######## block 1 ########
### Wire density map, block 1

(3 px per um) The die is cut into 19 by 33 equal tiles; white is low, dark blue is high, scaled to the fullest tile. Values are wire area over tile area, all layers added.
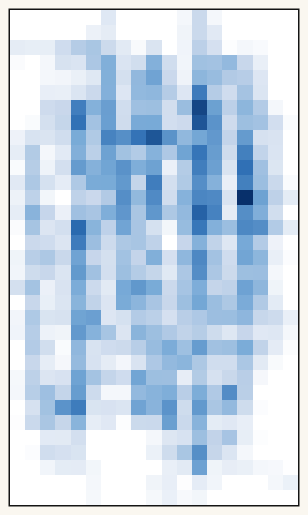
### Congestion heat map, block 1

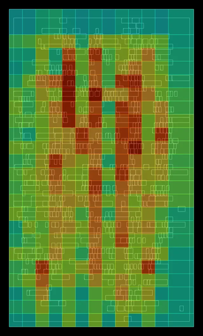
$ cat config.mk
export PLATFORM = sky130hd
export DESIGN_NAME = button_emulator
export DESIGN_NICKNAME = d
export VERILOG_FILES = /design/src/rtl/button_emulator.sv
export SDC_FILE = /design/constraint.sdc
export NUM_CORES = 1
export LEC_CHECK = 0
export ABC_AREA = 1
export CAP_MARGIN = 20
export CORE_ASPECT_RATIO = 1.75
export CORE_MARGIN = 2
export CORE_UTILIZATION = 29
export DETAILED_ROUTE_END_ITERATION = 10
export GPL_ROUTABILITY_DRIVEN = 0
export HOLD_SLACK_MARGIN = 0.1
export PLACE_DENSITY = 0.42
export SLEW_MARGIN = 0
export SYNTH_ARGS = -nofsm -noshare
export SYNTH_HDL_FRONTEND = slang
export SYNTH_SLANG_ARGS = --single-unit
$ cat constraint.sdc
create_clock -name clk -period 2.2 [get_ports clk]
set_clock_uncertainty 0.05 [all_clocks]
set_input_delay 0.55 -clock clk [delete_from_list [all_inputs] [get_ports clk]]
set_output_delay 0.55 -clock clk [all_outputs]
set_load 0.02 [all_outputs]
$ cat src/rtl/button_emulator.sv
// ============================================================================
// button_emulator : bouncing push-button generator (press bounce, hold, release bounce)
// Revision 1.0 - initial release
// ============================================================================
`default_nettype none

module button_emulator #(
    parameter int          GAP_RANDOM = 1,
    parameter int          GAP_FIXED  = 2,
    parameter logic [7:0]  LFSR_SEED  = 8'hA5
) (
    input  logic        clk,
    input  logic        rst_n,
    input  logic        press_req,
    input  logic [15:0] hold_cycles,
    input  logic [3:0]  bounce_cnt,
    output logic        button,
    output logic        busy,
    output logic        done
);

    typedef enum logic [2:0] {
        S_IDLE    = 3'd0,
        S_PRESS_B = 3'd1,
        S_HOLD    = 3'd2,
        S_REL_B   = 3'd3,
        S_DONE    = 3'd4
    } state_t;

    localparam logic [3:0] C_GAP_FIXED = 4'(GAP_FIXED);

    state_t      state_q, state_d;
    logic        button_q, button_d;
    logic [7:0]  lfsr_q, lfsr_d;
    logic [15:0] hold_q, hold_d;
    logic [3:0]  nb_q, nb_d;
    logic [15:0] hcnt_q, hcnt_d;
    logic [3:0]  gcnt_q, gcnt_d;
    logic [3:0]  wcnt_q, wcnt_d;
    logic [3:0]  gw_q, gw_d;
    logic        half_q, half_d;

    logic [7:0]  lfsr_next;
    logic [3:0]  gap_draw;
    logic [15:0] hold_last;

    assign lfsr_next = {lfsr_q[6:0], lfsr_q[7] ^ lfsr_q[5] ^ lfsr_q[4] ^ lfsr_q[3]};
    assign gap_draw  = (GAP_RANDOM != 0) ? ({2'b00, lfsr_q[1:0]} + 4'd1) : C_GAP_FIXED;
    // Hold counter counts down to zero, so load H-1 with a zero request meaning one cycle.
    assign hold_last = (hold_q == 16'd0) ? 16'd0 : hold_q - 16'd1;

    always_ff @(posedge clk or negedge rst_n) begin
        if (!rst_n) begin
            state_q  <= S_IDLE;
            button_q <= 1'b0;
            lfsr_q   <= LFSR_SEED;
            hold_q   <= '0;
            nb_q     <= '0;
            hcnt_q   <= '0;
            gcnt_q   <= '0;
            wcnt_q   <= '0;
            gw_q     <= '0;
            half_q   <= 1'b0;
        end else begin
            state_q  <= state_d;
            button_q <= button_d;
            lfsr_q   <= lfsr_d;
            hold_q   <= hold_d;
            nb_q     <= nb_d;
            hcnt_q   <= hcnt_d;
            gcnt_q   <= gcnt_d;
            wcnt_q   <= wcnt_d;
            gw_q     <= gw_d;
            half_q   <= half_d;
        end
    end

    always_comb begin
        state_d  = state_q;
        button_d = button_q;
        lfsr_d   = lfsr_q;
        hold_d   = hold_q;
        nb_d     = nb_q;
        hcnt_d   = hcnt_q;
        gcnt_d   = gcnt_q;
        wcnt_d   = wcnt_q;
        gw_d     = gw_q;
        half_d   = half_q;

        unique case (state_q)
            S_IDLE: begin
                button_d = 1'b0;
                if (press_req) begin
                    hold_d   = hold_cycles;
                    nb_d     = bounce_cnt;
                    button_d = 1'b1;
                    if (bounce_cnt != 4'd0) begin
                        state_d = S_PRESS_B;
                        gcnt_d  = bounce_cnt - 4'd1;
                        gw_d    = gap_draw;
                        wcnt_d  = gap_draw - 4'd1;
                        half_d  = 1'b0;
                        lfsr_d  = lfsr_next;
                    end else begin
                        state_d = S_HOLD;
                        hcnt_d  = (hold_cycles == 16'd0) ? 16'd0 : hold_cycles - 16'd1;
                    end
                end
            end

            // Both bounce phases share one engine; the second half of a glitch is the inverted level.
            S_PRESS_B, S_REL_B: begin
                if (wcnt_q != 4'd0) begin
                    wcnt_d = wcnt_q - 4'd1;
                end else if (!half_q) begin
                    half_d   = 1'b1;
                    button_d = ~button_q;
                    wcnt_d   = gw_q - 4'd1;
                end else if (gcnt_q != 4'd0) begin
                    gcnt_d   = gcnt_q - 4'd1;
                    gw_d     = gap_draw;
                    wcnt_d   = gap_draw - 4'd1;
                    half_d   = 1'b0;
                    lfsr_d   = lfsr_next;
                    button_d = ~button_q;
                end else if (state_q == S_PRESS_B) begin
                    state_d  = S_HOLD;
                    button_d = 1'b1;
                    hcnt_d   = hold_last;
                end else begin
                    state_d  = S_DONE;
                    button_d = 1'b0;
                end
            end

            S_HOLD: begin
                if (hcnt_q != 16'd0) begin
                    hcnt_d = hcnt_q - 16'd1;
                end else if (nb_q != 4'd0) begin
                    state_d  = S_REL_B;
                    button_d = 1'b0;
                    gcnt_d   = nb_q - 4'd1;
                    gw_d     = gap_draw;
                    wcnt_d   = gap_draw - 4'd1;
                    half_d   = 1'b0;
                    lfsr_d   = lfsr_next;
                end else begin
                    state_d  = S_DONE;
                    button_d = 1'b0;
                end
            end

            S_DONE: begin
                state_d  = S_IDLE;
                button_d = 1'b0;
            end

            default: begin
                state_d  = S_IDLE;
                button_d = 1'b0;
            end
        endcase
    end

    assign button = button_q;
    assign busy   = (state_q != S_IDLE);
    assign done   = (state_q == S_DONE);

endmodule

`default_nettype wire

==> reports/results.tsv <==
stage	metric	value	unit
status	outcome	complete, no violations	
global_route	grt_pass1_wl	21.8	mm
clock_network	clockBufferDepth	2	
power	comb_power_share	48.9	%
clock_network	postCtsSetupRepairBufs	0	
synth	netlist_top_cells_count	216 x nand2_1, 85 x nor2_1, 81 x inv_1, 70 x nand3_1, 56 x dfrtp_1	
place	dp_hpwl	10.8	mm
clock_network	cts_resized	2	
final_layout	nFillCells	1552	
final_layout	drive_gt1_share	12.8	%
final_layout	clkCellAreaFrac	5.85	%
synth	ys_cells	655	
critical_path	crit_end	busy	
synth	synth_cells	655	
critical_path	cp-end-kind	primary output	
power	p_leak	2.81	nW
synth	numSynthFlops	60	
power	p_total	7.15	mW
clock_network	cts-root-buf	clkbuf_16	
synth	topCellsByArea	dfrtp_1 33%, nand2_1 19%, nand3_1 8.2%	
clock_network	cts_num_sinks	60	
clock_network	cts_tree	yes	
floorplanning	chip_area	15800	um2
route	met2_length	7.64	mm
power	ir_worst_vdd	0.478	mV
## Picture notes: 'Wire density map' of block 1
- fullest tile: 0.56
- densest ninth of the die: center
- emptiest ninth of the die: lower right
- nearly empty tiles: 21%
- tiles over half the peak: 12%
Routed WL: 13.5 mm
GRT Total Usage: 18.3%

## Picture notes: 'Congestion heat map' of block 1
utilization after layout: 37.6%
drt wl/cell: 14.8 um
busiest grt layer: met2
routing usage on met2: 35.1%
met1 usage: 18.2%

## cells by family after synthesis
| logic type | Yosys count | share of synthesized area, % |
|---|---|---|
| flops | 60 | 35.1 |
| fa+ha+maj | 9 | 2.62 |
| buf+inv | 99 | 10.0 |
| simple gates | 400 | 39.5 |
| xor+xnor | 21 | 4.28 |
| compound gates | 66 | 8.48 |
## worst max-delay path, stage by stage (launching register included)
cell and delay [ns]:
dfrtp_1 0.41, nor2_1 0.20, nand2_1 0.14, dlygate4sd2_1 0.35

######## block 2 ########
### Logic cells by family, block 2

(8 px per um)
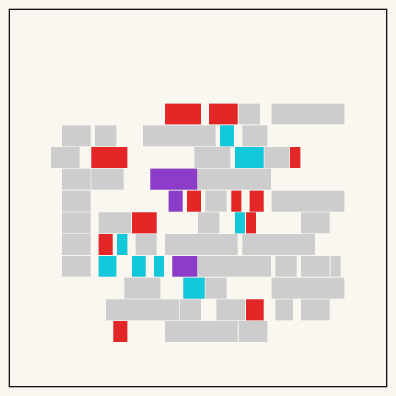
### Port wiring, block 2

(10 px per um)
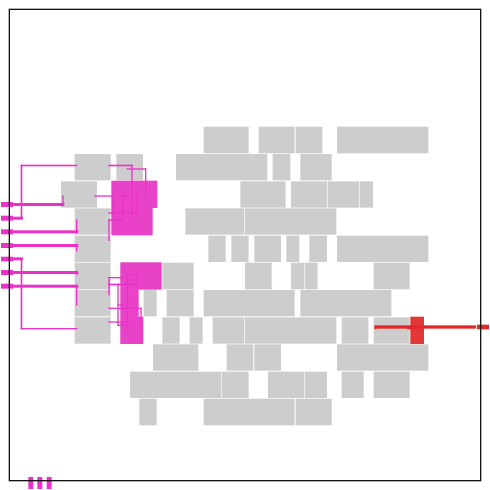
--- config.mk ---
export PLATFORM = sky130hd
export DESIGN_NAME = ss_detect_multi
export DESIGN_NICKNAME = d
export VERILOG_FILES = /design/src/rtl/ss_detect_pkg.sv /design/src/rtl/ss_detect_lane.sv /design/src/rtl/ss_detect_multi.sv
export SDC_FILE = /design/constraint.sdc
export NUM_CORES = 1
export LEC_CHECK = 0
export CAP_MARGIN = 20
export CORE_MARGIN = 5
export CORE_UTILIZATION = 35
export CTS_CLUSTER_DIAMETER = 40
export DETAILED_ROUTE_END_ITERATION = 6
export PLACE_DENSITY = 0.67
export SLEW_MARGIN = 0
export SYNTH_ARGS = -nofsm -noshare
export SYNTH_HDL_FRONTEND = slang
export SYNTH_SLANG_ARGS = --single-unit
--- constraint.sdc ---
create_clock -name rck -period 1.3 [get_ports rck]
set_input_delay 0.13 -clock rck [delete_from_list [all_inputs] [get_ports rck]]
set_output_delay 0.13 -clock rck [all_outputs]
set_load 0.005 [all_outputs]
--- src/rtl/ss_detect_pkg.sv ---
// ss_detect_pkg
// Shared types and helpers for the multi-lane stream-start detector.
//   lane_state_t : per-lane FSM state (IDLE / LOCKED)
//   MAX_WORD_W   : widest lane word the static-word helper accepts
//   qual_cnt_w   : width of the qualification counter for a given START_CNT
//   loss_cnt_w   : width of the loss counter for a given LOSS_CNT (never 0)
//   is_static    : 1 when the low cmp_w bits of a word are all 0 or all 1
package ss_detect_pkg;

    typedef enum logic {
        IDLE   = 1'b0,
        LOCKED = 1'b1
    } lane_state_t;

    localparam int MAX_WORD_W = 64;

    function automatic int qual_cnt_w(input int start_cnt);
        return $clog2(start_cnt + 1);
    endfunction

    // LOSS_CNT = 0 would give a zero-width counter; keep at least one bit.
    function automatic int loss_cnt_w(input int loss_cnt);
        return (loss_cnt > 0) ? $clog2(loss_cnt + 1) : 1;
    endfunction

    // Only the low cmp_w bits take part; higher bits are masked away.
    // cmp_w must be below MAX_WORD_W.
    function automatic logic is_static(input logic [MAX_WORD_W-1:0] word,
                                       input int                    cmp_w);
        logic [MAX_WORD_W-1:0] mask;
        mask = (MAX_WORD_W'(1) << cmp_w) - MAX_WORD_W'(1);
        return ((word & mask) == '0) || ((word & mask) == mask);
    endfunction

endpackage

--- src/rtl/ss_detect_lane.sv ---
// ss_detect_lane
// One lane of the stream-start detector: IDLE/LOCKED FSM with a
// qualification counter (consecutive non-static words) and a loss
// counter (consecutive static words while locked).
// Ports:
//   rck          : word clock, posedge
//   rst          : asynchronous active-high reset
//   rearm        : synchronous return to IDLE (no loss pulse)
//   en           : lane enable; 0 holds the lane in IDLE
//   word         : current lane word
//   stream_start : 1 while the lane is LOCKED
//   lock_lost    : one-cycle pulse when lock is dropped by static-word loss
module ss_detect_lane
    import ss_detect_pkg::*;
#(
    parameter int DATA_W    = 10,
    parameter int CMP_W     = 7,
    parameter int START_CNT = 2,
    parameter int LOSS_CNT  = 16
) (
    input  logic              rck,
    input  logic              rst,
    input  logic              rearm,
    input  logic              en,
    input  logic [DATA_W-1:0] word,
    output logic              stream_start,
    output logic              lock_lost
);

    localparam int QW = qual_cnt_w(START_CNT);
    localparam int LW = loss_cnt_w(LOSS_CNT);

    // Counter value held when the qualifying/losing word arrives.
    localparam logic [QW-1:0] QUAL_LAST = QW'(START_CNT - 1);
    localparam logic [LW-1:0] LOSS_LAST = (LOSS_CNT > 0) ? LW'(LOSS_CNT - 1) : '0;

    lane_state_t   state_reg;
    logic [QW-1:0] qual_reg;
    logic [LW-1:0] loss_reg;
    logic          lost_reg;
    logic          word_static;

    assign word_static = is_static(MAX_WORD_W'(word), CMP_W);

    always_ff @(posedge rck or posedge rst) begin
        if (rst) begin
            state_reg <= IDLE;
            qual_reg  <= '0;
            loss_reg  <= '0;
            lost_reg  <= 1'b0;
        end else begin
            lost_reg <= 1'b0;
            if (rearm || !en) begin
                state_reg <= IDLE;
                qual_reg  <= '0;
                loss_reg  <= '0;
            end else begin
                case (state_reg)
                    IDLE: begin
                        loss_reg <= '0;
                        if (word_static) begin
                            qual_reg <= '0;
                        end else if (qual_reg == QUAL_LAST) begin
                            state_reg <= LOCKED;
                            qual_reg  <= '0;
                        end else begin
                            qual_reg <= qual_reg + QW'(1);
                        end
                    end
                    LOCKED: begin
                        qual_reg <= '0;
                        // With LOSS_CNT = 0 the lock is sticky.
                        if (LOSS_CNT > 0) begin
                            if (!word_static) begin
                                loss_reg <= '0;
                            end else if (loss_reg == LOSS_LAST) begin
                                // Losing word is not reused for requalification.
                                state_reg <= IDLE;
                                loss_reg  <= '0;
                                lost_reg  <= 1'b1;
                            end else begin
                                loss_reg <= loss_reg + LW'(1);
                            end
                        end
                    end
                    default: begin
                        state_reg <= IDLE;
                        qual_reg  <= '0;
                        loss_reg  <= '0;
                    end
                endcase
            end
        end
    end

    assign stream_start = (state_reg == LOCKED);
    assign lock_lost    = lost_reg;

endmodule

--- src/rtl/ss_detect_multi.sv ---
// ss_detect_multi
// Multi-lane stream-start detector: LANES independent ss_detect_lane
// instances plus a registered "all enabled lanes started" flag.
// Ports:
//   rck          : word clock, posedge
//   rst          : asynchronous active-high reset
//   rearm        : synchronous, forces every lane to IDLE
//   lane_en      : per-lane enable
//   rx_data      : lane words, lane i at [i*DATA_W +: DATA_W]
//   stream_start : per-lane lock indication
//   all_start    : registered AND of stream_start over enabled lanes
//   lock_lost    : per-lane one-cycle loss-of-lock pulse
module ss_detect_multi
    import ss_detect_pkg::*;
#(
    parameter int DATA_W    = 10,
    parameter int CMP_W     = 7,
    parameter int LANES     = 1,
    parameter int START_CNT = 2,
    parameter int LOSS_CNT  = 16
) (
    input  logic                    rck,
    input  logic                    rst,
    input  logic                    rearm,
    input  logic [LANES-1:0]        lane_en,
    input  logic [LANES*DATA_W-1:0] rx_data,
    output logic [LANES-1:0]        stream_start,
    output logic                    all_start,
    output logic [LANES-1:0]        lock_lost
);

    logic all_start_reg;

    generate
        for (genvar gi = 0; gi < LANES; gi++) begin : g_lane
            ss_detect_lane #(
                .DATA_W    (DATA_W),
                .CMP_W     (CMP_W),
                .START_CNT (START_CNT),
                .LOSS_CNT  (LOSS_CNT)
            ) u_lane (
                .rck          (rck),
                .rst          (rst),
                .rearm        (rearm),
                .en           (lane_en[gi]),
                .word         (rx_data[gi*DATA_W +: DATA_W]),
                .stream_start (stream_start[gi]),
                .lock_lost    (lock_lost[gi])
            );
        end
    endgenerate

    // Disabled lanes are masked to 1 so they do not block the AND;
    // with no lane enabled the flag stays low.
    always_ff @(posedge rck or posedge rst) begin
        if (rst) begin
            all_start_reg <= 1'b0;
        end else begin
            all_start_reg <= (|lane_en) && (&(stream_start | ~lane_en));
        end
    end

    assign all_start = all_start_reg;

endmodule

==> reports/results.tsv <==
stage	metric	value	unit
route	drt_pass1_iterations	2	
global_route	gr-total-overflow	0	
final_layout	final-comb-area	230	um2
final_layout	comb_cells	31	
synth	synth_cells	42	
floorplanning	fp.dieH	47	um
timing	setup_tns	0	ns
route	post_drt_via_cell_ratio	4.97	
critical_path	startpoint	g_lane[0].u_lane.lock_lost	
global_route	first_global_vias	350	
status	outcome	complete, no violations	
timing	fmaxAchievable	831	MHz
critical_path	cp_num_buf_inv	1	
global_route	grt_use_met2	15.2	%
place	pre_cts_ws	-0.141	ns
synth	topCombFamilyByArea	simple AND/OR/NAND/NOR gates	
synth	yosysChipArea	479	um2
final_layout	ff_count	10	
clock_network	clk_pin_slew	0.06	ns
critical_path	slowest_stage	clkdlybuf4s50_1	
critical_path	reg2reg_depth	5	
critical_path	r2r-end	g_lane[0].u_lane.loss_reg[0]	
clock_network	cts-root-buf	clkbuf_4	
final_layout	largest_reg_flops	5	
floorplanning	die_w	47	um
global_route	grt_max_degree	11	
critical_path	crit_path_start_kind	flip-flop	
power	internal_power	0.460	mW
place	place_area	643	um2
power	p_sw_share	21.1	%
critical_path	crit_fanout	1	
critical_path	cp-end-kind	primary output	
route	routed.top_layer	met4	
Notes on 'Logic cells by family' of block 2 above:
- red: nor cells (cells 12; most used nor3_1)
- purple: aoi and oai cells (cells 3)
- cyan: nand cells (cells 8; most used nand2_1)
Comb area share: 33.8%
most common logic cell in the routed design: clkdlybuf4s50_1

Notes on 'Port wiring' of block 2 above:
- magenta: rx_data (bits 10; direction input; edge 7 left, 3 bottom; end cells 5; buffers 8; wire 111 um)
- red: rst (bits 1; direction input; edge right; end cells 1; buffers 1; wire 10.7 um)

## synthesized netlist by cell type, drive strengths merged
cell type | number | area (um2)
dfrtp | 10 | 250
nor3 | 5 | 30.0
and2 | 3 | 21.3
nand2 | 3 | 11.3
nand3 | 3 | 15.0
nor2 | 3 | 11.3
and4 | 2 | 22.5
o21ai | 2 | 21.3
ha | 1 | 12.5
inv | 1 | 3.75
nand3b | 1 | 7.51
nand4 | 1 | 6.26
nor2b | 1 | 6.26
nor3b | 1 | 12.5
nor4 | 1 | 12.5
nor4b | 1 | 8.76
o2bb2ai | 1 | 8.76
xnor2 | 1 | 8.76
xor2 | 1 | 8.76

######## block 3 ########
### Logic cells by family, block 3

(3 px per um)
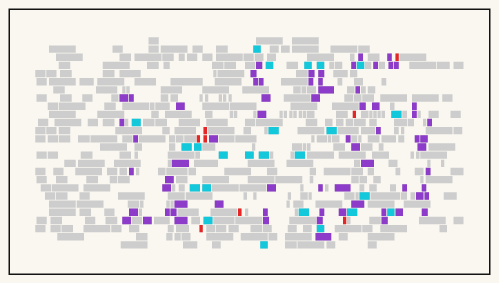
### Port wiring, block 3

(4 px per um)
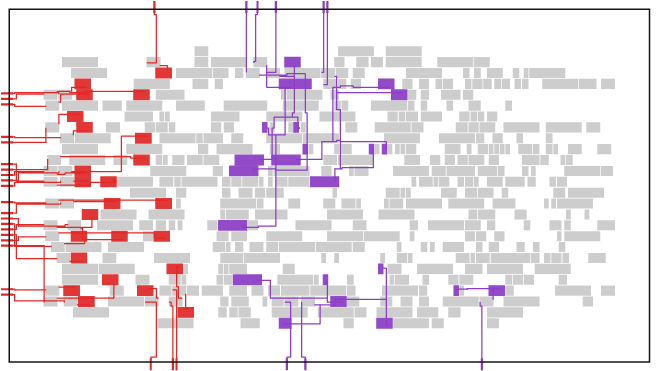
### Congestion heat map, block 3

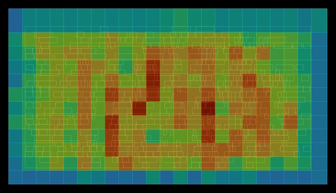
<file path="src/rtl/arc4_sched.sv">
// arc4_sched: ARC4 S-box scheduler with selectable init / KSA passes.
// Owns the single port of the S memory while busy. A caller starts it with
// one en pulse while rdy is high, then waits for rdy/done to come back.
module arc4_sched #(
    parameter int KEY_BYTES = 3,
    parameter int AW        = 8
) (
    input  logic                   clk,
    input  logic                   rst_n,
    input  logic                   en,
    output logic                   rdy,
    input  logic [1:0]             mode,
    input  logic [8*KEY_BYTES-1:0] key,
    output logic [AW-1:0]          addr,
    input  logic [AW-1:0]          rddata,
    output logic [AW-1:0]          wrdata,
    output logic                   wren,
    output logic                   done
);

    localparam int KW = (KEY_BYTES > 1) ? $clog2(KEY_BYTES) : 1;

    typedef enum logic [2:0] {
        IDLE,
        INIT,
        RD_I,
        LAT_I,
        RD_J,
        LAT_J,
        WR_I,
        WR_J
    } state_t;

    state_t                 state;
    state_t                 state_nxt;
    logic [AW-1:0]          i;
    logic [AW-1:0]          j;
    logic [AW-1:0]          si;
    logic [AW-1:0]          sj;
    logic [AW-1:0]          addr_q;
    logic [AW-1:0]          wrdata_q;
    logic [KW-1:0]          kidx;
    logic [8*KEY_BYTES-1:0] key_q;
    logic [1:0]             mode_q;
    logic [7:0]             key_byte;
    logic [AW-1:0]          j_next;
    logic                   i_last;
    logic                   finish;
    logic                   ksa_after_init;

    assign i_last         = &i;
    assign ksa_after_init = (mode_q != 2'b01);
    assign rdy            = (state == IDLE);

    // Select the current key byte; byte 0 sits in the most significant position.
    always_comb begin
        key_byte = '0;
        for (int k = 0; k < KEY_BYTES; k++) begin
            if (kidx == KW'(k)) begin
                key_byte = key_q[8*(KEY_BYTES-k)-1 -: 8];
            end
        end
        j_next = j + rddata + AW'(key_byte);
    end

    // State register; reset returns to IDLE at any time, even mid-run.
    always_ff @(posedge clk or negedge rst_n) begin
        if (!rst_n) begin
            state <= IDLE;
        end else begin
            state <= state_nxt;
        end
    end

    // Next-state and memory port drive; addr/wrdata hold their last value when unused.
    always_comb begin
        state_nxt = state;
        addr      = addr_q;
        wrdata    = wrdata_q;
        wren      = 1'b0;
        finish    = 1'b0;
        case (state)
            IDLE: begin
                if (en) begin
                    state_nxt = (mode == 2'b10) ? RD_I : INIT;
                end
            end
            INIT: begin
                wren   = 1'b1;
                addr   = i;
                wrdata = i;
                if (i_last) begin
                    if (ksa_after_init) begin
                        state_nxt = RD_I;
                    end else begin
                        state_nxt = IDLE;
                        finish    = 1'b1;
                    end
                end
            end
            RD_I: begin
                addr      = i;
                state_nxt = LAT_I;
            end
            LAT_I: begin
                state_nxt = RD_J;
            end
            RD_J: begin
                addr      = j;
                state_nxt = LAT_J;
            end
            LAT_J: begin
                state_nxt = WR_I;
            end
            WR_I: begin
                wren      = 1'b1;
                addr      = i;
                wrdata    = sj;
                state_nxt = WR_J;
            end
            WR_J: begin
                wren   = 1'b1;
                addr   = j;
                wrdata = si;
                if (i_last) begin
                    state_nxt = IDLE;
                    finish    = 1'b1;
                end else begin
                    state_nxt = RD_I;
                end
            end
            default: begin
                state_nxt = IDLE;
            end
        endcase
    end

    // Datapath: counters, captured request, swap operands, held port values, done pulse.
    always_ff @(posedge clk or negedge rst_n) begin
        if (!rst_n) begin
            i        <= '0;
            j        <= '0;
            si       <= '0;
            sj       <= '0;
            kidx     <= '0;
            key_q    <= '0;
            mode_q   <= '0;
            addr_q   <= '0;
            wrdata_q <= '0;
            done     <= 1'b0;
        end else begin
            addr_q   <= addr;
            wrdata_q <= wrdata;
            done     <= finish;
            case (state)
                IDLE: begin
                    if (en) begin
                        key_q  <= key;
                        mode_q <= mode;
                        i      <= '0;
                        j      <= '0;
                        kidx   <= '0;
                    end
                end
                INIT: begin
                    i <= i + AW'(1);
                    if (i_last) begin
                        j    <= '0;
                        kidx <= '0;
                    end
                end
                LAT_I: begin
                    si <= rddata;
                    j  <= j_next;
                end
                LAT_J: begin
                    sj <= rddata;
                end
                WR_J: begin
                    i    <= i + AW'(1);
                    kidx <= (kidx == KW'(KEY_BYTES - 1)) ? '0 : kidx + KW'(1);
                end
                default: begin
                end
            endcase
        end
    end

endmodule

</file>
<file path="config.mk">
export PLATFORM = sky130hd
export DESIGN_NAME = arc4_sched
export DESIGN_NICKNAME = d
export VERILOG_FILES = /design/src/rtl/arc4_sched.sv
export SDC_FILE = /design/constraint.sdc
export NUM_CORES = 1
export LEC_CHECK = 0
export CELL_PAD_IN_SITES_DETAIL_PLACEMENT = 0
export CELL_PAD_IN_SITES_GLOBAL_PLACEMENT = 1
export CORE_ASPECT_RATIO = 0.5
export CORE_MARGIN = 8
export CORE_UTILIZATION = 40
export CTS_BUF_LIST = sky130_fd_sc_hd__clkbuf_4
export CTS_CLUSTER_DIAMETER = 120
export DETAILED_ROUTE_END_ITERATION = 16
export GPL_TIMING_DRIVEN = 0
export HOLD_SLACK_MARGIN = 0.1
export PLACE_DENSITY_LB_ADDON = 0.1
export SLEW_MARGIN = 20
export SYNTH_ARGS = -nofsm -noshare
export SYNTH_HDL_FRONTEND = slang
export SYNTH_SLANG_ARGS = --single-unit
</file>
<file path="constraint.sdc">
create_clock -name clk -period 2.7 [get_ports clk]
set_input_delay 0.54 -clock clk [delete_from_list [all_inputs] [get_ports clk]]
set_output_delay 0.54 -clock clk [all_outputs]
set_load 0.005 [all_outputs]
</file>
==> reports/results.tsv <==
stage	metric	value	unit
status	outcome	finished, violations left	
status	failed_checks	negative setup slack	
floorplanning	fp-utilization	40.8	%
critical_path	crit_chain	buf_6 -> mux2i_2 -> o21ai_2 -> fa_1 -> ha_2 -> inv_2 -> fa_2 -> nand2b_4 -> a21oi_4 -> o22ai_2 -> xnor2_1 -> a22o_1	
critical_path	startpoint	kidx[0]	
final_layout	ff_count	80	
clock_network	cts-root-buf	clkbuf_4	
synth	yosysChipArea	4130	um2
place	dp.cells	567	
final_layout	final_area	5420	um2
synth	ys_sh_simple	11.0	%
route	drc	0	
timing	grt_setup_unrepaired	yes	
clock_network	cts_num_sinks	80	
synth	synth-edff-count	0	
power	ir_worst_vdd	0.451	mV
min_path	worstHoldPathCells	2	
final_layout	seqAreaFraction	36.9	%
timing	setup_tns	-0.0492	ns
timing	tightestPinTransition	0.730	ns
job	warning_count	28	
global_route	grt_max_degree	58	
route	vias	3165	
route	post_drt_via_cell_ratio	5.28	
critical_path	cp-end-kind	flip-flop	
global_route	grt_pass1_wl	18.5	mm
critical_path	crit_cells	12	
final_layout	drive_gt1_share	27.7	%
timing	fin_ws	-0.0492	ns
synth	syn-num-nets	423	
critical_path	cp_num_buf_inv	2	
route	ant_nets	0	
timing	setup_violations	1	
timing	hold_viol	0	
About 'Logic cells by family' of block 3:
- cyan: non-inverting ao/oa cells (cells 24)
- purple: aoi and oai cells (cells 68)
- red: inv cells (cells 8; most used inv_1)
most common logic cell in the routed design: dfrtp_1
Layout Cells excl Fill: 599

About 'Port wiring' of block 3:
- purple: rddata (bits 8; direction input; edge 5 top, 3 bottom; end cells 23; buffers 8; wire 494 um)
- red: key (bits 24; direction input; edge 20 left, 3 bottom, 1 top; end cells 24; buffers 24; wire 593 um)

About 'Congestion heat map' of block 3:
busiest grt layer: met2
GRT Total Usage: 17.0%
drt wl/cell: 19.3 um

## worst reg2reg max path, cell delays in order (launching register included)
cell and delay [ns]:
dfrtp_1 0.42, buf_6 0.13, mux2i_2 0.19, o21ai_2 0.10, fa_1 0.50, ha_2 0.19
inv_2 0.04, fa_2 0.34, nand2b_4 0.18, a21oi_4 0.16, o22ai_2 0.10, xnor2_1 0.12
a22o_1 0.18
## registers in the layout, indices dropped and copies added, names as in the netlist, 2 cells and up
register  flops
key_q        24
state         3
sj            8
wrdata_q      8
mode_q        2
addr_q        8
i             8
j             8
kidx          2
si            8

######## block 4 ########
### Congestion heat map, block 4

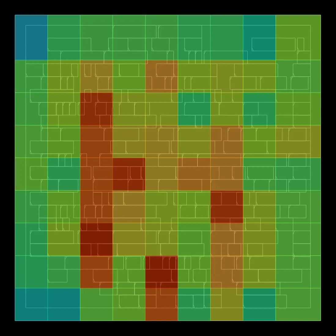
### Port wiring, block 4

(8 px per um)
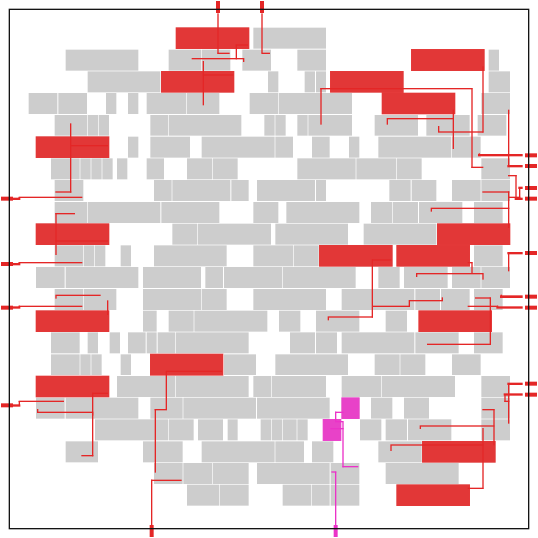
$ cat src/rtl/shift_add_multiplier_pkg.sv
// Shared definitions for the shift-and-add multiplier: state encoding and default width.
package shift_add_multiplier_pkg;

  // Default operand width; the product is twice this wide.
  localparam int DEFAULT_WIDTH = 8;

  // Controller states. 2'd3 is unused and falls back to IDLE.
  typedef enum logic [1:0] {
    S_IDLE = 2'd0,
    S_RUN  = 2'd1,
    S_DONE = 2'd2
  } state_t;

endpackage

$ cat src/rtl/shift_add_multiplier_ripple_adder.sv
// Single-bit full adder cell and a WIDTH-bit ripple-carry adder chained from it.
module fulladder (
  input  logic a,
  input  logic b,
  input  logic cin,
  output logic sum,
  output logic cout
);

  assign sum  = a ^ b ^ cin;
  assign cout = (a & b) | (cin & (a ^ b));

endmodule

module ripple_adder #(
  parameter int WIDTH = 8
) (
  input  logic [WIDTH-1:0] a,
  input  logic [WIDTH-1:0] b,
  input  logic             cin,
  output logic [WIDTH-1:0] sum,
  output logic             cout
);

  // Carry chain: w_carry[0] is the carry-in, w_carry[WIDTH] the carry-out.
  logic [WIDTH:0] w_carry;

  assign w_carry[0] = cin;
  assign cout       = w_carry[WIDTH];

  generate
    for (genvar gi = 0; gi < WIDTH; gi++) begin : g_cell
      fulladder u_fa (
        .a    (a[gi]),
        .b    (b[gi]),
        .cin  (w_carry[gi]),
        .sum  (sum[gi]),
        .cout (w_carry[gi+1])
      );
    end
  endgenerate

endmodule

$ cat src/rtl/shift_add_multiplier.sv
// Sequential unsigned multiplier: one add-and-shift step per clock, start/busy/done handshake.
module shift_add_multiplier
  import shift_add_multiplier_pkg::*;
#(
  parameter int WIDTH = DEFAULT_WIDTH
) (
  input  logic                 clk,
  input  logic                 reset,
  input  logic                 start,
  input  logic [WIDTH-1:0]     a,
  input  logic [WIDTH-1:0]     b,
  output logic [2*WIDTH-1:0]   product,
  output logic                 busy,
  output logic                 done
);

  localparam int CW = $clog2(WIDTH) + 1;

  state_t               r_state;
  logic [WIDTH-1:0]     r_a;
  // Partial-product accumulator. The bit above 2W-1 is always zero after
  // every step, so it is not stored.
  logic [2*WIDTH-1:0]   r_acc;
  logic [CW-1:0]        r_count;
  logic [2*WIDTH-1:0]   r_product;

  logic [WIDTH-1:0]     w_addend;
  logic [WIDTH-1:0]     w_sum;
  logic                 w_cout;
  logic [2*WIDTH-1:0]   w_acc_next;
  logic                 w_last;

  // Add the multiplicand only when the current multiplier bit is set.
  assign w_addend = r_acc[0] ? r_a : '0;

  ripple_adder #(
    .WIDTH (WIDTH)
  ) u_adder (
    .a    (r_acc[2*WIDTH-1:WIDTH]),
    .b    (w_addend),
    .cin  (1'b0),
    .sum  (w_sum),
    .cout (w_cout)
  );

  // Add then shift right by one; the carry-out lands in the top bit so it is never lost.
  assign w_acc_next = {w_cout, w_sum, r_acc[WIDTH-1:1]};
  assign w_last     = (r_count == CW'(WIDTH - 1));

  // Controller, step counter, accumulator and result register.
  always_ff @(posedge clk or posedge reset) begin
    if (reset) begin
      r_state   <= S_IDLE;
      r_a       <= '0;
      r_acc     <= '0;
      r_count   <= '0;
      r_product <= '0;
    end else begin
      case (r_state)
        S_IDLE, S_DONE: begin
          if (start) begin
            r_a     <= a;
            r_acc   <= {{WIDTH{1'b0}}, b};
            r_count <= '0;
            r_state <= S_RUN;
          end else begin
            r_state <= S_IDLE;
          end
        end
        S_RUN: begin
          r_acc   <= w_acc_next;
          r_count <= r_count + CW'(1);
          if (w_last) begin
            r_product <= w_acc_next;
            r_state   <= S_DONE;
          end
        end
        default: r_state <= S_IDLE;
      endcase
    end
  end

  assign product = r_product;
  assign busy    = (r_state == S_RUN);
  assign done    = (r_state == S_DONE);

endmodule

$ cat config.mk
export PLATFORM = sky130hd
export DESIGN_NAME = shift_add_multiplier
export DESIGN_NICKNAME = d
export VERILOG_FILES = /design/src/rtl/shift_add_multiplier_pkg.sv /design/src/rtl/shift_add_multiplier_ripple_adder.sv /design/src/rtl/shift_add_multiplier.sv
export SDC_FILE = /design/constraint.sdc
export NUM_CORES = 1
export LEC_CHECK = 0
export CAP_MARGIN = 10
export CORE_MARGIN = 2
export CORE_UTILIZATION = 56
export CTS_CLUSTER_DIAMETER = 150
export DETAILED_ROUTE_END_ITERATION = 10
export MAX_ROUTING_LAYER = met4
export PLACE_DENSITY = 0.84
export SLEW_MARGIN = 20
export SYNTH_ARGS = -nofsm -noshare
export SYNTH_HDL_FRONTEND = slang
export SYNTH_HIERARCHICAL = 1
export SYNTH_SLANG_ARGS = --single-unit
$ cat constraint.sdc
create_clock -name clk -period 12.32 [get_ports clk]
set_input_delay 2.464 -clock clk [delete_from_list [all_inputs] [get_ports clk]]
set_output_delay 2.464 -clock clk [all_outputs]
set_load 0.02 [all_outputs]
==> reports/results.tsv <==
stage	metric	value	unit
status	outcome	complete, no violations	
route	wl	3.67	mm
final_layout	syn_to_final_growth	23.0	%
synth	syn_area_per_cell	13.4	um2
min_path	worstHoldPathCells	2	
timing	tightestPinTransition	1.05	ns
final_layout	final_area	2540	um2
critical_path	crit_fanout	25	
final_layout	drive_gt1_share	15.1	%
power	clk-power	0.0936	mW
critical_path	cp.required	9.86	ns
route	routed.top_layer	met4	
timing	setup_tns	0	ns
critical_path	cp_num_buf_inv	1	
final_layout	nNonClkInverters	1	
clock_network	clockBufferDepth	2	
Notes on 'Congestion heat map' of block 4 above:
routing usage on met2: 34.0%
met1 usage: 24.5%

Notes on 'Port wiring' of block 4 above:
- red: product (bits 16; direction output; edge 9 right, 4 left, 2 top, 1 bottom; end cells 16; buffers 16; wire 362 um)
- magenta: start (bits 1; direction input; edge bottom; end cells 2; buffers 1; wire 19.1 um)
Ports: 37
port buffer count: 36

flip-flops by register name, indices dropped and copies added, names as in the netlist:
| signal | count |
|---|---|
| product | 16 |
| r_acc | 16 |
| r_a | 8 |
| r_count | 4 |
| r_state | 2 |
through the flow:
| step | hold WS [ns] | setup WS (ns) |
|---|---|---|
| after CTS | 0.479 | 7.68 |
| after global routing | 0.508 | 7.62 |
| after floorplan | 0.437 | 8.26 |
| after global placement | 0.452 | 8.06 |
| final | 0.475 | 7.70 |
| after detailed placement | 0.463 | 8.03 |

######## block 5 ########
### Congestion heat map, block 5

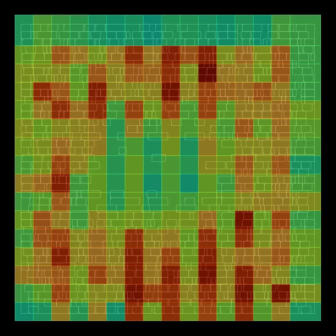
### Port wiring, block 5

(4 px per um)
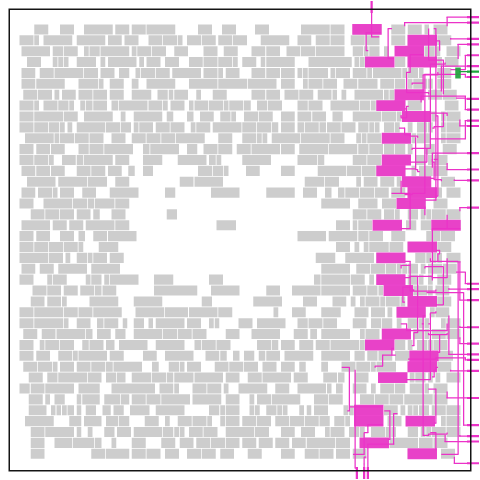
**src/rtl/mdu_ctrl.sv**
```systemverilog
// -----------------------------------------------------------------------------
// mdu_ctrl -- HI/LO register file and sequencer for a multi-cycle signed divider
//
// Accepts EX-stage requests (DIV, MTHI, MTLO), launches an external divider,
// stalls the pipeline while the divide is in flight and captures the
// quotient/remainder into LO/HI.
//
// Ports:
//   clock         in   1   sole clock, rising edge
//   reset         in   1   synchronous, active-low
//   op            in   2   00 none, 01 DIV (signed), 10 MTHI, 11 MTLO
//   rs_data       in  32   dividend / MTHI / MTLO source
//   rt_data       in  32   divisor
//   stall         out  1   pipeline hold while a divide is in flight
//   hi            out 32   HI register (remainder or MTHI value)
//   lo            out 32   LO register (quotient or MTLO value)
//   div_start     out  1   one-cycle launch pulse to the divider
//   div_dividend  out 32   dividend to the divider (held from LAUNCH to DONE)
//   div_divisor   out 32   divisor to the divider (held from LAUNCH to DONE)
//   div_busy      in   1   divider busy flag
//   div_q         in  32   divider quotient
//   div_r         in  32   divider remainder
//   div_zero      out  1   divide-by-zero flag (one-cycle pulse when trapping)
//   dbg_state     out  2   current FSM state (0 IDLE, 1 LAUNCH, 2 WAIT, 3 DONE)
//
// Build option:
//   DIV_ZERO_TRAP_EN  when defined, a DIV with rt_data == 0 is not launched;
//                     instead div_zero pulses for one cycle. When undefined,
//                     div_zero is tied 0 and zero divisors launch normally.
//
// Handshake: the divider is launched by a single div_start pulse; a divide is
// considered complete only once div_busy has been observed high and has then
// returned low, so a divider that needs a cycle to raise busy is tolerated.
// -----------------------------------------------------------------------------
module mdu_ctrl (
  input  logic        clock,
  input  logic        reset,
  input  logic [1:0]  op,
  input  logic [31:0] rs_data,
  input  logic [31:0] rt_data,
  output logic        stall,
  output logic [31:0] hi,
  output logic [31:0] lo,
  output logic        div_start,
  output logic [31:0] div_dividend,
  output logic [31:0] div_divisor,
  input  logic        div_busy,
  input  logic [31:0] div_q,
  input  logic [31:0] div_r,
  output logic        div_zero,
  output logic [1:0]  dbg_state
);

  localparam logic [1:0] OP_NONE = 2'b00;
  localparam logic [1:0] OP_DIV  = 2'b01;
  localparam logic [1:0] OP_MTHI = 2'b10;
  localparam logic [1:0] OP_MTLO = 2'b11;

  localparam logic [1:0] S_IDLE   = 2'd0;
  localparam logic [1:0] S_LAUNCH = 2'd1;
  localparam logic [1:0] S_WAIT   = 2'd2;
  localparam logic [1:0] S_DONE   = 2'd3;

  logic [1:0]  state_q, state_d;
  logic [31:0] hi_q, hi_d;
  logic [31:0] lo_q, lo_d;
  logic [31:0] dividend_q, dividend_d;
  logic [31:0] divisor_q, divisor_d;
  logic        seen_busy_q, seen_busy_d;

  logic        is_div;
  logic        zero_trap;
  logic        wait_exit;

  assign is_div    = (op == OP_DIV);
  assign wait_exit = seen_busy_q && !div_busy;

`ifdef DIV_ZERO_TRAP_EN
  // A zero divisor is intercepted in IDLE regardless of divider state.
  assign zero_trap = (rt_data == 32'd0);
`else
  assign zero_trap = 1'b0;
`endif

  // ---------------------------------------------------------------------------
  // State register and datapath registers
  // ---------------------------------------------------------------------------
  always_ff @(posedge clock) begin
    if (!reset) begin
      state_q     <= S_IDLE;
      hi_q        <= 32'd0;
      lo_q        <= 32'd0;
      dividend_q  <= 32'd0;
      divisor_q   <= 32'd0;
      seen_busy_q <= 1'b0;
    end else begin
      state_q     <= state_d;
      hi_q        <= hi_d;
      lo_q        <= lo_d;
      dividend_q  <= dividend_d;
      divisor_q   <= divisor_d;
      seen_busy_q <= seen_busy_d;
    end
  end

  // ---------------------------------------------------------------------------
  // Next-state logic
  // ---------------------------------------------------------------------------
  always_comb begin
    state_d = state_q;
    case (state_q)
      S_IDLE:   if (is_div && !div_busy && !zero_trap) state_d = S_LAUNCH;
      S_LAUNCH: state_d = S_WAIT;
      S_WAIT:   if (wait_exit) state_d = S_DONE;
      S_DONE:   state_d = S_IDLE;   // op here belongs to the finished DIV
      default:  state_d = S_IDLE;
    endcase
  end

  // ---------------------------------------------------------------------------
  // Datapath next values: operand latch, HI/LO writes, seen_busy tracking
  // ---------------------------------------------------------------------------
  always_comb begin
    hi_d        = hi_q;
    lo_d        = lo_q;
    dividend_d  = dividend_q;
    divisor_d   = divisor_q;
    seen_busy_d = seen_busy_q;
    case (state_q)
      S_IDLE: begin
        case (op)
          OP_DIV: begin
            if (!div_busy && !zero_trap) begin
              dividend_d = rs_data;
              divisor_d  = rt_data;
            end
          end
          OP_MTHI: hi_d = rs_data;
          OP_MTLO: lo_d = rs_data;
          default: ;
        endcase
      end
      S_WAIT: begin
        if (wait_exit) begin
          lo_d        = div_q;
          hi_d        = div_r;
          seen_busy_d = 1'b0;
        end else if (div_busy) begin
          seen_busy_d = 1'b1;
        end
      end
      default: ;
    endcase
  end

  // ---------------------------------------------------------------------------
  // Outputs
  // ---------------------------------------------------------------------------
  always_comb begin
    stall     = 1'b0;
    div_start = 1'b0;
    case (state_q)
      S_IDLE:   stall = is_div && !zero_trap;
      S_LAUNCH: begin
        stall     = 1'b1;
        div_start = 1'b1;
      end
      S_WAIT:   stall = 1'b1;
      default:  ;
    endcase
  end

  assign hi           = hi_q;
  assign lo           = lo_q;
  assign div_dividend = dividend_q;
  assign div_divisor  = divisor_q;
  assign dbg_state    = state_q;

`ifdef DIV_ZERO_TRAP_EN
  logic div_zero_q, div_zero_d;

  always_comb begin
    div_zero_d = (state_q == S_IDLE) && is_div && zero_trap;
  end

  always_ff @(posedge clock) begin
    if (!reset) div_zero_q <= 1'b0;
    else        div_zero_q <= div_zero_d;
  end

  assign div_zero = div_zero_q;
`else
  assign div_zero = 1'b0;
`endif

endmodule

```
**config.mk**
```make
export PLATFORM = sky130hd
export DESIGN_NAME = mdu_ctrl
export DESIGN_NICKNAME = d
export VERILOG_FILES = /design/src/rtl/mdu_ctrl.sv
export SDC_FILE = /design/constraint.sdc
export NUM_CORES = 1
export LEC_CHECK = 0
export CORE_MARGIN = 2
export CORE_UTILIZATION = 46
export CTS_BUF_LIST = sky130_fd_sc_hd__clkbuf_8
export DETAILED_ROUTE_END_ITERATION = 12
export PLACE_DENSITY = 0.89
export REMOVE_ABC_BUFFERS = 1
export SYNTH_ARGS = -nofsm -noshare
export SYNTH_HDL_FRONTEND = slang
export SYNTH_SLANG_ARGS = --single-unit
```
**constraint.sdc**
```tcl
create_clock -name clock -period 3.6 [get_ports clock]
set_clock_uncertainty 0.05 [all_clocks]
set_input_delay 0.72 -clock clock [delete_from_list [all_inputs] [get_ports clock]]
set_output_delay 0.72 -clock clock [all_outputs]
set_load 0.02 [all_outputs]
```
==> reports/results.tsv <==
stage	metric	value	unit
status	outcome	complete, no violations	
synth	mux_share	11.5	%
final_layout	final_area	8760	um2
final_layout	lay_top_count	clkdlybuf4s50_1	
final_layout	nFillCells	854	
synth	topCombFamilyByArea	AND-OR/OR-AND gates	
global_route	antenna_found_initial	0	
floorplanning	fp.dieH	115	um
clock_network	cts_resized	0	
power	internal_power	3.62	mW
final_layout	mostFrequentLayoutCells	263 x clkdlybuf4s50_1, 162 x nand2_1, 131 x dfxtp_1	
timing	holdWs	0.404	ns
timing	timing.final.crit_period	3.03	ns
synth	top_area_cell	dfxtp_1	
clock_network	clk_latency	0.43	ns
final_layout	comb_share	31.8	%
route	drt_pass1_iterations	5	
global_route	first_global_vias	5540	
synth	ys_warn_count	0	
global_route	use_met3	9.80	%
critical_path	cp.required	2.83	ns
critical_path	arrival	2.26	ns
timing	fmaxAchievable	330	MHz
final_layout	seqAreaFraction	29.9	%
final_layout	clkCellAreaFrac	4.71	%
final_layout	top_area_cell_class	combinational gates	
Notes on 'Congestion heat map' of block 5 above:
drt wl/cell: 17.8 um
utilization after layout: 72.9%

Notes on 'Port wiring' of block 5 above:
- magenta: div_divisor (bits 32; direction output; edge 28 right, 3 bottom, 1 top; end cells 32; buffers 32; wire 924 um)
- green: div_zero (bits 1; direction output; edge right; end cells 1; buffers 0; wire 2.20 um)

[synth_stat cells (all sizes together)]
library cell and n:
nand3 32, dfxtp 131, or3b 1, inv 4, nor2 3, a211oi 1, nand2 162, and2 1
a21boi 65, a31o 1, nand3b 1, nor2b 1, buf 29, o21ai 2, o211a 64, nand2b 1
mux2i 65, conb 1, o211ai 1, clkbuf 23, or2 1, a21oi 2, ha 6, a22oi 1
[flip-flops by register name, indices dropped and copies added (netlist names)]
signal and cells:
div_dividend 32, div_divisor 32, hi 32, lo 32
dbg_state 2, seen_busy_q 1

######## block 6 ########
--- config.mk ---
export PLATFORM = sky130hd
export DESIGN_NAME = uart_rx
export DESIGN_NICKNAME = d
export VERILOG_FILES = /design/src/rtl/lotr_pkg.sv /design/src/rtl/uart_baud_gen.sv /design/src/rtl/uart_rx.sv
export SDC_FILE = /design/constraint.sdc
export NUM_CORES = 1
export LEC_CHECK = 0
export CAP_MARGIN = 20
export CORE_AREA = 4 4 83 93
export DETAILED_ROUTE_END_ITERATION = 7
export DIE_AREA = 0 0 87 97
export SYNTH_ARGS = -nofsm -noshare
export SYNTH_HDL_FRONTEND = slang
export SYNTH_SLANG_ARGS = --single-unit
export TNS_END_PERCENT = 30
--- constraint.sdc ---
create_clock -name clk -period 2.39 [get_ports clk]
set_input_delay 0.478 -clock clk [delete_from_list [all_inputs] [get_ports clk]]
set_output_delay 0.478 -clock clk [all_outputs]
set_load 0.01 [all_outputs]
--- src/rtl/lotr_pkg.sv ---
// Shared UART definitions: receiver FSM state type, default line settings and
// the baud divider calculation used by both the RX and TX sides.
package lotr_pkg;

  typedef enum logic [2:0] {
    IDLE,
    START,
    DATA,
    PARITY,
    STOP,
    DONE
  } uart_rx_state_t;

  localparam int unsigned UART_DEFAULT_BAUD = 9600;
  localparam int unsigned UART_OVERSAMPLE   = 16;

  // Clocks per oversample tick, rounded to nearest.
  function automatic int unsigned uart_div(input int unsigned clk_hz,
                                           input int unsigned baud,
                                           input int unsigned os);
    int unsigned den;
    den = baud * os;
    return (clk_hz + den / 2) / den;
  endfunction

endpackage

--- src/rtl/uart_baud_gen.sv ---
// Oversample tick generator.
//   clk     : system clock
//   rstn    : asynchronous active-low reset
//   restart : zero the divider so the next tick lands DIV clocks later
//   tick    : one-cycle pulse every DIV clocks
module uart_baud_gen #(
  parameter int unsigned DIV = 130
) (
  input  logic clk,
  input  logic rstn,
  input  logic restart,
  output logic tick
);

  localparam int unsigned CntW = (DIV > 1) ? $clog2(DIV) : 1;
  localparam logic [CntW-1:0] CntLast = CntW'(DIV - 1);

  logic [CntW-1:0] cnt_q;

  always_ff @(posedge clk or negedge rstn) begin
    if (!rstn) begin
      cnt_q <= '0;
    end else if (restart || cnt_q == CntLast) begin
      cnt_q <= '0;
    end else begin
      cnt_q <= cnt_q + 1'b1;
    end
  end

  assign tick = (cnt_q == CntLast) && !restart;

endmodule

--- src/rtl/uart_rx.sv ---
// UART receiver: synchronizes the serial line, validates the start bit at
// mid-bit, samples data/parity/stop bits at mid-bit and presents each frame
// in a one-entry valid/ready holding register with error sideband.
//   clk, rstn         : clock, asynchronous active-low reset
//   uart_rx_in        : asynchronous serial line, idle high
//   rx_data, rx_valid : held word and full flag; rx_ready accepts it
//   rx_parity_err     : parity mismatch of the held word
//   rx_frame_err      : stop bit sampled low for the held word
//   rx_overrun        : sticky, a frame arrived while the register was full
//   overrun_clr       : synchronous clear of rx_overrun (set wins)
//   rx_busy           : receiver FSM is not idle
module uart_rx import lotr_pkg::*; #(
  parameter int unsigned CLK_FREQ_HZ     = 20000000,
  parameter int unsigned BAUDRATE        = UART_DEFAULT_BAUD,
  parameter int unsigned OVERSAMPLE      = UART_OVERSAMPLE,
  parameter int unsigned N_DATA_BITS     = 8,
  parameter int unsigned LSB_FIRST       = 1,
  parameter int unsigned PARITY_EN       = 0,
  parameter int unsigned PARITY_ODD      = 0,
  parameter int unsigned SINGLE_STOP_BIT = 1
) (
  input  logic                   clk,
  input  logic                   rstn,
  input  logic                   uart_rx_in,
  output logic [N_DATA_BITS-1:0] rx_data,
  output logic                   rx_valid,
  input  logic                   rx_ready,
  output logic                   rx_parity_err,
  output logic                   rx_frame_err,
  output logic                   rx_overrun,
  input  logic                   overrun_clr,
  output logic                   rx_busy
);

  localparam int unsigned DIV   = uart_div(CLK_FREQ_HZ, BAUDRATE, OVERSAMPLE);
  localparam int unsigned TickW = $clog2(OVERSAMPLE);
  localparam int unsigned BitW  = $clog2(N_DATA_BITS);
  localparam logic [TickW-1:0] HalfLast = TickW'(OVERSAMPLE / 2 - 1);
  localparam logic [TickW-1:0] FullLast = TickW'(OVERSAMPLE - 1);
  localparam logic [BitW-1:0]  LastBit  = BitW'(N_DATA_BITS - 1);
  localparam logic             ParOdd   = (PARITY_ODD != 0);

  uart_rx_state_t state_q, state_d;

  logic sync1_q, rx_s, rx_prev_q, fall;
  logic tick, sample, start_edge, load, ovr_set;
  logic [TickW-1:0] tick_cnt_q;
  logic [BitW-1:0] bit_cnt_q;
  logic stop_cnt_q, perr_q, ferr_q, break_q;
  logic [N_DATA_BITS-1:0] shreg_q, rx_data_q;
  logic rx_valid_q, rx_perr_q, rx_ferr_q, rx_overrun_q;

  // Synchronizer and edge-detect flops reset to the idle line level.
  always_ff @(posedge clk or negedge rstn) begin
    if (!rstn) begin
      sync1_q   <= 1'b1;
      rx_s      <= 1'b1;
      rx_prev_q <= 1'b1;
    end else begin
      sync1_q   <= uart_rx_in;
      rx_s      <= sync1_q;
      rx_prev_q <= rx_s;
    end
  end

  assign fall = rx_prev_q & ~rx_s;
  // After a framing error the line must return high before a new start counts.
  assign start_edge = (state_q == IDLE) && fall && !break_q;

  uart_baud_gen #(
    .DIV(DIV)
  ) u_baud_gen (
    .clk    (clk),
    .rstn   (rstn),
    .restart(start_edge),
    .tick   (tick)
  );

  // Mid-bit sample point: half a bit into START, a full bit in later states.
  assign sample = tick && (tick_cnt_q == ((state_q == START) ? HalfLast : FullLast));

  always_ff @(posedge clk or negedge rstn) begin
    if (!rstn) begin
      state_q <= IDLE;
    end else begin
      state_q <= state_d;
    end
  end

  always_comb begin
    state_d = state_q;
    unique case (state_q)
      IDLE:   if (start_edge) state_d = START;
      START:  if (sample) state_d = rx_s ? IDLE : DATA;
      DATA:   if (sample && bit_cnt_q == LastBit) state_d = (PARITY_EN != 0) ? PARITY : STOP;
      PARITY: if (sample) state_d = STOP;
      STOP:   if (sample && ((SINGLE_STOP_BIT != 0) || stop_cnt_q)) state_d = DONE;
      DONE:   state_d = IDLE;
      default: state_d = IDLE;
    endcase
  end

  always_comb begin
    rx_busy = (state_q != IDLE);
    load    = (state_q == DONE) && (!rx_valid_q || rx_ready);
    ovr_set = (state_q == DONE) && rx_valid_q && !rx_ready;
  end

  always_ff @(posedge clk or negedge rstn) begin
    if (!rstn) begin
      tick_cnt_q <= '0;
      bit_cnt_q  <= '0;
      stop_cnt_q <= 1'b0;
      shreg_q    <= '0;
      perr_q     <= 1'b0;
      ferr_q     <= 1'b0;
      break_q    <= 1'b0;
    end else begin
      if (start_edge) begin
        tick_cnt_q <= '0;
        bit_cnt_q  <= '0;
        stop_cnt_q <= 1'b0;
        perr_q     <= 1'b0;
        ferr_q     <= 1'b0;
      end else if (tick && state_q != IDLE && state_q != DONE) begin
        tick_cnt_q <= sample ? '0 : tick_cnt_q + 1'b1;
      end

      if (sample) begin
        unique case (state_q)
          DATA: begin
            if (LSB_FIRST != 0) shreg_q <= {rx_s, shreg_q[N_DATA_BITS-1:1]};
            else                shreg_q <= {shreg_q[N_DATA_BITS-2:0], rx_s};
            bit_cnt_q <= bit_cnt_q + 1'b1;
          end
          PARITY: perr_q <= rx_s != ((^shreg_q) ^ ParOdd);
          STOP: begin
            if (!rx_s) ferr_q <= 1'b1;
            stop_cnt_q <= 1'b1;
          end
          default: ;
        endcase
      end

      if (state_q == DONE) begin
        break_q <= ferr_q;
      end else if (state_q == IDLE && rx_s) begin
        break_q <= 1'b0;
      end
    end
  end

  always_ff @(posedge clk or negedge rstn) begin
    if (!rstn) begin
      rx_valid_q   <= 1'b0;
      rx_data_q    <= '0;
      rx_perr_q    <= 1'b0;
      rx_ferr_q    <= 1'b0;
      rx_overrun_q <= 1'b0;
    end else begin
      if (load) begin
        rx_valid_q <= 1'b1;
        rx_data_q  <= shreg_q;
        rx_perr_q  <= perr_q;
        rx_ferr_q  <= ferr_q;
      end else if (rx_valid_q && rx_ready) begin
        rx_valid_q <= 1'b0;
      end

      if (ovr_set) begin
        rx_overrun_q <= 1'b1;
      end else if (overrun_clr) begin
        rx_overrun_q <= 1'b0;
      end
    end
  end

  assign rx_valid      = rx_valid_q;
  assign rx_data       = rx_data_q;
  assign rx_parity_err = rx_perr_q;
  assign rx_frame_err  = rx_ferr_q;
  assign rx_overrun    = rx_overrun_q;

endmodule

==> reports/results.tsv <==
stage	metric	value	unit
critical_path	crit_family	simple AND/OR/NAND/NOR gates	
route	drt_pass1_iterations	4	
place	place_area	2260	um2
clock_network	clk_pin_slew	0.09	ns
status	outcome	complete, no violations	
power	p_total	1.50	mW
floorplanning	rows	32	
critical_path	crit_path_start_kind	flip-flop	
timing	fin_ws	0.209	ns
critical_path	reg2reg_depth	7	
synth	topCombFamilyByArea	simple AND/OR/NAND/NOR gates	
synth	ys_sh_adder	3.17	%
clock_network	cts_buffers	5	
timing	fin_skew	0.0110	ns
floorplanning	chip_area	8440	um2
place	pre_cts_ws	0.221	ns
final_layout	final_area	2350	um2
timing	fmaxAchievable	458	MHz
timing	holdWs	0.145	ns
synth	yosys.cell_count.top_type	dfrtp_1	
timing	drv_slew	0	
-- metal layers --
layer	share of wire, %	global-route usage (%)
met1	46	10.6
met5	0	0
met2	48	14.1
met3	4.6	3.41
met4	1.9	3.96
-- repair_timing --
action	4_1_cts	5_1_grt
setup endpoints to repair	0	1
hold buffers	0	0
gates resized	0	1
-- cell type report --
| cell class | instances | area, um2 |
|---|---|---|
| clock buffers | 6 | 72.6 |
| clock inverters | 2 | 12.5 |
| flip-flops and latches | 44 | 1100 |
| inverters | 9 | 33.8 |
| fillers | 684 | 4500 |
| multi-input cells | 114 | 818 |
| well taps | 85 | 106 |
| repair buffers | 20 | 200 |
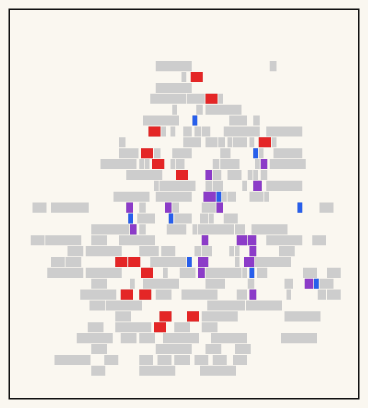
*Logic cells by family, block 6*
(4 px per um)
- blue: inv cells (cells 9; most used inv_1)
- red: xor and xnor cells (cells 15; most used xnor2_1)
- purple: aoi and oai cells (cells 17; most used o21ai_0)

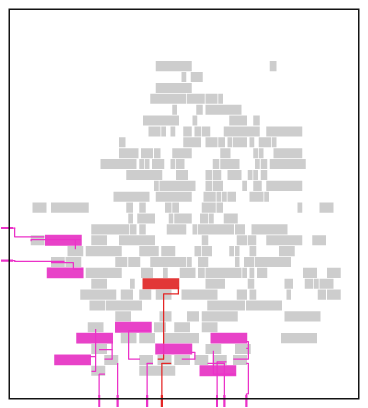
*Port wiring, block 6*
(4 px per um)
- magenta: rx_data (bits 8; direction output; edge 6 bottom, 2 left; end cells 8; buffers 8; wire 170 um)
- red: rx_parity_err (bits 1; direction output; edge bottom; end cells 1; buffers 1; wire 33.7 um)


######## block 7 ########
### Clock distribution, block 7

(3 px per um)
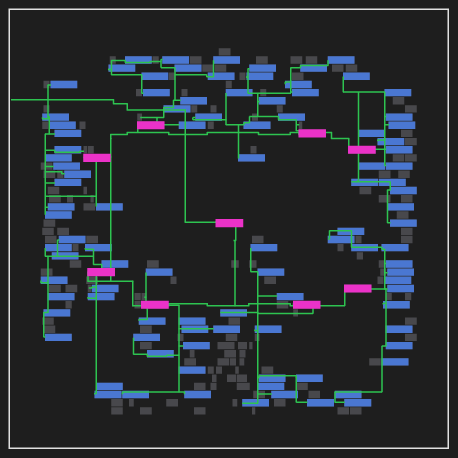
### Wire density map, block 7

(2 px per um) The die is cut into 29 by 29 equal tiles; white is low, dark blue is high, scaled to the fullest tile. Values are wire area over tile area, all layers added.
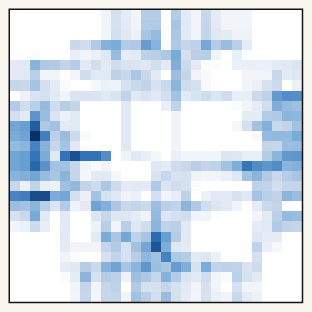
### Logic cells by family, block 7

(2 px per um)
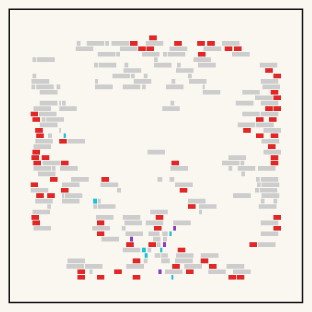
## src/rtl/fetch_unit.sv

```systemverilog
// fetch_unit: instruction fetch stage that owns the PC and feeds decode through a registered IF/ID slot.
module fetch_unit #(
    parameter int PC_WIDTH         = 32,
    parameter int RESET_PC         = 0,
    parameter int NUM_INSTRUCTIONS = 11
) (
    input  logic                i_clk,
    input  logic                i_rst_n,
    output logic [PC_WIDTH-1:0] o_pc,
    input  logic [31:0]         i_instruction,
    input  logic                i_redirect,
    input  logic [PC_WIDTH-1:0] i_redirect_pc,
    output logic                o_inst_valid,
    output logic [31:0]         o_inst,
    output logic [PC_WIDTH-1:0] o_inst_pc,
    input  logic                i_inst_ready,
    output logic                o_halted
);
    typedef enum logic {RUN, HALT} state_t;
    localparam logic [PC_WIDTH-1:0] LP_NUM   = PC_WIDTH'(NUM_INSTRUCTIONS);
    localparam logic [PC_WIDTH-1:0] LP_RESET = PC_WIDTH'(RESET_PC);
    state_t              r_state;
    logic [PC_WIDTH-1:0] r_pc;
    logic [PC_WIDTH-1:0] r_inst_pc;
    logic [31:0]         r_inst;
    logic                r_inst_valid;
    logic                w_in_range;
    logic                w_xfer;
    logic                w_load;
    assign w_in_range = r_pc < LP_NUM;
    assign w_xfer     = r_inst_valid && i_inst_ready;
    assign w_load     = (r_state == RUN) && w_in_range && (!r_inst_valid || i_inst_ready) && !i_redirect;
    always_ff @(posedge i_clk or negedge i_rst_n) begin
        if (!i_rst_n) begin
            r_state      <= RUN;
            r_pc         <= LP_RESET;
            r_inst_valid <= 1'b0;
            r_inst       <= '0;
            r_inst_pc    <= '0;
        end else if (i_redirect) begin
            r_state      <= RUN;
            r_pc         <= i_redirect_pc;
            r_inst_valid <= 1'b0;
        end else begin
            if (w_load) begin
                r_inst       <= i_instruction;
                r_inst_pc    <= r_pc;
                r_inst_valid <= 1'b1;
                r_pc         <= r_pc + PC_WIDTH'(1);
            end else if (w_xfer) begin
                r_inst_valid <= 1'b0;
            end
            // running off the end of the program parks the PC until a redirect
            if (r_state == RUN && !w_in_range) r_state <= HALT;
        end
    end
    assign o_pc         = r_pc;
    assign o_inst_valid = r_inst_valid;
    assign o_inst       = r_inst;
    assign o_inst_pc    = r_inst_pc;
    assign o_halted     = (r_state == HALT);
endmodule

```

## config.mk

```make
export PLATFORM = sky130hd
export DESIGN_NAME = fetch_unit
export DESIGN_NICKNAME = d
export VERILOG_FILES = /design/src/rtl/fetch_unit.sv
export SDC_FILE = /design/constraint.sdc
export NUM_CORES = 1
export LEC_CHECK = 0
export ABC_CLOCK_PERIOD_IN_PS = 5100
export CORE_MARGIN = 10
export CORE_UTILIZATION = 23
export CTS_BUF_LIST = sky130_fd_sc_hd__clkbuf_16
export DETAILED_ROUTE_END_ITERATION = 8
export DONT_BUFFER_PORTS = 1
export PLACE_DENSITY_LB_ADDON = 0.2
export SYNTH_ARGS = -nofsm -noshare
export SYNTH_HDL_FRONTEND = slang
export SYNTH_SLANG_ARGS = --single-unit
```

## constraint.sdc

```tcl
create_clock -name i_clk -period 5.1 [get_ports i_clk]
set_input_delay 0.765 -clock i_clk [delete_from_list [all_inputs] [get_ports i_clk]]
set_output_delay 0.765 -clock i_clk [all_outputs]
set_load 0.02 [all_outputs]
```

==> reports/results.tsv <==
stage	metric	value	unit
status	outcome	complete, no violations	
clock_network	cts_num_sinks	98	
synth	top_area_cell	dfrtp_1	
clock_network	cts_tree	yes	
timing	period_used_share	54.4	%
global_route	grt_max_degree	99	
synth	synth_cells	232	
final_layout	syn_to_final_growth	12.6	%
critical_path	crit_path_start_kind	flip-flop	
timing	slew_headroom	58.9	%
final_layout	ff_count	98	
final_layout	num_antenna_cells	0	
route	drt_pass1_iterations	4	
critical_path	cp_num_buf_inv	1	
timing	holdWs	0.113	ns
About 'Clock distribution' of block 7:
- magenta: clock-net drivers (count 9)
- green: clock wires (length 1330 um)
- blue: flip-flops (count 98)
- flops lie: widely spread
- routed clock nets: 10
Clock Power Share: 38.3%
clk ins delay skew pair: 0.35 ns
Worst Clk Skew: 0.00542 ns

About 'Wire density map' of block 7:
- tiles over half the peak: 5.6%
- mean over tiles: 0.073
- densest ninth of the die: middle left
- fullest tile: 0.43

About 'Logic cells by family' of block 7:
- cyan: nand cells (cells 7; most used nand2_1; where bottom center)
- red: mux cells (cells 67; most used mux2_2; where widely spread)
- purple: aoi and oai cells (cells 4; most used o21ai_0; where bottom center)
Comb area share: 27.3%
most common logic cell in the routed design: dfrtp_1
Layout Cells excl Fill: 450

routing by layer:
metal / up-vias / wire, um
met5: - / 20
met4: 2 / 115
met3: 11 / 1300
met2: 100 / 4180
met1: 942 / 3350
li1: 808 / -
where the power goes:
group          switching (mW)  internal (mW)
sequential             0.0895          0.816
combinational          0.0132         0.0355
clock                   0.273          0.320
total                   0.376           1.17
kinds of logic after synthesis:
group / share of synthesized area, %
AND-OR/OR-AND: 0.824
XOR/XNOR: 0.481
adder cells (fa/ha/maj): 0.343
buffers and inverters: 1.92
flip-flops: 67.3
multiplexers: 20.7
AND/OR/NAND/NOR: 8.41

######## block 8 ########
File: src/rtl/mem_copy_engine.sv
//------------------------------------------------------------------
// mem_copy_engine: pipelined RAM block copy, writes trail reads by one cycle
// rev 1.0
//------------------------------------------------------------------
`default_nettype none

module mem_copy_engine #(
  parameter int addr_width = 11,
  parameter int data_width = 8
) (
  input  logic                  clk,
  input  logic                  rst,
  input  logic                  start,
  input  logic                  abort,
  input  logic [addr_width-1:0] src_addr,
  input  logic [addr_width-1:0] dst_addr,
  input  logic [addr_width:0]   len,
  output logic                  r_en,
  output logic [addr_width-1:0] r_addr,
  input  logic [data_width-1:0] mem_rdata,
  output logic                  w_en,
  output logic [addr_width-1:0] w_addr,
  output logic [data_width-1:0] w_data,
  output logic                  busy,
  output logic                  done,
  output logic                  aborted
);

  typedef enum logic [1:0] {
    S_IDLE   = 2'd0,
    S_COPY   = 2'd1,
    S_DRAIN  = 2'd2,
    S_FINISH = 2'd3
  } state_t;

  localparam logic [addr_width-1:0] ADDR_ONE = addr_width'(1);
  localparam logic [addr_width:0]   CNT_ONE  = (addr_width + 1)'(1);

  state_t                state_q, state_d;
  logic [addr_width-1:0] src_q, src_d;
  logic [addr_width-1:0] dst_q, dst_d;
  logic [addr_width:0]   cnt_q, cnt_d;
  logic                  wpend_q, wpend_d;
  logic                  aborted_q, aborted_d;

  always_ff @(posedge clk) begin
    if (!rst) begin
      state_q   <= S_IDLE;
      src_q     <= '0;
      dst_q     <= '0;
      cnt_q     <= '0;
      wpend_q   <= 1'b0;
      aborted_q <= 1'b0;
    end else begin
      state_q   <= state_d;
      src_q     <= src_d;
      dst_q     <= dst_d;
      cnt_q     <= cnt_d;
      wpend_q   <= wpend_d;
      aborted_q <= aborted_d;
    end
  end

  always_comb begin
    state_d   = state_q;
    src_d     = src_q;
    dst_d     = dst_q;
    cnt_d     = cnt_q;
    wpend_d   = 1'b0;
    aborted_d = aborted_q;
    r_en      = 1'b0;
    w_en      = 1'b0;
    busy      = 1'b0;
    done      = 1'b0;

    case (state_q)
      S_IDLE: begin
        if (start) begin
          src_d     = src_addr;
          dst_d     = dst_addr;
          cnt_d     = len;
          aborted_d = 1'b0;
          state_d   = (len == '0) ? S_FINISH : S_COPY;
        end
      end

      S_COPY: begin
        busy = 1'b1;
        // The write for last cycle's read always lands, even on abort.
        w_en = wpend_q;
        if (wpend_q) dst_d = dst_q + ADDR_ONE;
        if (abort) begin
          aborted_d = 1'b1;
          state_d   = S_FINISH;
        end else begin
          r_en    = 1'b1;
          src_d   = src_q + ADDR_ONE;
          cnt_d   = cnt_q - CNT_ONE;
          wpend_d = 1'b1;
          if (cnt_q == CNT_ONE) state_d = S_DRAIN;
        end
      end

      S_DRAIN: begin
        busy    = 1'b1;
        w_en    = wpend_q;
        dst_d   = dst_q + ADDR_ONE;
        state_d = S_FINISH;
      end

      S_FINISH: begin
        done    = 1'b1;
        state_d = S_IDLE;
      end

      default: state_d = S_IDLE;
    endcase
  end

  assign r_addr  = src_q;
  assign w_addr  = dst_q;
  assign w_data  = mem_rdata;
  assign aborted = aborted_q;

endmodule

`default_nettype wire

File: config.mk
export PLATFORM = sky130hd
export DESIGN_NAME = mem_copy_engine
export DESIGN_NICKNAME = d
export VERILOG_FILES = /design/src/rtl/mem_copy_engine.sv
export SDC_FILE = /design/constraint.sdc
export NUM_CORES = 1
export LEC_CHECK = 0
export ABC_AREA = 1
export ABC_CLOCK_PERIOD_IN_PS = 1750
export CORE_ASPECT_RATIO = 1.5
export CORE_MARGIN = 5
export CORE_UTILIZATION = 42
export DETAILED_ROUTE_END_ITERATION = 8
export GPL_ROUTABILITY_DRIVEN = 0
export PLACE_DENSITY = 0.76
export SLEW_MARGIN = 0
export SYNTH_ARGS = -nofsm -noshare
export SYNTH_HDL_FRONTEND = slang
export SYNTH_SLANG_ARGS = --single-unit
File: constraint.sdc
create_clock -name clk -period 1.75 [get_ports clk]
set_clock_uncertainty 0.1 [all_clocks]
set_input_delay 0.175 -clock clk [delete_from_list [all_inputs] [get_ports clk]]
set_output_delay 0.175 -clock clk [all_outputs]
set_load 0.005 [all_outputs]
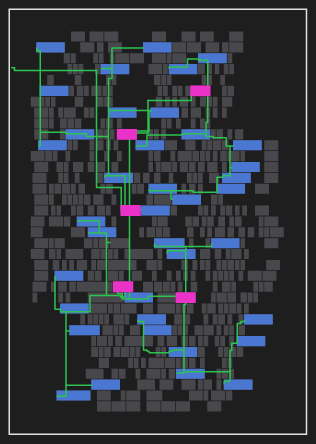
*Clock distribution, block 8*
(4 px per um)
- green: clock wires (length 591 um)
- blue: flip-flops (count 38)
- magenta: clock-net drivers (count 5)
- routed clock nets: 6

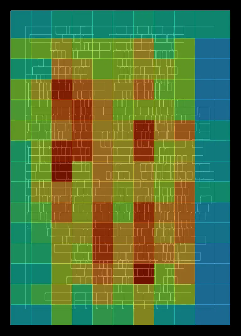
*Congestion heat map, block 8*
met3 Use GR: 3.60%
drt wl/cell: 13.1 um
GRT Total Usage: 19.9%
met1 usage: 21.8%

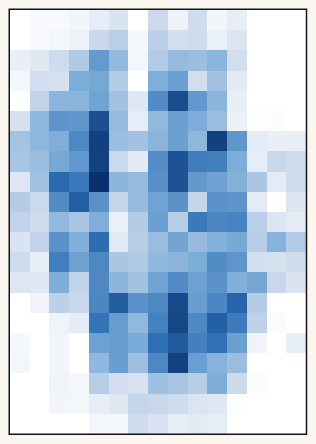
*Wire density map, block 8*
(4 px per um) The die is cut into 15 by 21 equal tiles; white is low, dark blue is high, scaled to the fullest tile. Values are wire area over tile area, all layers added.
- mean over tiles: 0.15
- tiles over half the peak: 26%
- nearly empty tiles: 18%
- emptiest ninth of the die: lower left
- fullest tile: 0.49
Routed WL: 7.51 mm
vias: 2949

==> reports/results.tsv <==
stage	metric	value	unit
final_layout	lay_top_count	nand2_1	
final_layout	final_area	3530	um2
critical_path	r2r-end	w_addr[8]	
clock_network	cts-root-buf	clkbuf_8	
timing	timing.final.crit_period	1.69	ns
global_route	grt_max_degree	19	
timing	hold_viol	0	
global_route	grt_pass1_wl	12.5	mm
synth	ys_cells	429	
synth	syn_area	2570	um2
power	powerComb	4.34	mW
final_layout	nFillCells	596	
status	outcome	complete, no violations	
timing	grt_setup_unrepaired	yes	
global_route	grt_use_met2	36.3	%
power	p_leak	1.54	nW
final_layout	largest_reg_flops	12	
critical_path	cp.required	1.47	ns
critical_path	crit_family	buffers and inverters	
synth	synth-edff-count	0	
place	pre_cts_ws	-0.0295	ns
timing	fin_ws	0.0577	ns
## cell type report
type	instances	area (um2)	share of cell area, %
Multi-Input combinational cell	325	1550	43.9
Timing Repair Buffer	89	871	24.7
Sequential cell	38	767	21.7
Inverter	43	169	4.78
Tap cell	74	92.6	2.62
Clock buffer	6	82.6	2.34
## cells by family after synthesis
kind of cell               Yosys count  share of synthesized area, %
and+or+nand+nor                    234                          37.7
adders and majority gates            8                          3.89
AOI/OAI and AO/OA                   81                          16.5
xor gates and xnor gates             2                         0.680
buffers and inverters               66                          11.7
DFF                                 38                          29.5

######## block 9 ########
### Clock distribution, block 9

(2 px per um)
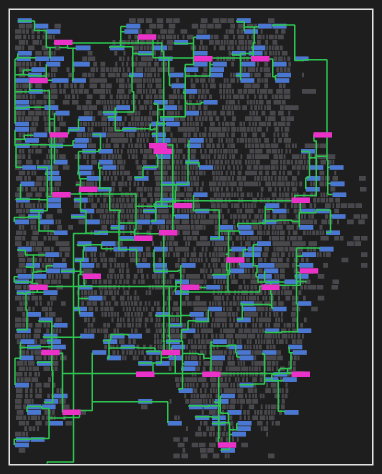
File: config.mk
export PLATFORM = sky130hd
export DESIGN_NAME = conv_window_feeder
export DESIGN_NICKNAME = d
export VERILOG_FILES = /design/src/rtl/conv_window_feeder.sv
export SDC_FILE = /design/constraint.sdc
export NUM_CORES = 1
export LEC_CHECK = 0
export ABC_AREA = 1
export CAP_MARGIN = 40
export CORE_AREA = 2 2 179 225
export DETAILED_ROUTE_END_ITERATION = 8
export DIE_AREA = 0 0 181 227
export GPL_ROUTABILITY_DRIVEN = 0
export MAX_ROUTING_LAYER = met4
export PLACE_DENSITY = 0.74
export SLEW_MARGIN = 40
export SYNTH_ARGS = -nofsm -noshare
export SYNTH_HDL_FRONTEND = slang
export SYNTH_SLANG_ARGS = --single-unit
File: constraint.sdc
create_clock -name clk -period 2.7 [get_ports clk]
set_input_delay 0.27 -clock clk [delete_from_list [all_inputs] [get_ports clk]]
set_output_delay 0.27 -clock clk [all_outputs]
set_load 0.01 [all_outputs]
File: src/rtl/conv_window_feeder.sv
// conv_window_feeder
//   Sequencer in front of the 3x3 kernel window generator. On an accepted
//   start it latches the layer config, waits CFG_SETTLE cycles for the
//   generator's registered config to settle, then streams pixel vectors in
//   NHWC order. With cfg_pad set, zero vectors are injected so the generator
//   sees a (W+2)x(H+2) image.
//
// Ports
//   clk, rst_n          clock, synchronous active-low reset
//   start               one-cycle frame start, honoured only in IDLE
//   cfg_width/height    image size W x H in pixels
//   cfg_channels        input channels C, nonzero multiple of 8
//   cfg_pad             1 = 1-pixel zero border
//   in_pixel/in_valid   upstream vector stream
//   in_ready            upstream ready (BODY only, deasserted by stall)
//   stall               downstream hold; blocks production in that cycle
//   win_pixel/win_valid registered vector stream to the generator
//   gen_channels        latched C
//   gen_width           W+2 when padded, else W
//   busy                frame in progress
//   done                one-cycle pulse after the final vector
//   cfg_err             one-cycle pulse on a rejected start
module conv_window_feeder #(
  parameter int unsigned CFG_SETTLE = 4,
  parameter int unsigned DATA_W     = 64
) (
  input  logic              clk,
  input  logic              rst_n,
  input  logic              start,
  input  logic [15:0]       cfg_width,
  input  logic [15:0]       cfg_height,
  input  logic [15:0]       cfg_channels,
  input  logic              cfg_pad,
  input  logic [DATA_W-1:0] in_pixel,
  input  logic              in_valid,
  output logic              in_ready,
  input  logic              stall,
  output logic [DATA_W-1:0] win_pixel,
  output logic              win_valid,
  output logic [15:0]       gen_channels,
  output logic [15:0]       gen_width,
  output logic              busy,
  output logic              done,
  output logic              cfg_err
);

  typedef enum logic [2:0] {
    S_IDLE, S_SETTLE, S_TOP, S_LEFT, S_BODY, S_RIGHT, S_BOTTOM, S_FINISH
  } state_t;

  state_t      state, state_nxt;
  logic [31:0] settle_cnt, settle_nxt;
  logic [31:0] vec_cnt, vec_nxt;
  logic [31:0] col_cnt, col_nxt;
  logic [31:0] row_cnt, row_nxt;

  // Latched per-frame config
  logic [31:0] lat_vpp, lat_w, lat_wp, lat_h;
  logic        lat_pad;

  logic        cfg_bad, accept, reject;
  logic        pad_state, produce;
  logic        last_vec, last_col, last_row;
  logic [31:0] pix_cnt;

  always_comb begin
    cfg_bad   = (cfg_channels == '0) || (cfg_channels[2:0] != '0) ||
                (cfg_width == '0) || (cfg_height == '0);
    accept    = (state == S_IDLE) && start && !cfg_bad;
    reject    = (state == S_IDLE) && start && cfg_bad;
    pad_state = (state == S_TOP) || (state == S_LEFT) ||
                (state == S_RIGHT) || (state == S_BOTTOM);
    in_ready  = (state == S_BODY) && !stall;
    // A stall and an upstream bubble in one cycle still cost only that cycle.
    produce   = (pad_state && !stall) || (in_valid && in_ready);

    case (state)
      S_TOP, S_BOTTOM: pix_cnt = lat_wp;
      S_BODY:          pix_cnt = lat_w;
      default:         pix_cnt = 32'd1;
    endcase

    last_vec = (vec_cnt == lat_vpp - 32'd1);
    last_col = (col_cnt == pix_cnt - 32'd1);
    last_row = (row_cnt == lat_h - 32'd1);

    state_nxt  = state;
    settle_nxt = settle_cnt;
    vec_nxt    = vec_cnt;
    col_nxt    = col_cnt;
    row_nxt    = row_cnt;

    case (state)
      S_IDLE: begin
        if (accept) begin
          state_nxt  = S_SETTLE;
          settle_nxt = '0;
          vec_nxt    = '0;
          col_nxt    = '0;
          row_nxt    = '0;
        end
      end
      S_SETTLE: begin
        if (settle_cnt == CFG_SETTLE - 1) state_nxt = lat_pad ? S_TOP : S_BODY;
        else                              settle_nxt = settle_cnt + 32'd1;
      end
      S_FINISH: state_nxt = S_IDLE;
      default: begin
        // Streaming states: the transition fires on the producing cycle of
        // the last vector so consecutive segments have no dead cycle.
        if (produce) begin
          vec_nxt = last_vec ? '0 : vec_cnt + 32'd1;
          if (last_vec) begin
            col_nxt = last_col ? '0 : col_cnt + 32'd1;
            if (last_col) begin
              case (state)
                S_TOP:  state_nxt = S_LEFT;
                S_LEFT: state_nxt = S_BODY;
                S_BODY: begin
                  if (lat_pad)       state_nxt = S_RIGHT;
                  else if (last_row) state_nxt = S_FINISH;
                  else               row_nxt   = row_cnt + 32'd1;
                end
                S_RIGHT: begin
                  if (last_row) state_nxt = S_BOTTOM;
                  else begin
                    state_nxt = S_LEFT;
                    row_nxt   = row_cnt + 32'd1;
                  end
                end
                S_BOTTOM: state_nxt = S_FINISH;
                default:  state_nxt = state;
              endcase
            end
          end
        end
      end
    endcase
  end

  always_ff @(posedge clk) begin
    if (!rst_n) begin
      state        <= S_IDLE;
      settle_cnt   <= '0;
      vec_cnt      <= '0;
      col_cnt      <= '0;
      row_cnt      <= '0;
      lat_vpp      <= '0;
      lat_w        <= '0;
      lat_wp       <= '0;
      lat_h        <= '0;
      lat_pad      <= 1'b0;
      win_pixel    <= '0;
      win_valid    <= 1'b0;
      gen_channels <= '0;
      gen_width    <= '0;
      busy         <= 1'b0;
      done         <= 1'b0;
      cfg_err      <= 1'b0;
    end else begin
      state      <= state_nxt;
      settle_cnt <= settle_nxt;
      vec_cnt    <= vec_nxt;
      col_cnt    <= col_nxt;
      row_cnt    <= row_nxt;
      win_valid  <= produce;
      if (produce) win_pixel <= pad_state ? '0 : in_pixel;
      done       <= (state == S_FINISH);
      cfg_err    <= reject;
      if (accept) begin
        lat_vpp      <= {19'd0, cfg_channels[15:3]};
        lat_w        <= {16'd0, cfg_width};
        lat_h        <= {16'd0, cfg_height};
        lat_wp       <= {16'd0, cfg_width} + (cfg_pad ? 32'd2 : 32'd0);
        lat_pad      <= cfg_pad;
        gen_channels <= cfg_channels;
        gen_width    <= cfg_width + (cfg_pad ? 16'd2 : 16'd0);
        busy         <= 1'b1;
      end else if (state == S_FINISH) begin
        busy <= 1'b0;
      end
    end
  end

endmodule

==> reports/results.tsv <==
stage	metric	value	unit
final_layout	nFillCells	3507	
clock_network	clockBufferDepth	3	
place	dp.cells	3147	
route	drtIter0Drc	1124	
critical_path	arrival	3.45	ns
timing	fin_ws	-0.262	ns
critical_path	cpMostUsedCell	nand2_1	
critical_path	path_class	reg2reg	
synth	synth-main-ff-cell	dfxtp_1	
final_layout	comb_share	44.3	%
timing	fin_skew	0.0195	ns
final_layout	nNonClkInverters	233	
synth	mux_share	0	%
power	power_leader	combinational cells	
synth	yosys.cell_count.top_type	nand2_1	
power	ir_worst_vdd	0.559	mV
floorplanning	chip_area	41100	um2
min_path	worstHoldPathCells	5	
timing	setup_violations	66	
final_layout	stdcell_count	3225	
final_layout	largest_register	win_pixel	
status	outcome	finished, violations left	
status	failed_checks	negative setup slack	
synth	syn_area_per_cell	6.60	um2
route	wl	49.4	mm
power	p_total	14.2	mW
min_path	worstHoldStart	rst_n	
critical_path	reg2reg_depth	23	
floorplanning	tap_cells	498	
route	ant_nets	0	
floorplanning	die_w	181	um
timing	slew_headroom	53.7	%
critical_path	crit_chain	nor2_4 -> nand3_2 -> nand2_2 -> inv_2 -> ha_4 -> buf_6 -> nand3b_1 -> nand3_2 -> nand2_2 -> nor2_2 -> nand2_1 -> nor2_2 -> nand2_1 -> nor2_2 -> nand2_2 -> nor2_4 -> nand3_4 -> nand2_8 -> buf_12 -> nand3_2 -> nand2_1 -> nand2_1 -> nor2_1	
synth	ys_sh_simple	39.8	%
global_route	gr-total-overflow	0	
power	p_sw_share	36.2	%
clock_network	cts_resized	50	
final_layout	nNonClkBuffers	434	
synth	ys_warn_count	0	
critical_path	slowest_stage	dfxtp_4	
About 'Clock distribution' of block 9:
- blue: flip-flops (count 264)
- magenta: clock-net drivers (count 28)
- green: clock wires (length 3770 um)
- routed clock nets: 29
- flops lie: widely spread
Clock Power Share: 27.8%
clk ins delay skew pair: 0.57 ns
clock network power: 3.95 mW

==> routing by layer <==
layer  vias to the layer above  part of all wire [%]  GRT usage, %
li1                       8374                     -             -
met2                       657                    49          41.4
met5                         -                     0             -
met4                         0                   3.8          8.86
met1                      7724                    40          27.1
met3                       127                   7.0          3.82
==> how the worst max path moves through the flow <==
stage	from	end	cells past startpoint
after floorplan	state[0]	row_cnt[7]	24
after global placement	cfg_height[0]	vec_cnt[11]	13
after detailed placement	cfg_height[0]	vec_cnt[11]	13
after CTS	state[1]	row_cnt[28]	24
after global routing	state[0]	row_cnt[13]	23
final	state[0]	row_cnt[13]	23

######## block 10 ########
### Port wiring, block 10

(4 px per um)
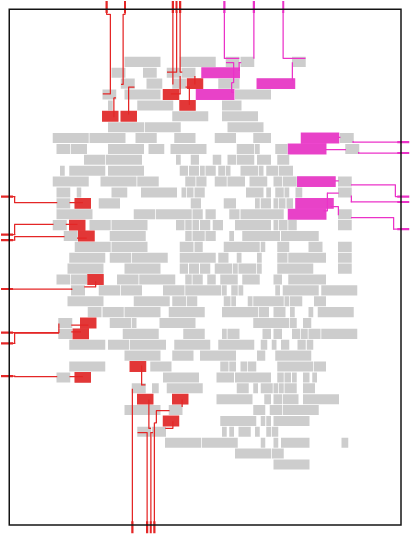
--- src/rtl/seg7_scan.sv ---
// rtl/seg7_scan.sv - multiplexed seven-segment scanner with a double-buffered display
// Registered active-low outputs, with a ghosting dead band and leading-zero blanking.
module seg7_scan #(
  parameter int NDIG    = 4,
  parameter int CLK_DIV = 50000,
  parameter int DEAD    = 2
) (
  input  logic              clk,
  input  logic              rst_n,
  input  logic [4*NDIG-1:0] data,
  input  logic [NDIG-1:0]   dp,
  input  logic              load,
  input  logic              lzb,
  output logic [7:0]        seg,
  output logic [NDIG-1:0]   an,
  output logic              frame_done
);

  localparam int PW = $clog2(CLK_DIV);
  localparam int IW = (NDIG > 1) ? $clog2(NDIG) : 1;
  localparam logic [PW-1:0] PRESC_MAX = PW'(CLK_DIV - 1);
  localparam logic [IW-1:0] IDX_MAX   = IW'(NDIG - 1);

  logic [PW-1:0]     presc_q, presc_d;
  logic [IW-1:0]     idx_q, idx_d;
  logic [4*NDIG-1:0] shad_data_q, disp_data_q;
  logic [NDIG-1:0]   shad_dp_q, disp_dp_q;
  logic              lzb_q;
  logic              run_q;
  logic [7:0]        seg_q, seg_d;
  logic [NDIG-1:0]   an_q, an_d;
  logic              fd_q;

  logic              wrap;
  logic              frame_tick;
  logic              in_dead;
  logic [3:0]        cur_nib;
  logic              cur_dp;
  logic              cur_blank;
  logic              zero_run;
  logic              zero_here;

  function automatic logic [6:0] enc7(input logic [3:0] nib);
    logic [6:0] s;
    case (nib)
      4'h0: s = 7'h40;
      4'h1: s = 7'h79;
      4'h2: s = 7'h24;
      4'h3: s = 7'h30;
      4'h4: s = 7'h19;
      4'h5: s = 7'h12;
      4'h6: s = 7'h02;
      4'h7: s = 7'h78;
      4'h8: s = 7'h00;
      4'h9: s = 7'h10;
      4'hA: s = 7'h08;
      4'hB: s = 7'h03;
      4'hC: s = 7'h46;
      4'hD: s = 7'h21;
      4'hE: s = 7'h06;
      default: s = 7'h0E;
    endcase
    return s;
  endfunction

  assign wrap       = (presc_q == PRESC_MAX);
  assign frame_tick = wrap && (idx_q == IDX_MAX);

  generate
    if (DEAD == 0) begin : g_no_dead
      assign in_dead = 1'b0;
    end else begin : g_dead
      assign in_dead = (presc_q < PW'(DEAD));
    end
  endgenerate

  always_comb begin
    presc_d = wrap ? '0 : presc_q + PW'(1);
    idx_d   = idx_q;
    if (wrap) begin
      idx_d = (idx_q == IDX_MAX) ? '0 : idx_q + IW'(1);
    end
  end

  // Walk from the most significant digit down; zero_run stays set while every
  // digit seen so far is zero, which is exactly the leading-zero blanking set.
  always_comb begin
    cur_nib   = '0;
    cur_dp    = 1'b0;
    cur_blank = 1'b0;
    an_d      = '1;
    zero_run  = lzb_q;
    zero_here = 1'b0;
    for (int i = NDIG - 1; i >= 0; i--) begin
      zero_here = zero_run && (disp_data_q[4*i +: 4] == 4'h0) && (i != 0);
      zero_run  = zero_here;
      if (idx_q == IW'(i)) begin
        cur_nib   = disp_data_q[4*i +: 4];
        cur_dp    = disp_dp_q[i];
        cur_blank = zero_here;
        an_d[i]   = in_dead;
      end
    end
  end

  always_comb begin
    seg_d = 8'hFF;
    if (!in_dead) begin
      seg_d = {~cur_dp, cur_blank ? 7'h7F : enc7(cur_nib)};
    end
  end

  // run_q keeps the first edge after reset release from capturing a load.
  always_ff @(posedge clk or negedge rst_n) begin
    if (!rst_n) begin
      presc_q     <= '0;
      idx_q       <= '0;
      shad_data_q <= '0;
      shad_dp_q   <= '0;
      disp_data_q <= '0;
      disp_dp_q   <= '0;
      lzb_q       <= 1'b0;
      run_q       <= 1'b0;
      seg_q       <= 8'hFF;
      an_q        <= '1;
      fd_q        <= 1'b0;
    end else begin
      presc_q <= presc_d;
      idx_q   <= idx_d;
      run_q   <= 1'b1;
      if (frame_tick) begin
        disp_data_q <= shad_data_q;
        disp_dp_q   <= shad_dp_q;
        lzb_q       <= lzb;
      end
      if (load && run_q) begin
        shad_data_q <= data;
        shad_dp_q   <= dp;
      end
      seg_q <= seg_d;
      an_q  <= an_d;
      fd_q  <= frame_tick;
    end
  end

  assign seg        = seg_q;
  assign an         = an_q;
  assign frame_done = fd_q;

endmodule

--- config.mk ---
export PLATFORM = sky130hd
export DESIGN_NAME = seg7_scan
export DESIGN_NICKNAME = d
export VERILOG_FILES = /design/src/rtl/seg7_scan.sv
export SDC_FILE = /design/constraint.sdc
export NUM_CORES = 1
export LEC_CHECK = 0
export ABC_CLOCK_PERIOD_IN_PS = 3500
export CAP_MARGIN = 20
export CORE_ASPECT_RATIO = 1.4
export CORE_MARGIN = 10
export CORE_UTILIZATION = 40
export CTS_CLUSTER_DIAMETER = 200
export DETAILED_ROUTE_END_ITERATION = 16
export PLACE_DENSITY = 0.65
export SYNTH_ARGS = -nofsm -noshare
export SYNTH_HDL_FRONTEND = slang
export SYNTH_SLANG_ARGS = --single-unit
--- constraint.sdc ---
create_clock -name clk -period 3.5 [get_ports clk]
set_clock_uncertainty 0.2 [all_clocks]
set_input_delay 0.7 -clock clk [delete_from_list [all_inputs] [get_ports clk]]
set_output_delay 0.7 -clock clk [all_outputs]
set_load 0.05 [all_outputs]
==> reports/results.tsv <==
stage	metric	value	unit
critical_path	timing.rr.start	idx_q[0]	
timing	slew_headroom	45.9	%
global_route	grt_use_total	10.5	%
global_route	grtUsageMet1	11.8	%
route	wl_per_cell	15.1	um
final_layout	lay_top_count	dfrtp_1	
power	p_sw_share	19.6	%
floorplanning	ios	37	
clock_network	clk_latency	0.33	ns
synth	ys_async_sr_fraction	100	%
synth	syn_area_per_cell	12.8	um2
synth	synth-edff-count	0	
final_layout	mostFrequentLayoutCells	61 x dfrtp_1, 35 x clkdlybuf4s50_1, 21 x mux2_2	
timing	drv_slew	0	
final_layout	stdcell_count	414	
critical_path	ff2ff_setup_slack	0.70	ns
critical_path	cp_num_buf_inv	2	
final_layout	clkCellAreaFrac	7.01	%
status	outcome	complete, no violations	
route	ant_nets	0	
synth	top_cell_area_share	45.3	%
synth	synth_cells	264	
synth	yosysChipArea	3370	um2
power	internal_power	1.50	mW
critical_path	crit_end	seg[3]	
place	dp_hpwl	4.68	mm
clock_network	cts_num_sinks	73	
clock_network	holdBufCountCts	0	
final_layout	fin_nets	343	
power	seq_power_share	48.0	%
synth	netlist_top_cells_count	61 x dfrtp_1, 21 x mux2_2, 20 x mux2_4, 19 x nand2_1, 14 x nor2_1	
power	p_leak	1.86	nW
place	port_buffers	36	
critical_path	worst_path_largest_cell_delay	0.42	ns
place	dp.cells	398	
synth	syn-num-nets	300	
clock_network	postCtsSetupRepairBufs	0	
final_layout	syn_to_final_growth	23.0	%
global_route	antenna_found_initial	0	
floorplanning	fp.dieH	129	um
timing	setup_tns	0	ns
critical_path	crit_chain	inv_1 -> ha_1 -> nor2b_1 -> a221o_1 -> a22oi_1 -> inv_1 -> ha_1 -> nand2_1 -> and3_1 -> o21ai_0	
floorplanning	rows	39	
route	drt_pass1_iterations	4	
Notes on 'Port wiring' of block 10 above:
- magenta: seg (bits 8; direction output; edge 5 right, 3 top; end cells 8; buffers 8; wire 144 um)
- red: data (bits 16; direction input; edge 7 left, 5 top, 4 bottom; end cells 16; buffers 16; wire 369 um)

[kinds of logic (layout without fill, tap and decap cells)]
kind of cell,count (synthesis),after routing,synth area share (%)
XOR/XNOR,14,14,3.64
buffers and inverters,16,64,2.27
flip-flops,73,73,54.7
other,1,1,0.111
multiplexers,44,44,16.8
adder cells (fa/ha/maj),12,12,4.46
AND/OR/NAND/NOR,76,76,12.1
AND-OR/OR-AND,28,28,5.87
[state kept, by name, indices dropped and copies added (netlist names)]
signal,flops
shad_data_q,16
disp_data_q,16
disp_dp_q,4
an,4
idx_q,2
lzb_q,1
frame_done,1
seg,8
presc_q,16
run_q,1
shad_dp_q,4

######## block 11 ########
**src/rtl/gin_tag_sequencer.sv**
```systemverilog
// gin_tag_sequencer: buffers global-buffer words in a small FIFO and presents
// them to the GIN column bus stamped with row-major (row, col) destination tags.
module gin_tag_sequencer #(
  parameter int unsigned DATA_WIDTH    = 64,
  parameter int unsigned ROW_TAG_WIDTH = 4,
  parameter int unsigned COL_TAG_WIDTH = 4,
  parameter int unsigned NUM_OF_ROWS   = 12,
  parameter int unsigned NUM_OF_COLS   = 14,
  parameter int unsigned FIFO_DEPTH    = 4
) (
  input  logic                     clk,
  input  logic                     reset,
  input  logic                     start,
  input  logic [ROW_TAG_WIDTH-1:0] cfg_rows,
  input  logic [COL_TAG_WIDTH-1:0] cfg_cols,
  input  logic [DATA_WIDTH-1:0]    in_data,
  input  logic                     in_valid,
  output logic                     in_ready,
  output logic [DATA_WIDTH-1:0]    data_out,
  output logic [ROW_TAG_WIDTH-1:0] row_tag,
  output logic [COL_TAG_WIDTH-1:0] col_tag,
  output logic                     enable_out,
  input  logic                     ready_in,
  output logic                     busy,
  output logic                     done
);

  localparam int unsigned CNT_W  = ROW_TAG_WIDTH + COL_TAG_WIDTH;
  localparam int unsigned ADDR_W = $clog2(FIFO_DEPTH);
  localparam int unsigned PTR_W  = ADDR_W + 1;

  typedef enum logic {IDLE, RUN} state_t;

  state_t                   state_q, state_d;
  logic [ROW_TAG_WIDTH-1:0] rows_q, rows_eff, row_q;
  logic [COL_TAG_WIDTH-1:0] cols_q, cols_eff, col_q;
  logic [CNT_W-1:0]         acc_cnt_q, xfer_cnt_q, total;
  logic [DATA_WIDTH-1:0]    mem [FIFO_DEPTH];
  logic [PTR_W-1:0]         wr_ptr_q, rd_ptr_q;
  logic                     done_q;
  logic                     fifo_empty, fifo_full;
  logic                     push, pop, last_xfer, cfg_load, zero_start;

  // Clamp requested frame size to the physical array and derive frame length.
  always_comb begin
    rows_eff = (cfg_rows > ROW_TAG_WIDTH'(NUM_OF_ROWS)) ? ROW_TAG_WIDTH'(NUM_OF_ROWS) : cfg_rows;
    cols_eff = (cfg_cols > COL_TAG_WIDTH'(NUM_OF_COLS)) ? COL_TAG_WIDTH'(NUM_OF_COLS) : cfg_cols;
    total    = CNT_W'(rows_q) * CNT_W'(cols_q);
  end

  // Extra pointer bit distinguishes full from empty when addresses match.
  assign fifo_empty = (wr_ptr_q == rd_ptr_q);
  assign fifo_full  = (wr_ptr_q[ADDR_W-1:0] == rd_ptr_q[ADDR_W-1:0]) &&
                      (wr_ptr_q[ADDR_W] != rd_ptr_q[ADDR_W]);

  // State register.
  always_ff @(posedge clk or posedge reset) begin
    if (reset) state_q <= IDLE;
    else       state_q <= state_d;
  end

  // Next state, handshakes and FIFO head presentation.
  always_comb begin
    state_d    = state_q;
    in_ready   = 1'b0;
    enable_out = 1'b0;
    data_out   = '0;
    push       = 1'b0;
    pop        = 1'b0;
    last_xfer  = 1'b0;
    cfg_load   = 1'b0;
    zero_start = 1'b0;
    case (state_q)
      IDLE: begin
        if (start) begin
          cfg_load = 1'b1;
          if ((rows_eff != '0) && (cols_eff != '0)) state_d = RUN;
          else                                      zero_start = 1'b1;
        end
      end
      RUN: begin
        in_ready   = !fifo_full && (acc_cnt_q < total);
        enable_out = !fifo_empty;
        if (enable_out) data_out = mem[rd_ptr_q[ADDR_W-1:0]];
        push       = in_valid && in_ready;
        pop        = enable_out && ready_in;
        last_xfer  = pop && (xfer_cnt_q == total - CNT_W'(1));
        if (last_xfer) state_d = IDLE;
      end
      default: state_d = IDLE;
    endcase
  end

  // Frame configuration, counters, tag walk, FIFO pointers and done pulse.
  always_ff @(posedge clk or posedge reset) begin
    if (reset) begin
      rows_q     <= '0;
      cols_q     <= '0;
      row_q      <= '0;
      col_q      <= '0;
      acc_cnt_q  <= '0;
      xfer_cnt_q <= '0;
      wr_ptr_q   <= '0;
      rd_ptr_q   <= '0;
      done_q     <= 1'b0;
    end else begin
      done_q <= last_xfer || zero_start;
      if (cfg_load) begin
        rows_q <= rows_eff;
        cols_q <= cols_eff;
      end
      if (push) begin
        wr_ptr_q  <= wr_ptr_q + PTR_W'(1);
        acc_cnt_q <= acc_cnt_q + CNT_W'(1);
      end
      if (pop) rd_ptr_q <= rd_ptr_q + PTR_W'(1);
      if (last_xfer) begin
        row_q      <= '0;
        col_q      <= '0;
        acc_cnt_q  <= '0;
        xfer_cnt_q <= '0;
      end else if (pop) begin
        xfer_cnt_q <= xfer_cnt_q + CNT_W'(1);
        if (col_q == cols_q - COL_TAG_WIDTH'(1)) begin
          col_q <= '0;
          row_q <= row_q + ROW_TAG_WIDTH'(1);
        end else begin
          col_q <= col_q + COL_TAG_WIDTH'(1);
        end
      end
    end
  end

  // FIFO storage; contents need no reset since pointers define validity.
  always_ff @(posedge clk) begin
    if (push) mem[wr_ptr_q[ADDR_W-1:0]] <= in_data;
  end

  assign row_tag = row_q;
  assign col_tag = col_q;
  assign busy    = (state_q == RUN);
  assign done    = done_q;

endmodule

```
**config.mk**
```make
export PLATFORM = sky130hd
export DESIGN_NAME = gin_tag_sequencer
export DESIGN_NICKNAME = d
export VERILOG_FILES = /design/src/rtl/gin_tag_sequencer.sv
export SDC_FILE = /design/constraint.sdc
export NUM_CORES = 1
export LEC_CHECK = 0
export CORE_MARGIN = 2
export CORE_UTILIZATION = 50
export CTS_CLUSTER_SIZE = 28
export DETAILED_ROUTE_END_ITERATION = 8
export PLACE_DENSITY_LB_ADDON = 0.25
export SKIP_CTS_REPAIR_TIMING = 1
export SYNTH_ARGS = -nofsm -noshare
export SYNTH_HDL_FRONTEND = slang
export SYNTH_SLANG_ARGS = --single-unit
```
**constraint.sdc**
```tcl
create_clock -name clk -period 6.2 [get_ports clk]
set_input_delay 0.62 -clock clk [delete_from_list [all_inputs] [get_ports clk]]
set_output_delay 0.62 -clock clk [all_outputs]
set_load 0.005 [all_outputs]
```
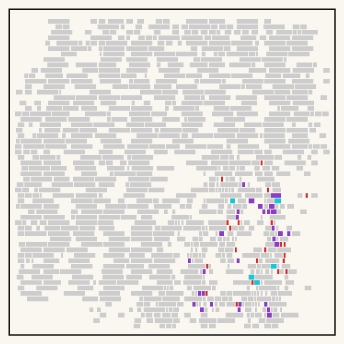
*Logic cells by family, block 11*
(2 px per um)
- cyan: non-inverting ao/oa cells (cells 5; most used a22o_1; where lower right)
- purple: aoi and oai cells (cells 29; most used o21ai_0)
- red: inv cells (cells 21; most used inv_1; where lower right)

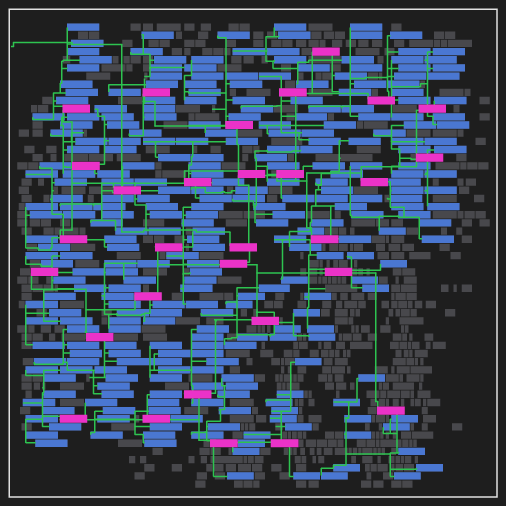
*Clock distribution, block 11*
(3 px per um)
- green: clock wires (length 3090 um)
- blue: flip-flops (count 296)
- magenta: clock-net drivers (count 30)
- routed clock nets: 31
- flops lie: widely spread

==> reports/results.tsv <==
stage	metric	value	unit
status	outcome	complete, no violations	
clock_network	htree_levels	1	
final_layout	fin_nets	992	
synth	yosysUniqueCellTypes	51	
final_layout	mostFrequentLayoutCells	256 x edfxtp_1, 152 x clkdlybuf4s50_1, 74 x and2_1	
floorplanning	ios	153	
synth	ys_async_sr_fraction	13.5	%
synth	syn_area	12500	um2
critical_path	cp_num_buf_inv	2	
timing	grt_setup_unrepaired	no	
synth	mux_share	11.8	%
timing	timing.final.crit_period	5.87	ns
final_layout	num_antenna_cells	1	
synth	syn-num-nets	827	
final_layout	buf_share	10.6	%
## worst register-to-register path: stages (launching register included)
cell	delay, ns
dfrtp_1	0.48
nand2_1	0.12
fa_1	0.52
fa_1	0.61
inv_1	0.06
ha_1	0.31
a211oi_1	0.32
o21bai_1	0.12
a21oi_1	0.18
xor2_1	0.27
ha_1	0.32
and2_1	0.19
and4b_1	0.20
nor3_1	0.28
o211a_1	0.23
buf_4	0.14
and3_4	0.57
buf_12	0.32
## where the power goes
part,internal [mW],total [mW],switching (mW)
registers,2.93,3.35,0.422
logic,2.18,3.93,1.75
clock network,1.05,1.76,0.713
total,6.16,9.05,2.89

######## block 12 ########
--- config.mk ---
export PLATFORM = sky130hd
export DESIGN_NAME = if_stage_flat
export DESIGN_NICKNAME = d
export VERILOG_FILES = /design/src/rtl/if_stage_if.sv /design/src/rtl/if_stage.sv /design/src/flat_wrapper.sv
export SDC_FILE = /design/constraint.sdc
export NUM_CORES = 1
export LEC_CHECK = 0
export CAP_MARGIN = 20
export CORE_MARGIN = 10
export CORE_UTILIZATION = 40
export CTS_CLUSTER_DIAMETER = 60
export DETAILED_ROUTE_END_ITERATION = 8
export PLACE_DENSITY = 0.71
export SKIP_CTS_REPAIR_TIMING = 1
export SYNTH_ARGS = -nofsm -noshare
export SYNTH_HDL_FRONTEND = slang
export SYNTH_SLANG_ARGS = --single-unit
--- constraint.sdc ---
create_clock -name clk -period 4.4 [get_ports clk]
set_input_delay 0.66 -clock clk [delete_from_list [all_inputs] [get_ports clk]]
set_output_delay 0.66 -clock clk [all_outputs]
set_load 0.005 [all_outputs]
--- src/rtl/if_stage_if.sv ---
// Bus between the instruction-fetch stage and the rest of the pipeline: hazard and
// redirect controls, the instruction-memory address/data pair, and the IF/ID register.
interface if_stage_if;
  logic        stall_i;
  logic        flush_i;
  logic        redirect_valid_i;
  logic [31:0] redirect_pc_i;
  logic [31:0] imem_addr_o;
  logic [31:0] imem_instr_i;
  logic        ifid_valid_o;
  logic [31:0] ifid_pc_o;
  logic [31:0] ifid_pc4_o;
  logic [31:0] ifid_instr_o;
  logic        misalign_o;
  logic [31:0] fetch_count_o;

  // Pipeline and memory side: drives the controls and the fetched word.
  modport master (
    output stall_i, flush_i, redirect_valid_i, redirect_pc_i, imem_instr_i,
    input  imem_addr_o, ifid_valid_o, ifid_pc_o, ifid_pc4_o, ifid_instr_o,
           misalign_o, fetch_count_o
  );

  // Fetch stage side.
  modport slave (
    input  stall_i, flush_i, redirect_valid_i, redirect_pc_i, imem_instr_i,
    output imem_addr_o, ifid_valid_o, ifid_pc_o, ifid_pc4_o, ifid_instr_o,
           misalign_o, fetch_count_o
  );
endinterface

--- src/rtl/if_stage.sv ---
// Instruction-fetch stage: owns the PC, presents it to combinational instruction
// memory and captures the returned word into IF/ID. Handles stall, flush and redirect.
module if_stage #(
  parameter logic [31:0] RESET_PC  = 32'h0000_0000,
  parameter logic [31:0] NOP_INSTR = 32'h0000_0013
) (
  input logic        clk,
  input logic        rst,
  if_stage_if.slave  bus
);
  localparam int unsigned XLEN = 32;

  logic [XLEN-1:0] pc_q;
  logic            valid_q;
  logic [XLEN-1:0] ifid_pc_q;
  logic [XLEN-1:0] ifid_pc4_q;
  logic [XLEN-1:0] ifid_instr_q;
  logic            misalign_q;
  logic [XLEN-1:0] count_q;
  logic [XLEN-1:0] pc_plus4_c;

  assign pc_plus4_c = XLEN'(pc_q + XLEN'(4));

  // Priority per edge: reset, redirect, flush, stall, then normal advance.
  always_ff @(posedge clk) begin
    if (rst) begin
      pc_q         <= RESET_PC;
      valid_q      <= 1'b0;
      ifid_pc_q    <= '0;
      ifid_pc4_q   <= '0;
      ifid_instr_q <= NOP_INSTR;
      misalign_q   <= 1'b0;
      count_q      <= '0;
    end else if (bus.redirect_valid_i) begin
      // Target is forced to a word boundary; the low bits only raise the flag.
      pc_q         <= {bus.redirect_pc_i[XLEN-1:2], 2'b00};
      valid_q      <= 1'b0;
      ifid_pc_q    <= '0;
      ifid_pc4_q   <= '0;
      ifid_instr_q <= NOP_INSTR;
      misalign_q   <= |bus.redirect_pc_i[1:0];
    end else if (bus.flush_i) begin
      valid_q      <= 1'b0;
      ifid_pc_q    <= '0;
      ifid_pc4_q   <= '0;
      ifid_instr_q <= NOP_INSTR;
      misalign_q   <= 1'b0;
      if (!bus.stall_i) begin
        pc_q <= pc_plus4_c;
      end
    end else if (bus.stall_i) begin
      misalign_q <= 1'b0;
    end else begin
      pc_q         <= pc_plus4_c;
      valid_q      <= 1'b1;
      ifid_pc_q    <= pc_q;
      ifid_pc4_q   <= pc_plus4_c;
      ifid_instr_q <= bus.imem_instr_i;
      misalign_q   <= 1'b0;
      count_q      <= XLEN'(count_q + XLEN'(1));
    end
  end

  assign bus.imem_addr_o   = pc_q;
  assign bus.ifid_valid_o  = valid_q;
  assign bus.ifid_pc_o     = ifid_pc_q;
  assign bus.ifid_pc4_o    = ifid_pc4_q;
  assign bus.ifid_instr_o  = ifid_instr_q;
  assign bus.misalign_o    = misalign_q;
  assign bus.fetch_count_o = count_q;
endmodule

--- src/flat_wrapper.sv ---
// flat-port wrapper written by rule: the top's interface ports become plain ports
module if_stage_flat 
#(
  parameter logic [31:0] RESET_PC  = 32'h0000_0000,
  parameter logic [31:0] NOP_INSTR = 32'h0000_0013
)
  (clk, rst, bus_stall_i, bus_flush_i, bus_redirect_valid_i, bus_redirect_pc_i, bus_imem_instr_i, bus_imem_addr_o, bus_ifid_valid_o, bus_ifid_pc_o, bus_ifid_pc4_o, bus_ifid_instr_o, bus_misalign_o, bus_fetch_count_o);
  if_stage_if bus_i ();
  input logic clk;
  input logic rst;
  input wire logic [$bits(bus_i.stall_i)-1:0] bus_stall_i;
  input wire logic [$bits(bus_i.flush_i)-1:0] bus_flush_i;
  input wire logic [$bits(bus_i.redirect_valid_i)-1:0] bus_redirect_valid_i;
  input wire logic [$bits(bus_i.redirect_pc_i)-1:0] bus_redirect_pc_i;
  input wire logic [$bits(bus_i.imem_instr_i)-1:0] bus_imem_instr_i;
  output wire logic [$bits(bus_i.imem_addr_o)-1:0] bus_imem_addr_o;
  output wire logic [$bits(bus_i.ifid_valid_o)-1:0] bus_ifid_valid_o;
  output wire logic [$bits(bus_i.ifid_pc_o)-1:0] bus_ifid_pc_o;
  output wire logic [$bits(bus_i.ifid_pc4_o)-1:0] bus_ifid_pc4_o;
  output wire logic [$bits(bus_i.ifid_instr_o)-1:0] bus_ifid_instr_o;
  output wire logic [$bits(bus_i.misalign_o)-1:0] bus_misalign_o;
  output wire logic [$bits(bus_i.fetch_count_o)-1:0] bus_fetch_count_o;
  assign bus_i.stall_i = bus_stall_i;
  assign bus_i.flush_i = bus_flush_i;
  assign bus_i.redirect_valid_i = bus_redirect_valid_i;
  assign bus_i.redirect_pc_i = bus_redirect_pc_i;
  assign bus_i.imem_instr_i = bus_imem_instr_i;
  assign bus_imem_addr_o = bus_i.imem_addr_o;
  assign bus_ifid_valid_o = bus_i.ifid_valid_o;
  assign bus_ifid_pc_o = bus_i.ifid_pc_o;
  assign bus_ifid_pc4_o = bus_i.ifid_pc4_o;
  assign bus_ifid_instr_o = bus_i.ifid_instr_o;
  assign bus_misalign_o = bus_i.misalign_o;
  assign bus_fetch_count_o = bus_i.fetch_count_o;
  if_stage #(.RESET_PC(RESET_PC), .NOP_INSTR(NOP_INSTR)) u_core (.clk(clk), .rst(rst), .bus(bus_i));
endmodule
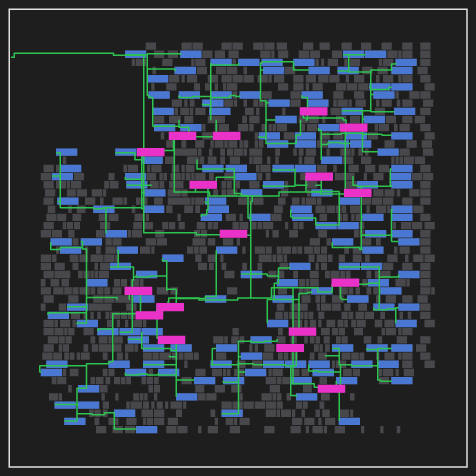
*Clock distribution, block 12*
(3 px per um)
- green: clock wires (length 1910 um)
- magenta: clock-net drivers (count 17)
- blue: flip-flops (count 156)
- flops lie: widely spread
- routed clock nets: 18
Worst Clk Skew: 0.00887 ns
clk ins delay skew pair: 0.43 ns

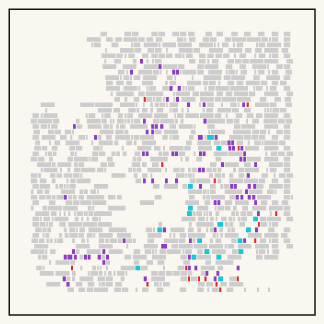
*Logic cells by family, block 12*
(2 px per um)
- purple: aoi and oai cells (cells 88; most used a21oi_1)
- cyan: non-inverting ao/oa cells (cells 17; most used o21a_1)
- red: inv cells (cells 17; most used inv_1)
Comb area share: 35.7%
most common logic cell in the routed design: clkdlybuf4s50_1

==> reports/results.tsv <==
stage	metric	value	unit
critical_path	crit_fanout	11	
synth	yosysUniqueCellTypes	46	
clock_network	htree_levels	4	
clock_network	cts_tree	yes	
power	p_leak	3.71	nW
clock_network	cts_buffers	17	
synth	synthAoiAreaFrac	8.32	%
power	seq_power_share	46.2	%
global_route	antenna_found_initial	0	
route	vias	6046	
floorplanning	die_w	152	um
critical_path	cp-end-kind	flip-flop	
critical_path	crit_end	u_core.bus.imem_addr_o[26]	
critical_path	cp.required	4.72	ns
synth	yosys.cell_count.top_type	dfxtp_1	
critical_path	reg2reg_depth	6	
clock_network	clk_pin_slew	0.07	ns
job	maxCapViolCount	0	
final_layout	comb_cells	555	
synth	synth-edff-count	0	
final_layout	top_area_cell_class	combinational gates	
synth	ys_sh_adder	0.358	%
power	sequentialPower	1.50	mW
synth	netlist_top_cells_count	156 x dfxtp_1, 124 x nor2_1, 69 x mux2i_1, 55 x a21oi_1, 42 x xor2_1	
status	outcome	complete, no violations	
clock_network	clockBufferDepth	2	
power	p_sw_share	26.6	%
route	routed.top_layer	met4	
global_route	grt_use_total	17.4	%
synth	synth-main-ff-cell	dfxtp_1	
critical_path	worst_path_largest_cell_delay	0.71	ns
synth	ys_cells	789	
timing	tightestPinTransition	1.05	ns
global_route	first_global_vias	5770	
critical_path	ff2ff_setup_slack	1.80	ns
critical_path	path_class	reg2reg	
[cells in the final DEF (no fill, tap or decap), drive strengths merged, types with 2 or more instances in the layout]
cell	n
a21o	2
buf	10
o21ai	30
nand3b	2
nand2	37
xnor2	33
nor2	124
nor2b	10
ha	2
inv	26
clkdlybuf4s50	221
dfxtp	156
or3	9
clkbuf	17
nand4	32
and3	10
clkinv	6
nand3	27
and4	4
nor3	16
and2	6
or4	2
mux2	3
xor2	42
o21a	13
mux2i	69
conb	6
nand2b	2
nor4	11
a21oi	56

######## block 13 ########
### Port wiring, block 13

(1.5 px per um)
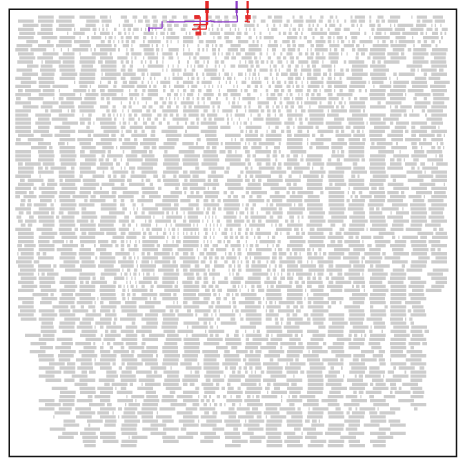
<file path="config.mk">
export PLATFORM = sky130hd
export DESIGN_NAME = mem_request_server
export DESIGN_NICKNAME = d
export VERILOG_FILES = /design/src/rtl/mem_request_server_pkg.sv /design/src/rtl/mem_request_server_array.sv /design/src/rtl/mem_request_server.sv
export SDC_FILE = /design/constraint.sdc
export NUM_CORES = 1
export LEC_CHECK = 0
export CAP_MARGIN = 20
export CELL_PAD_IN_SITES_DETAIL_PLACEMENT = 1
export CELL_PAD_IN_SITES_GLOBAL_PLACEMENT = 1
export CORE_MARGIN = 3
export CORE_UTILIZATION = 53
export DETAILED_ROUTE_END_ITERATION = 10
export PLACE_DENSITY_LB_ADDON = 0.1
export SLEW_MARGIN = 20
export SYNTH_ARGS = -nofsm -noshare
export SYNTH_HDL_FRONTEND = slang
export SYNTH_SLANG_ARGS = --single-unit
export TNS_END_PERCENT = 50
</file>
<file path="constraint.sdc">
create_clock -name clock -period 3.3 [get_ports clock]
set_input_delay 0.66 -clock clock [delete_from_list [all_inputs] [get_ports clock]]
set_output_delay 0.66 -clock clock [all_outputs]
set_load 0.005 [all_outputs]
</file>
<file path="src/rtl/mem_request_server_pkg.sv">
// Shared encodings, FSM state type and lane helpers for the data-memory responder.
// The lane-extract function is also used by the load unit.
package mem_request_server_pkg;

  typedef enum logic [2:0] {
    LoadW  = 3'd0,
    LoadH  = 3'd1,
    LoadHu = 3'd2,
    LoadB  = 3'd3,
    LoadBu = 3'd4
  } ld_type_e;

  typedef enum logic [1:0] {
    StoreW = 2'd0,
    StoreH = 2'd1,
    StoreB = 2'd2
  } st_type_e;

  typedef enum logic [1:0] {
    StIdle,
    StLoadWait,
    StStoreWait
  } state_e;

  function automatic logic misaligned(input logic [1:0] off, input logic is_word,
                                      input logic is_half);
    return (is_word && (off != 2'b00)) || (is_half && off[0]);
  endfunction

  // Clears the low offset bits that the access size cannot use.
  function automatic logic [1:0] align_off(input logic [1:0] off, input logic is_word,
                                           input logic is_half);
    if (is_word) return 2'b00;
    if (is_half) return {off[1], 1'b0};
    return off;
  endfunction

  function automatic logic [31:0] lane_extract(input logic [31:0] word, input logic [1:0] off,
                                               input ld_type_e typ);
    logic [15:0] h;
    logic [7:0]  b;
    h = off[1] ? word[31:16] : word[15:0];
    b = 8'(word >> {off, 3'b000});
    case (typ)
      LoadH:   return {{16{h[15]}}, h};
      LoadHu:  return {16'h0000, h};
      LoadB:   return {{24{b[7]}}, b};
      LoadBu:  return {24'h000000, b};
      default: return word;
    endcase
  endfunction

endpackage

</file>
<file path="src/rtl/mem_request_server_array.sv">
// DEPTH x 32 data array with per-byte write enables and a combinational read port.
module mem_array_bytewe #(
  parameter int unsigned DEPTH = 32,
  parameter int unsigned AddrW = $clog2(DEPTH)
) (
  input  logic             clk_i,
  input  logic [3:0]       we_i,
  input  logic [AddrW-1:0] waddr_i,
  input  logic [31:0]      wdata_i,
  input  logic [AddrW-1:0] raddr_i,
  output logic [31:0]      rdata_o
);

  logic [31:0] mem_q [DEPTH];

  always_ff @(posedge clk_i) begin
    for (int b = 0; b < 4; b++) begin
      if (we_i[b]) mem_q[waddr_i][8*b +: 8] <= wdata_i[8*b +: 8];
    end
  end

  assign rdata_o = mem_q[raddr_i];

endmodule

</file>
<file path="src/rtl/mem_request_server.sv">
// Single-port data-memory responder serving the load unit and the ROB store-commit path.
// One access in flight; stores win arbitration so commits never starve.
module mem_request_server
  import mem_request_server_pkg::*;
#(
  parameter int unsigned DEPTH   = 32,
  parameter int unsigned LATENCY = 2,
  parameter int unsigned ROB_W   = 3
) (
  input  logic             clock,
  input  logic             reset,
  input  logic             ld_req,
  input  logic [31:0]      ld_addr,
  input  logic [2:0]       ld_type,
  input  logic [ROB_W-1:0] ld_rob,
  output logic             ld_acc,
  output logic             ld_valid,
  output logic [31:0]      ld_data,
  output logic [ROB_W-1:0] ld_rob_out,
  input  logic             st_req,
  input  logic [31:0]      st_addr,
  input  logic [1:0]       st_type,
  input  logic [31:0]      st_data,
  output logic             st_acc,
  output logic             st_done,
  output logic             misalign,
  output logic             busy
);

  // DEPTH is a power of two, so slicing the index wraps addresses modulo DEPTH*4.
  localparam int unsigned IdxW = $clog2(DEPTH);
  localparam int unsigned AW   = IdxW + 2;

  state_e           state_q, state_d;
  logic [3:0]       cnt_q, cnt_d;
  logic [AW-1:0]    addr_q, addr_d;
  ld_type_e         ld_type_q, ld_type_d;
  st_type_e         st_type_q, st_type_d;
  logic [31:0]      st_data_q, st_data_d;
  logic [ROB_W-1:0] rob_q, rob_d, rob_out_q, rob_out_d;
  logic [31:0]      ld_data_q, ld_data_d;
  logic             mis_q, mis_d;

  logic [3:0]  we;
  logic [31:0] wdata, rdata, ld_result;

  ld_type_e ld_t;
  st_type_e st_t;
  logic     ld_half, ld_byte, ld_word, st_half, st_byte, st_word;

  logic unused_addr_bits;
  assign unused_addr_bits = ^{ld_addr[31:AW], st_addr[31:AW]};

  assign ld_t    = ld_type_e'(ld_type);
  assign st_t    = st_type_e'(st_type);
  assign ld_half = (ld_t == LoadH) || (ld_t == LoadHu);
  assign ld_byte = (ld_t == LoadB) || (ld_t == LoadBu);
  assign ld_word = !ld_half && !ld_byte;
  assign st_half = (st_t == StoreH);
  assign st_byte = (st_t == StoreB);
  assign st_word = !st_half && !st_byte;

  assign ld_result = lane_extract(rdata, addr_q[1:0], ld_type_q);

  always_comb begin
    state_d   = state_q;
    cnt_d     = cnt_q;
    addr_d    = addr_q;
    ld_type_d = ld_type_q;
    st_type_d = st_type_q;
    st_data_d = st_data_q;
    rob_d     = rob_q;
    rob_out_d = rob_out_q;
    ld_data_d = ld_data_q;
    mis_d     = mis_q;
    ld_acc    = 1'b0;
    st_acc    = 1'b0;
    ld_valid  = 1'b0;
    st_done   = 1'b0;
    we        = 4'b0000;
    wdata     = st_data_q;
    // Gating on reset keeps pulses and array writes quiet while an access is being aborted.
    if (!reset) begin
      case (state_q)
        StIdle: begin
          if (st_req) begin
            st_acc    = 1'b1;
            state_d   = StStoreWait;
            cnt_d     = 4'(LATENCY - 1);
            addr_d    = {st_addr[AW-1:2], align_off(st_addr[1:0], st_word, st_half)};
            st_type_d = st_t;
            st_data_d = st_data;
            mis_d     = misaligned(st_addr[1:0], st_word, st_half);
          end else if (ld_req) begin
            ld_acc    = 1'b1;
            state_d   = StLoadWait;
            cnt_d     = 4'(LATENCY - 1);
            addr_d    = {ld_addr[AW-1:2], align_off(ld_addr[1:0], ld_word, ld_half)};
            ld_type_d = ld_t;
            rob_d     = ld_rob;
            mis_d     = misaligned(ld_addr[1:0], ld_word, ld_half);
          end
        end
        StLoadWait: begin
          if (cnt_q == 4'd0) begin
            ld_valid  = 1'b1;
            ld_data_d = ld_result;
            rob_out_d = rob_q;
            state_d   = StIdle;
          end else begin
            cnt_d = cnt_q - 4'd1;
          end
        end
        StStoreWait: begin
          if (cnt_q == 4'd0) begin
            st_done = 1'b1;
            state_d = StIdle;
            case (st_type_q)
              StoreH: begin
                we    = addr_q[1] ? 4'b1100 : 4'b0011;
                wdata = {2{st_data_q[15:0]}};
              end
              StoreB: begin
                we    = 4'b0001 << addr_q[1:0];
                wdata = {4{st_data_q[7:0]}};
              end
              default: we = 4'b1111;
            endcase
          end else begin
            cnt_d = cnt_q - 4'd1;
          end
        end
        default: state_d = StIdle;
      endcase
    end
  end

  always_ff @(posedge clock) begin
    if (reset) begin
      state_q   <= StIdle;
      cnt_q     <= 4'd0;
      addr_q    <= '0;
      ld_type_q <= LoadW;
      st_type_q <= StoreW;
      st_data_q <= 32'd0;
      rob_q     <= '0;
      rob_out_q <= '0;
      ld_data_q <= 32'd0;
      mis_q     <= 1'b0;
    end else begin
      state_q   <= state_d;
      cnt_q     <= cnt_d;
      addr_q    <= addr_d;
      ld_type_q <= ld_type_d;
      st_type_q <= st_type_d;
      st_data_q <= st_data_d;
      rob_q     <= rob_d;
      rob_out_q <= rob_out_d;
      ld_data_q <= ld_data_d;
      mis_q     <= mis_d;
    end
  end

  mem_array_bytewe #(
    .DEPTH (DEPTH),
    .AddrW (IdxW)
  ) u_array (
    .clk_i   (clock),
    .we_i    (we),
    .waddr_i (addr_q[AW-1:2]),
    .wdata_i (wdata),
    .raddr_i (addr_q[AW-1:2]),
    .rdata_o (rdata)
  );

  assign ld_data    = reset ? 32'd0 : (ld_valid ? ld_result : ld_data_q);
  assign ld_rob_out = reset ? '0 : (ld_valid ? rob_q : rob_out_q);
  assign misalign   = (ld_valid || st_done) && mis_q;
  assign busy       = !reset && (state_q != StIdle);

endmodule

</file>
==> reports/results.tsv <==
stage	metric	value	unit
timing	setup_violations	33	
status	outcome	finished, violations left	
clock_network	htree_levels	3	
place	gp_congestion	0.891	
final_layout	seqAreaFraction	58.3	%
clock_network	clockBufferDepth	3	
clock_network	cts-root-buf	clkbuf_16	
critical_path	crit_fanout	7	
final_layout	comb_cells	1310	
final_layout	final_area	56000	um2
power	clk-power	12.9	mW
timing	timing.final.crit_period	4.48	ns
timing	fin_ws	-1.18	ns
place	dp_hpwl	92.7	mm
synth	syn_area	44900	um2
status	failed_checks	negative setup slack	
synth	ys_sh_simple	5.68	%
final_layout	buf_share	10.7	%
global_route	grt_use_met2	51.3	%
route	m1WireLength	55.6	mm
clock_network	clk_pin_slew	0.07	ns
synth	synth_cells	2601	
final_layout	final_util	66.8	%
final_layout	lay_top_count	edfxtp_1	
synth	synth-edff-count	1024	
final_layout	nFillCells	7222	
## Picture notes: 'Port wiring' of block 13
- purple: st_acc (bits 1; direction output; edge top; end cells 1; buffers 1; wire 70.0 um)
- red: ld_rob (bits 3; direction input; edge top; end cells 3; buffers 3; wire 77.2 um)
port buffer count: 98
Ports: 149

[worst max-delay path, cell delays in order, from the launching register on]
cell	delay, ns
dfxtp_4	0.39
buf_12	0.16
buf_12	0.13
buf_12	0.12
buf_16	0.14
buf_6	0.14
buf_4	0.14
mux4_2	0.32
nand2_1	0.09
a32oi_1	0.22
buf_4	0.16
nand2_1	0.10
mux2i_1	0.27
a2bb2oi_2	0.12
a311oi_2	0.32
dlygate4sd2_1	0.28


## Gallery

Port wiring.
panel A
(2 px per um)
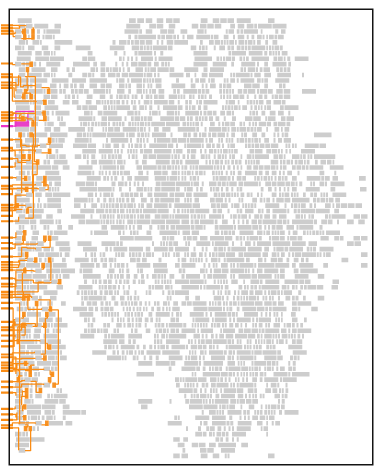
panel B
(3 px per um)
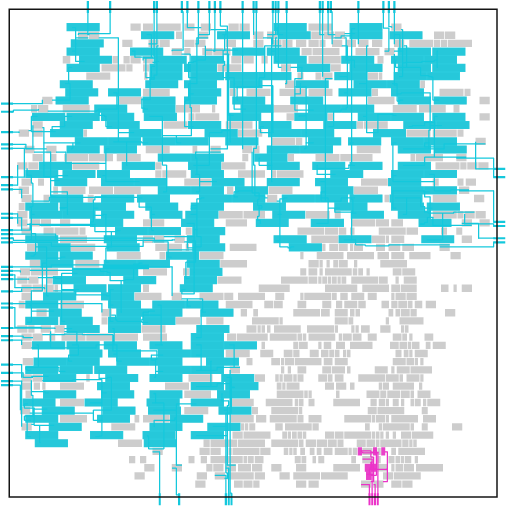
panel C
(3 px per um)
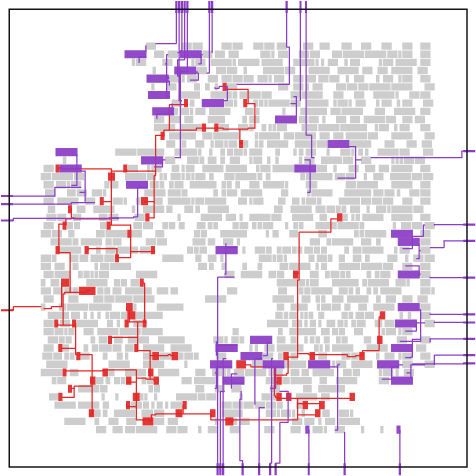
panel D
(4 px per um)
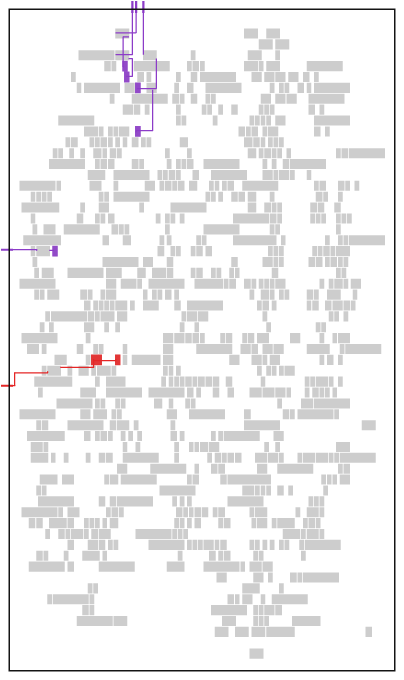
panel E
(4 px per um)
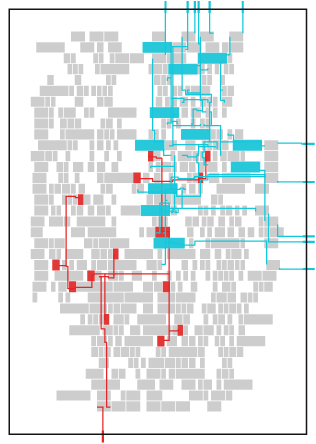
panel F
(3 px per um)
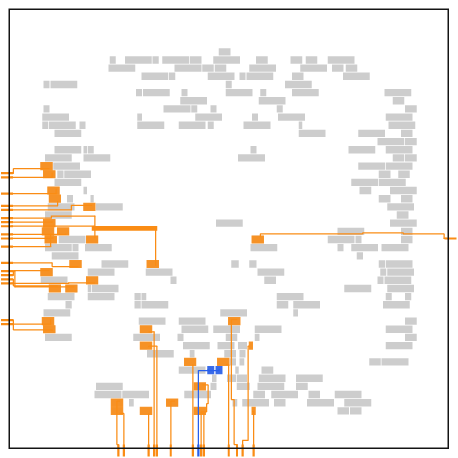
block 12 -> panel C
block 1 -> panel D
block 11 -> panel B
block 9 -> panel A
block 8 -> panel E
block 7 -> panel F
- smallest die: panel E
- most cells: panel A

Key to panel C:
- purple: bus_ifid_pc_o (bits 32; direction output; edge 10 bottom, 10 top, 9 right, 3 left; end cells 32; buffers 30; wire 1170 um)
- red: rst (bits 1; direction input; edge left; end cells 69; buffers 2; wire 745 um)


==> screenshots <==
Logic cells by family.
picture 1
(3 px per um)
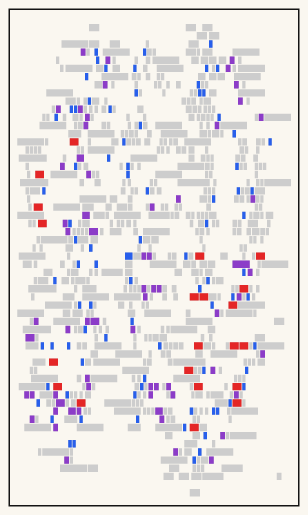
picture 2
(1.5 px per um)
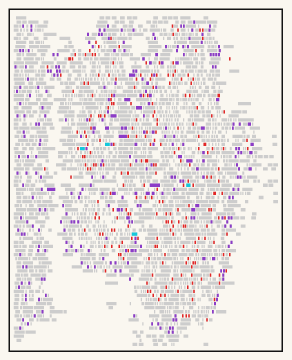
picture 3
(3 px per um)
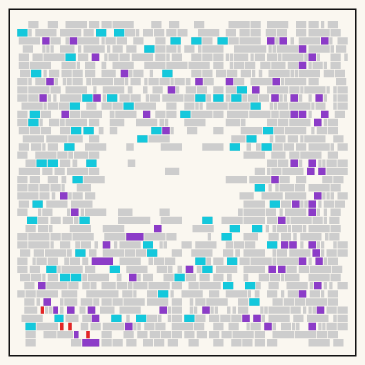
picture 4
(3 px per um)
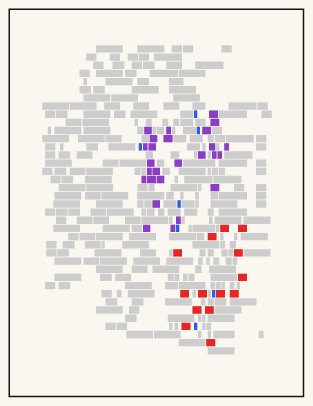
picture 5
(4 px per um)
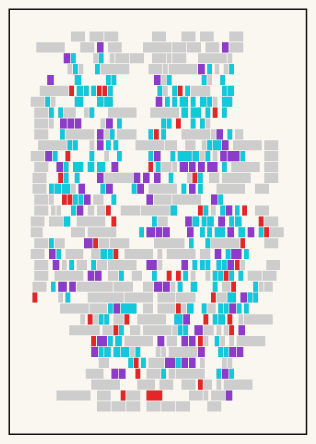
picture 6
(6 px per um)
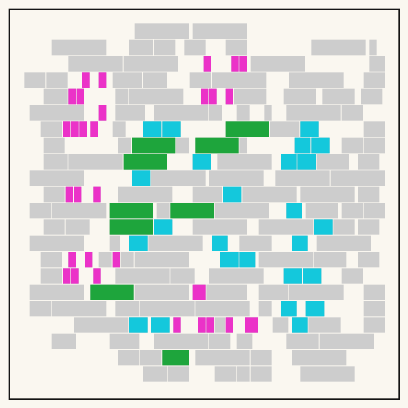
Of these, fewest cells: picture 6
Of these, most cells: picture 2
- block 8 = picture 5
- block 5 = picture 3
- block 4 = picture 6
- block 1 = picture 1
- block 9 = picture 2
- block 10 = picture 4

Power is estimated from default activity; no workload was simulated.
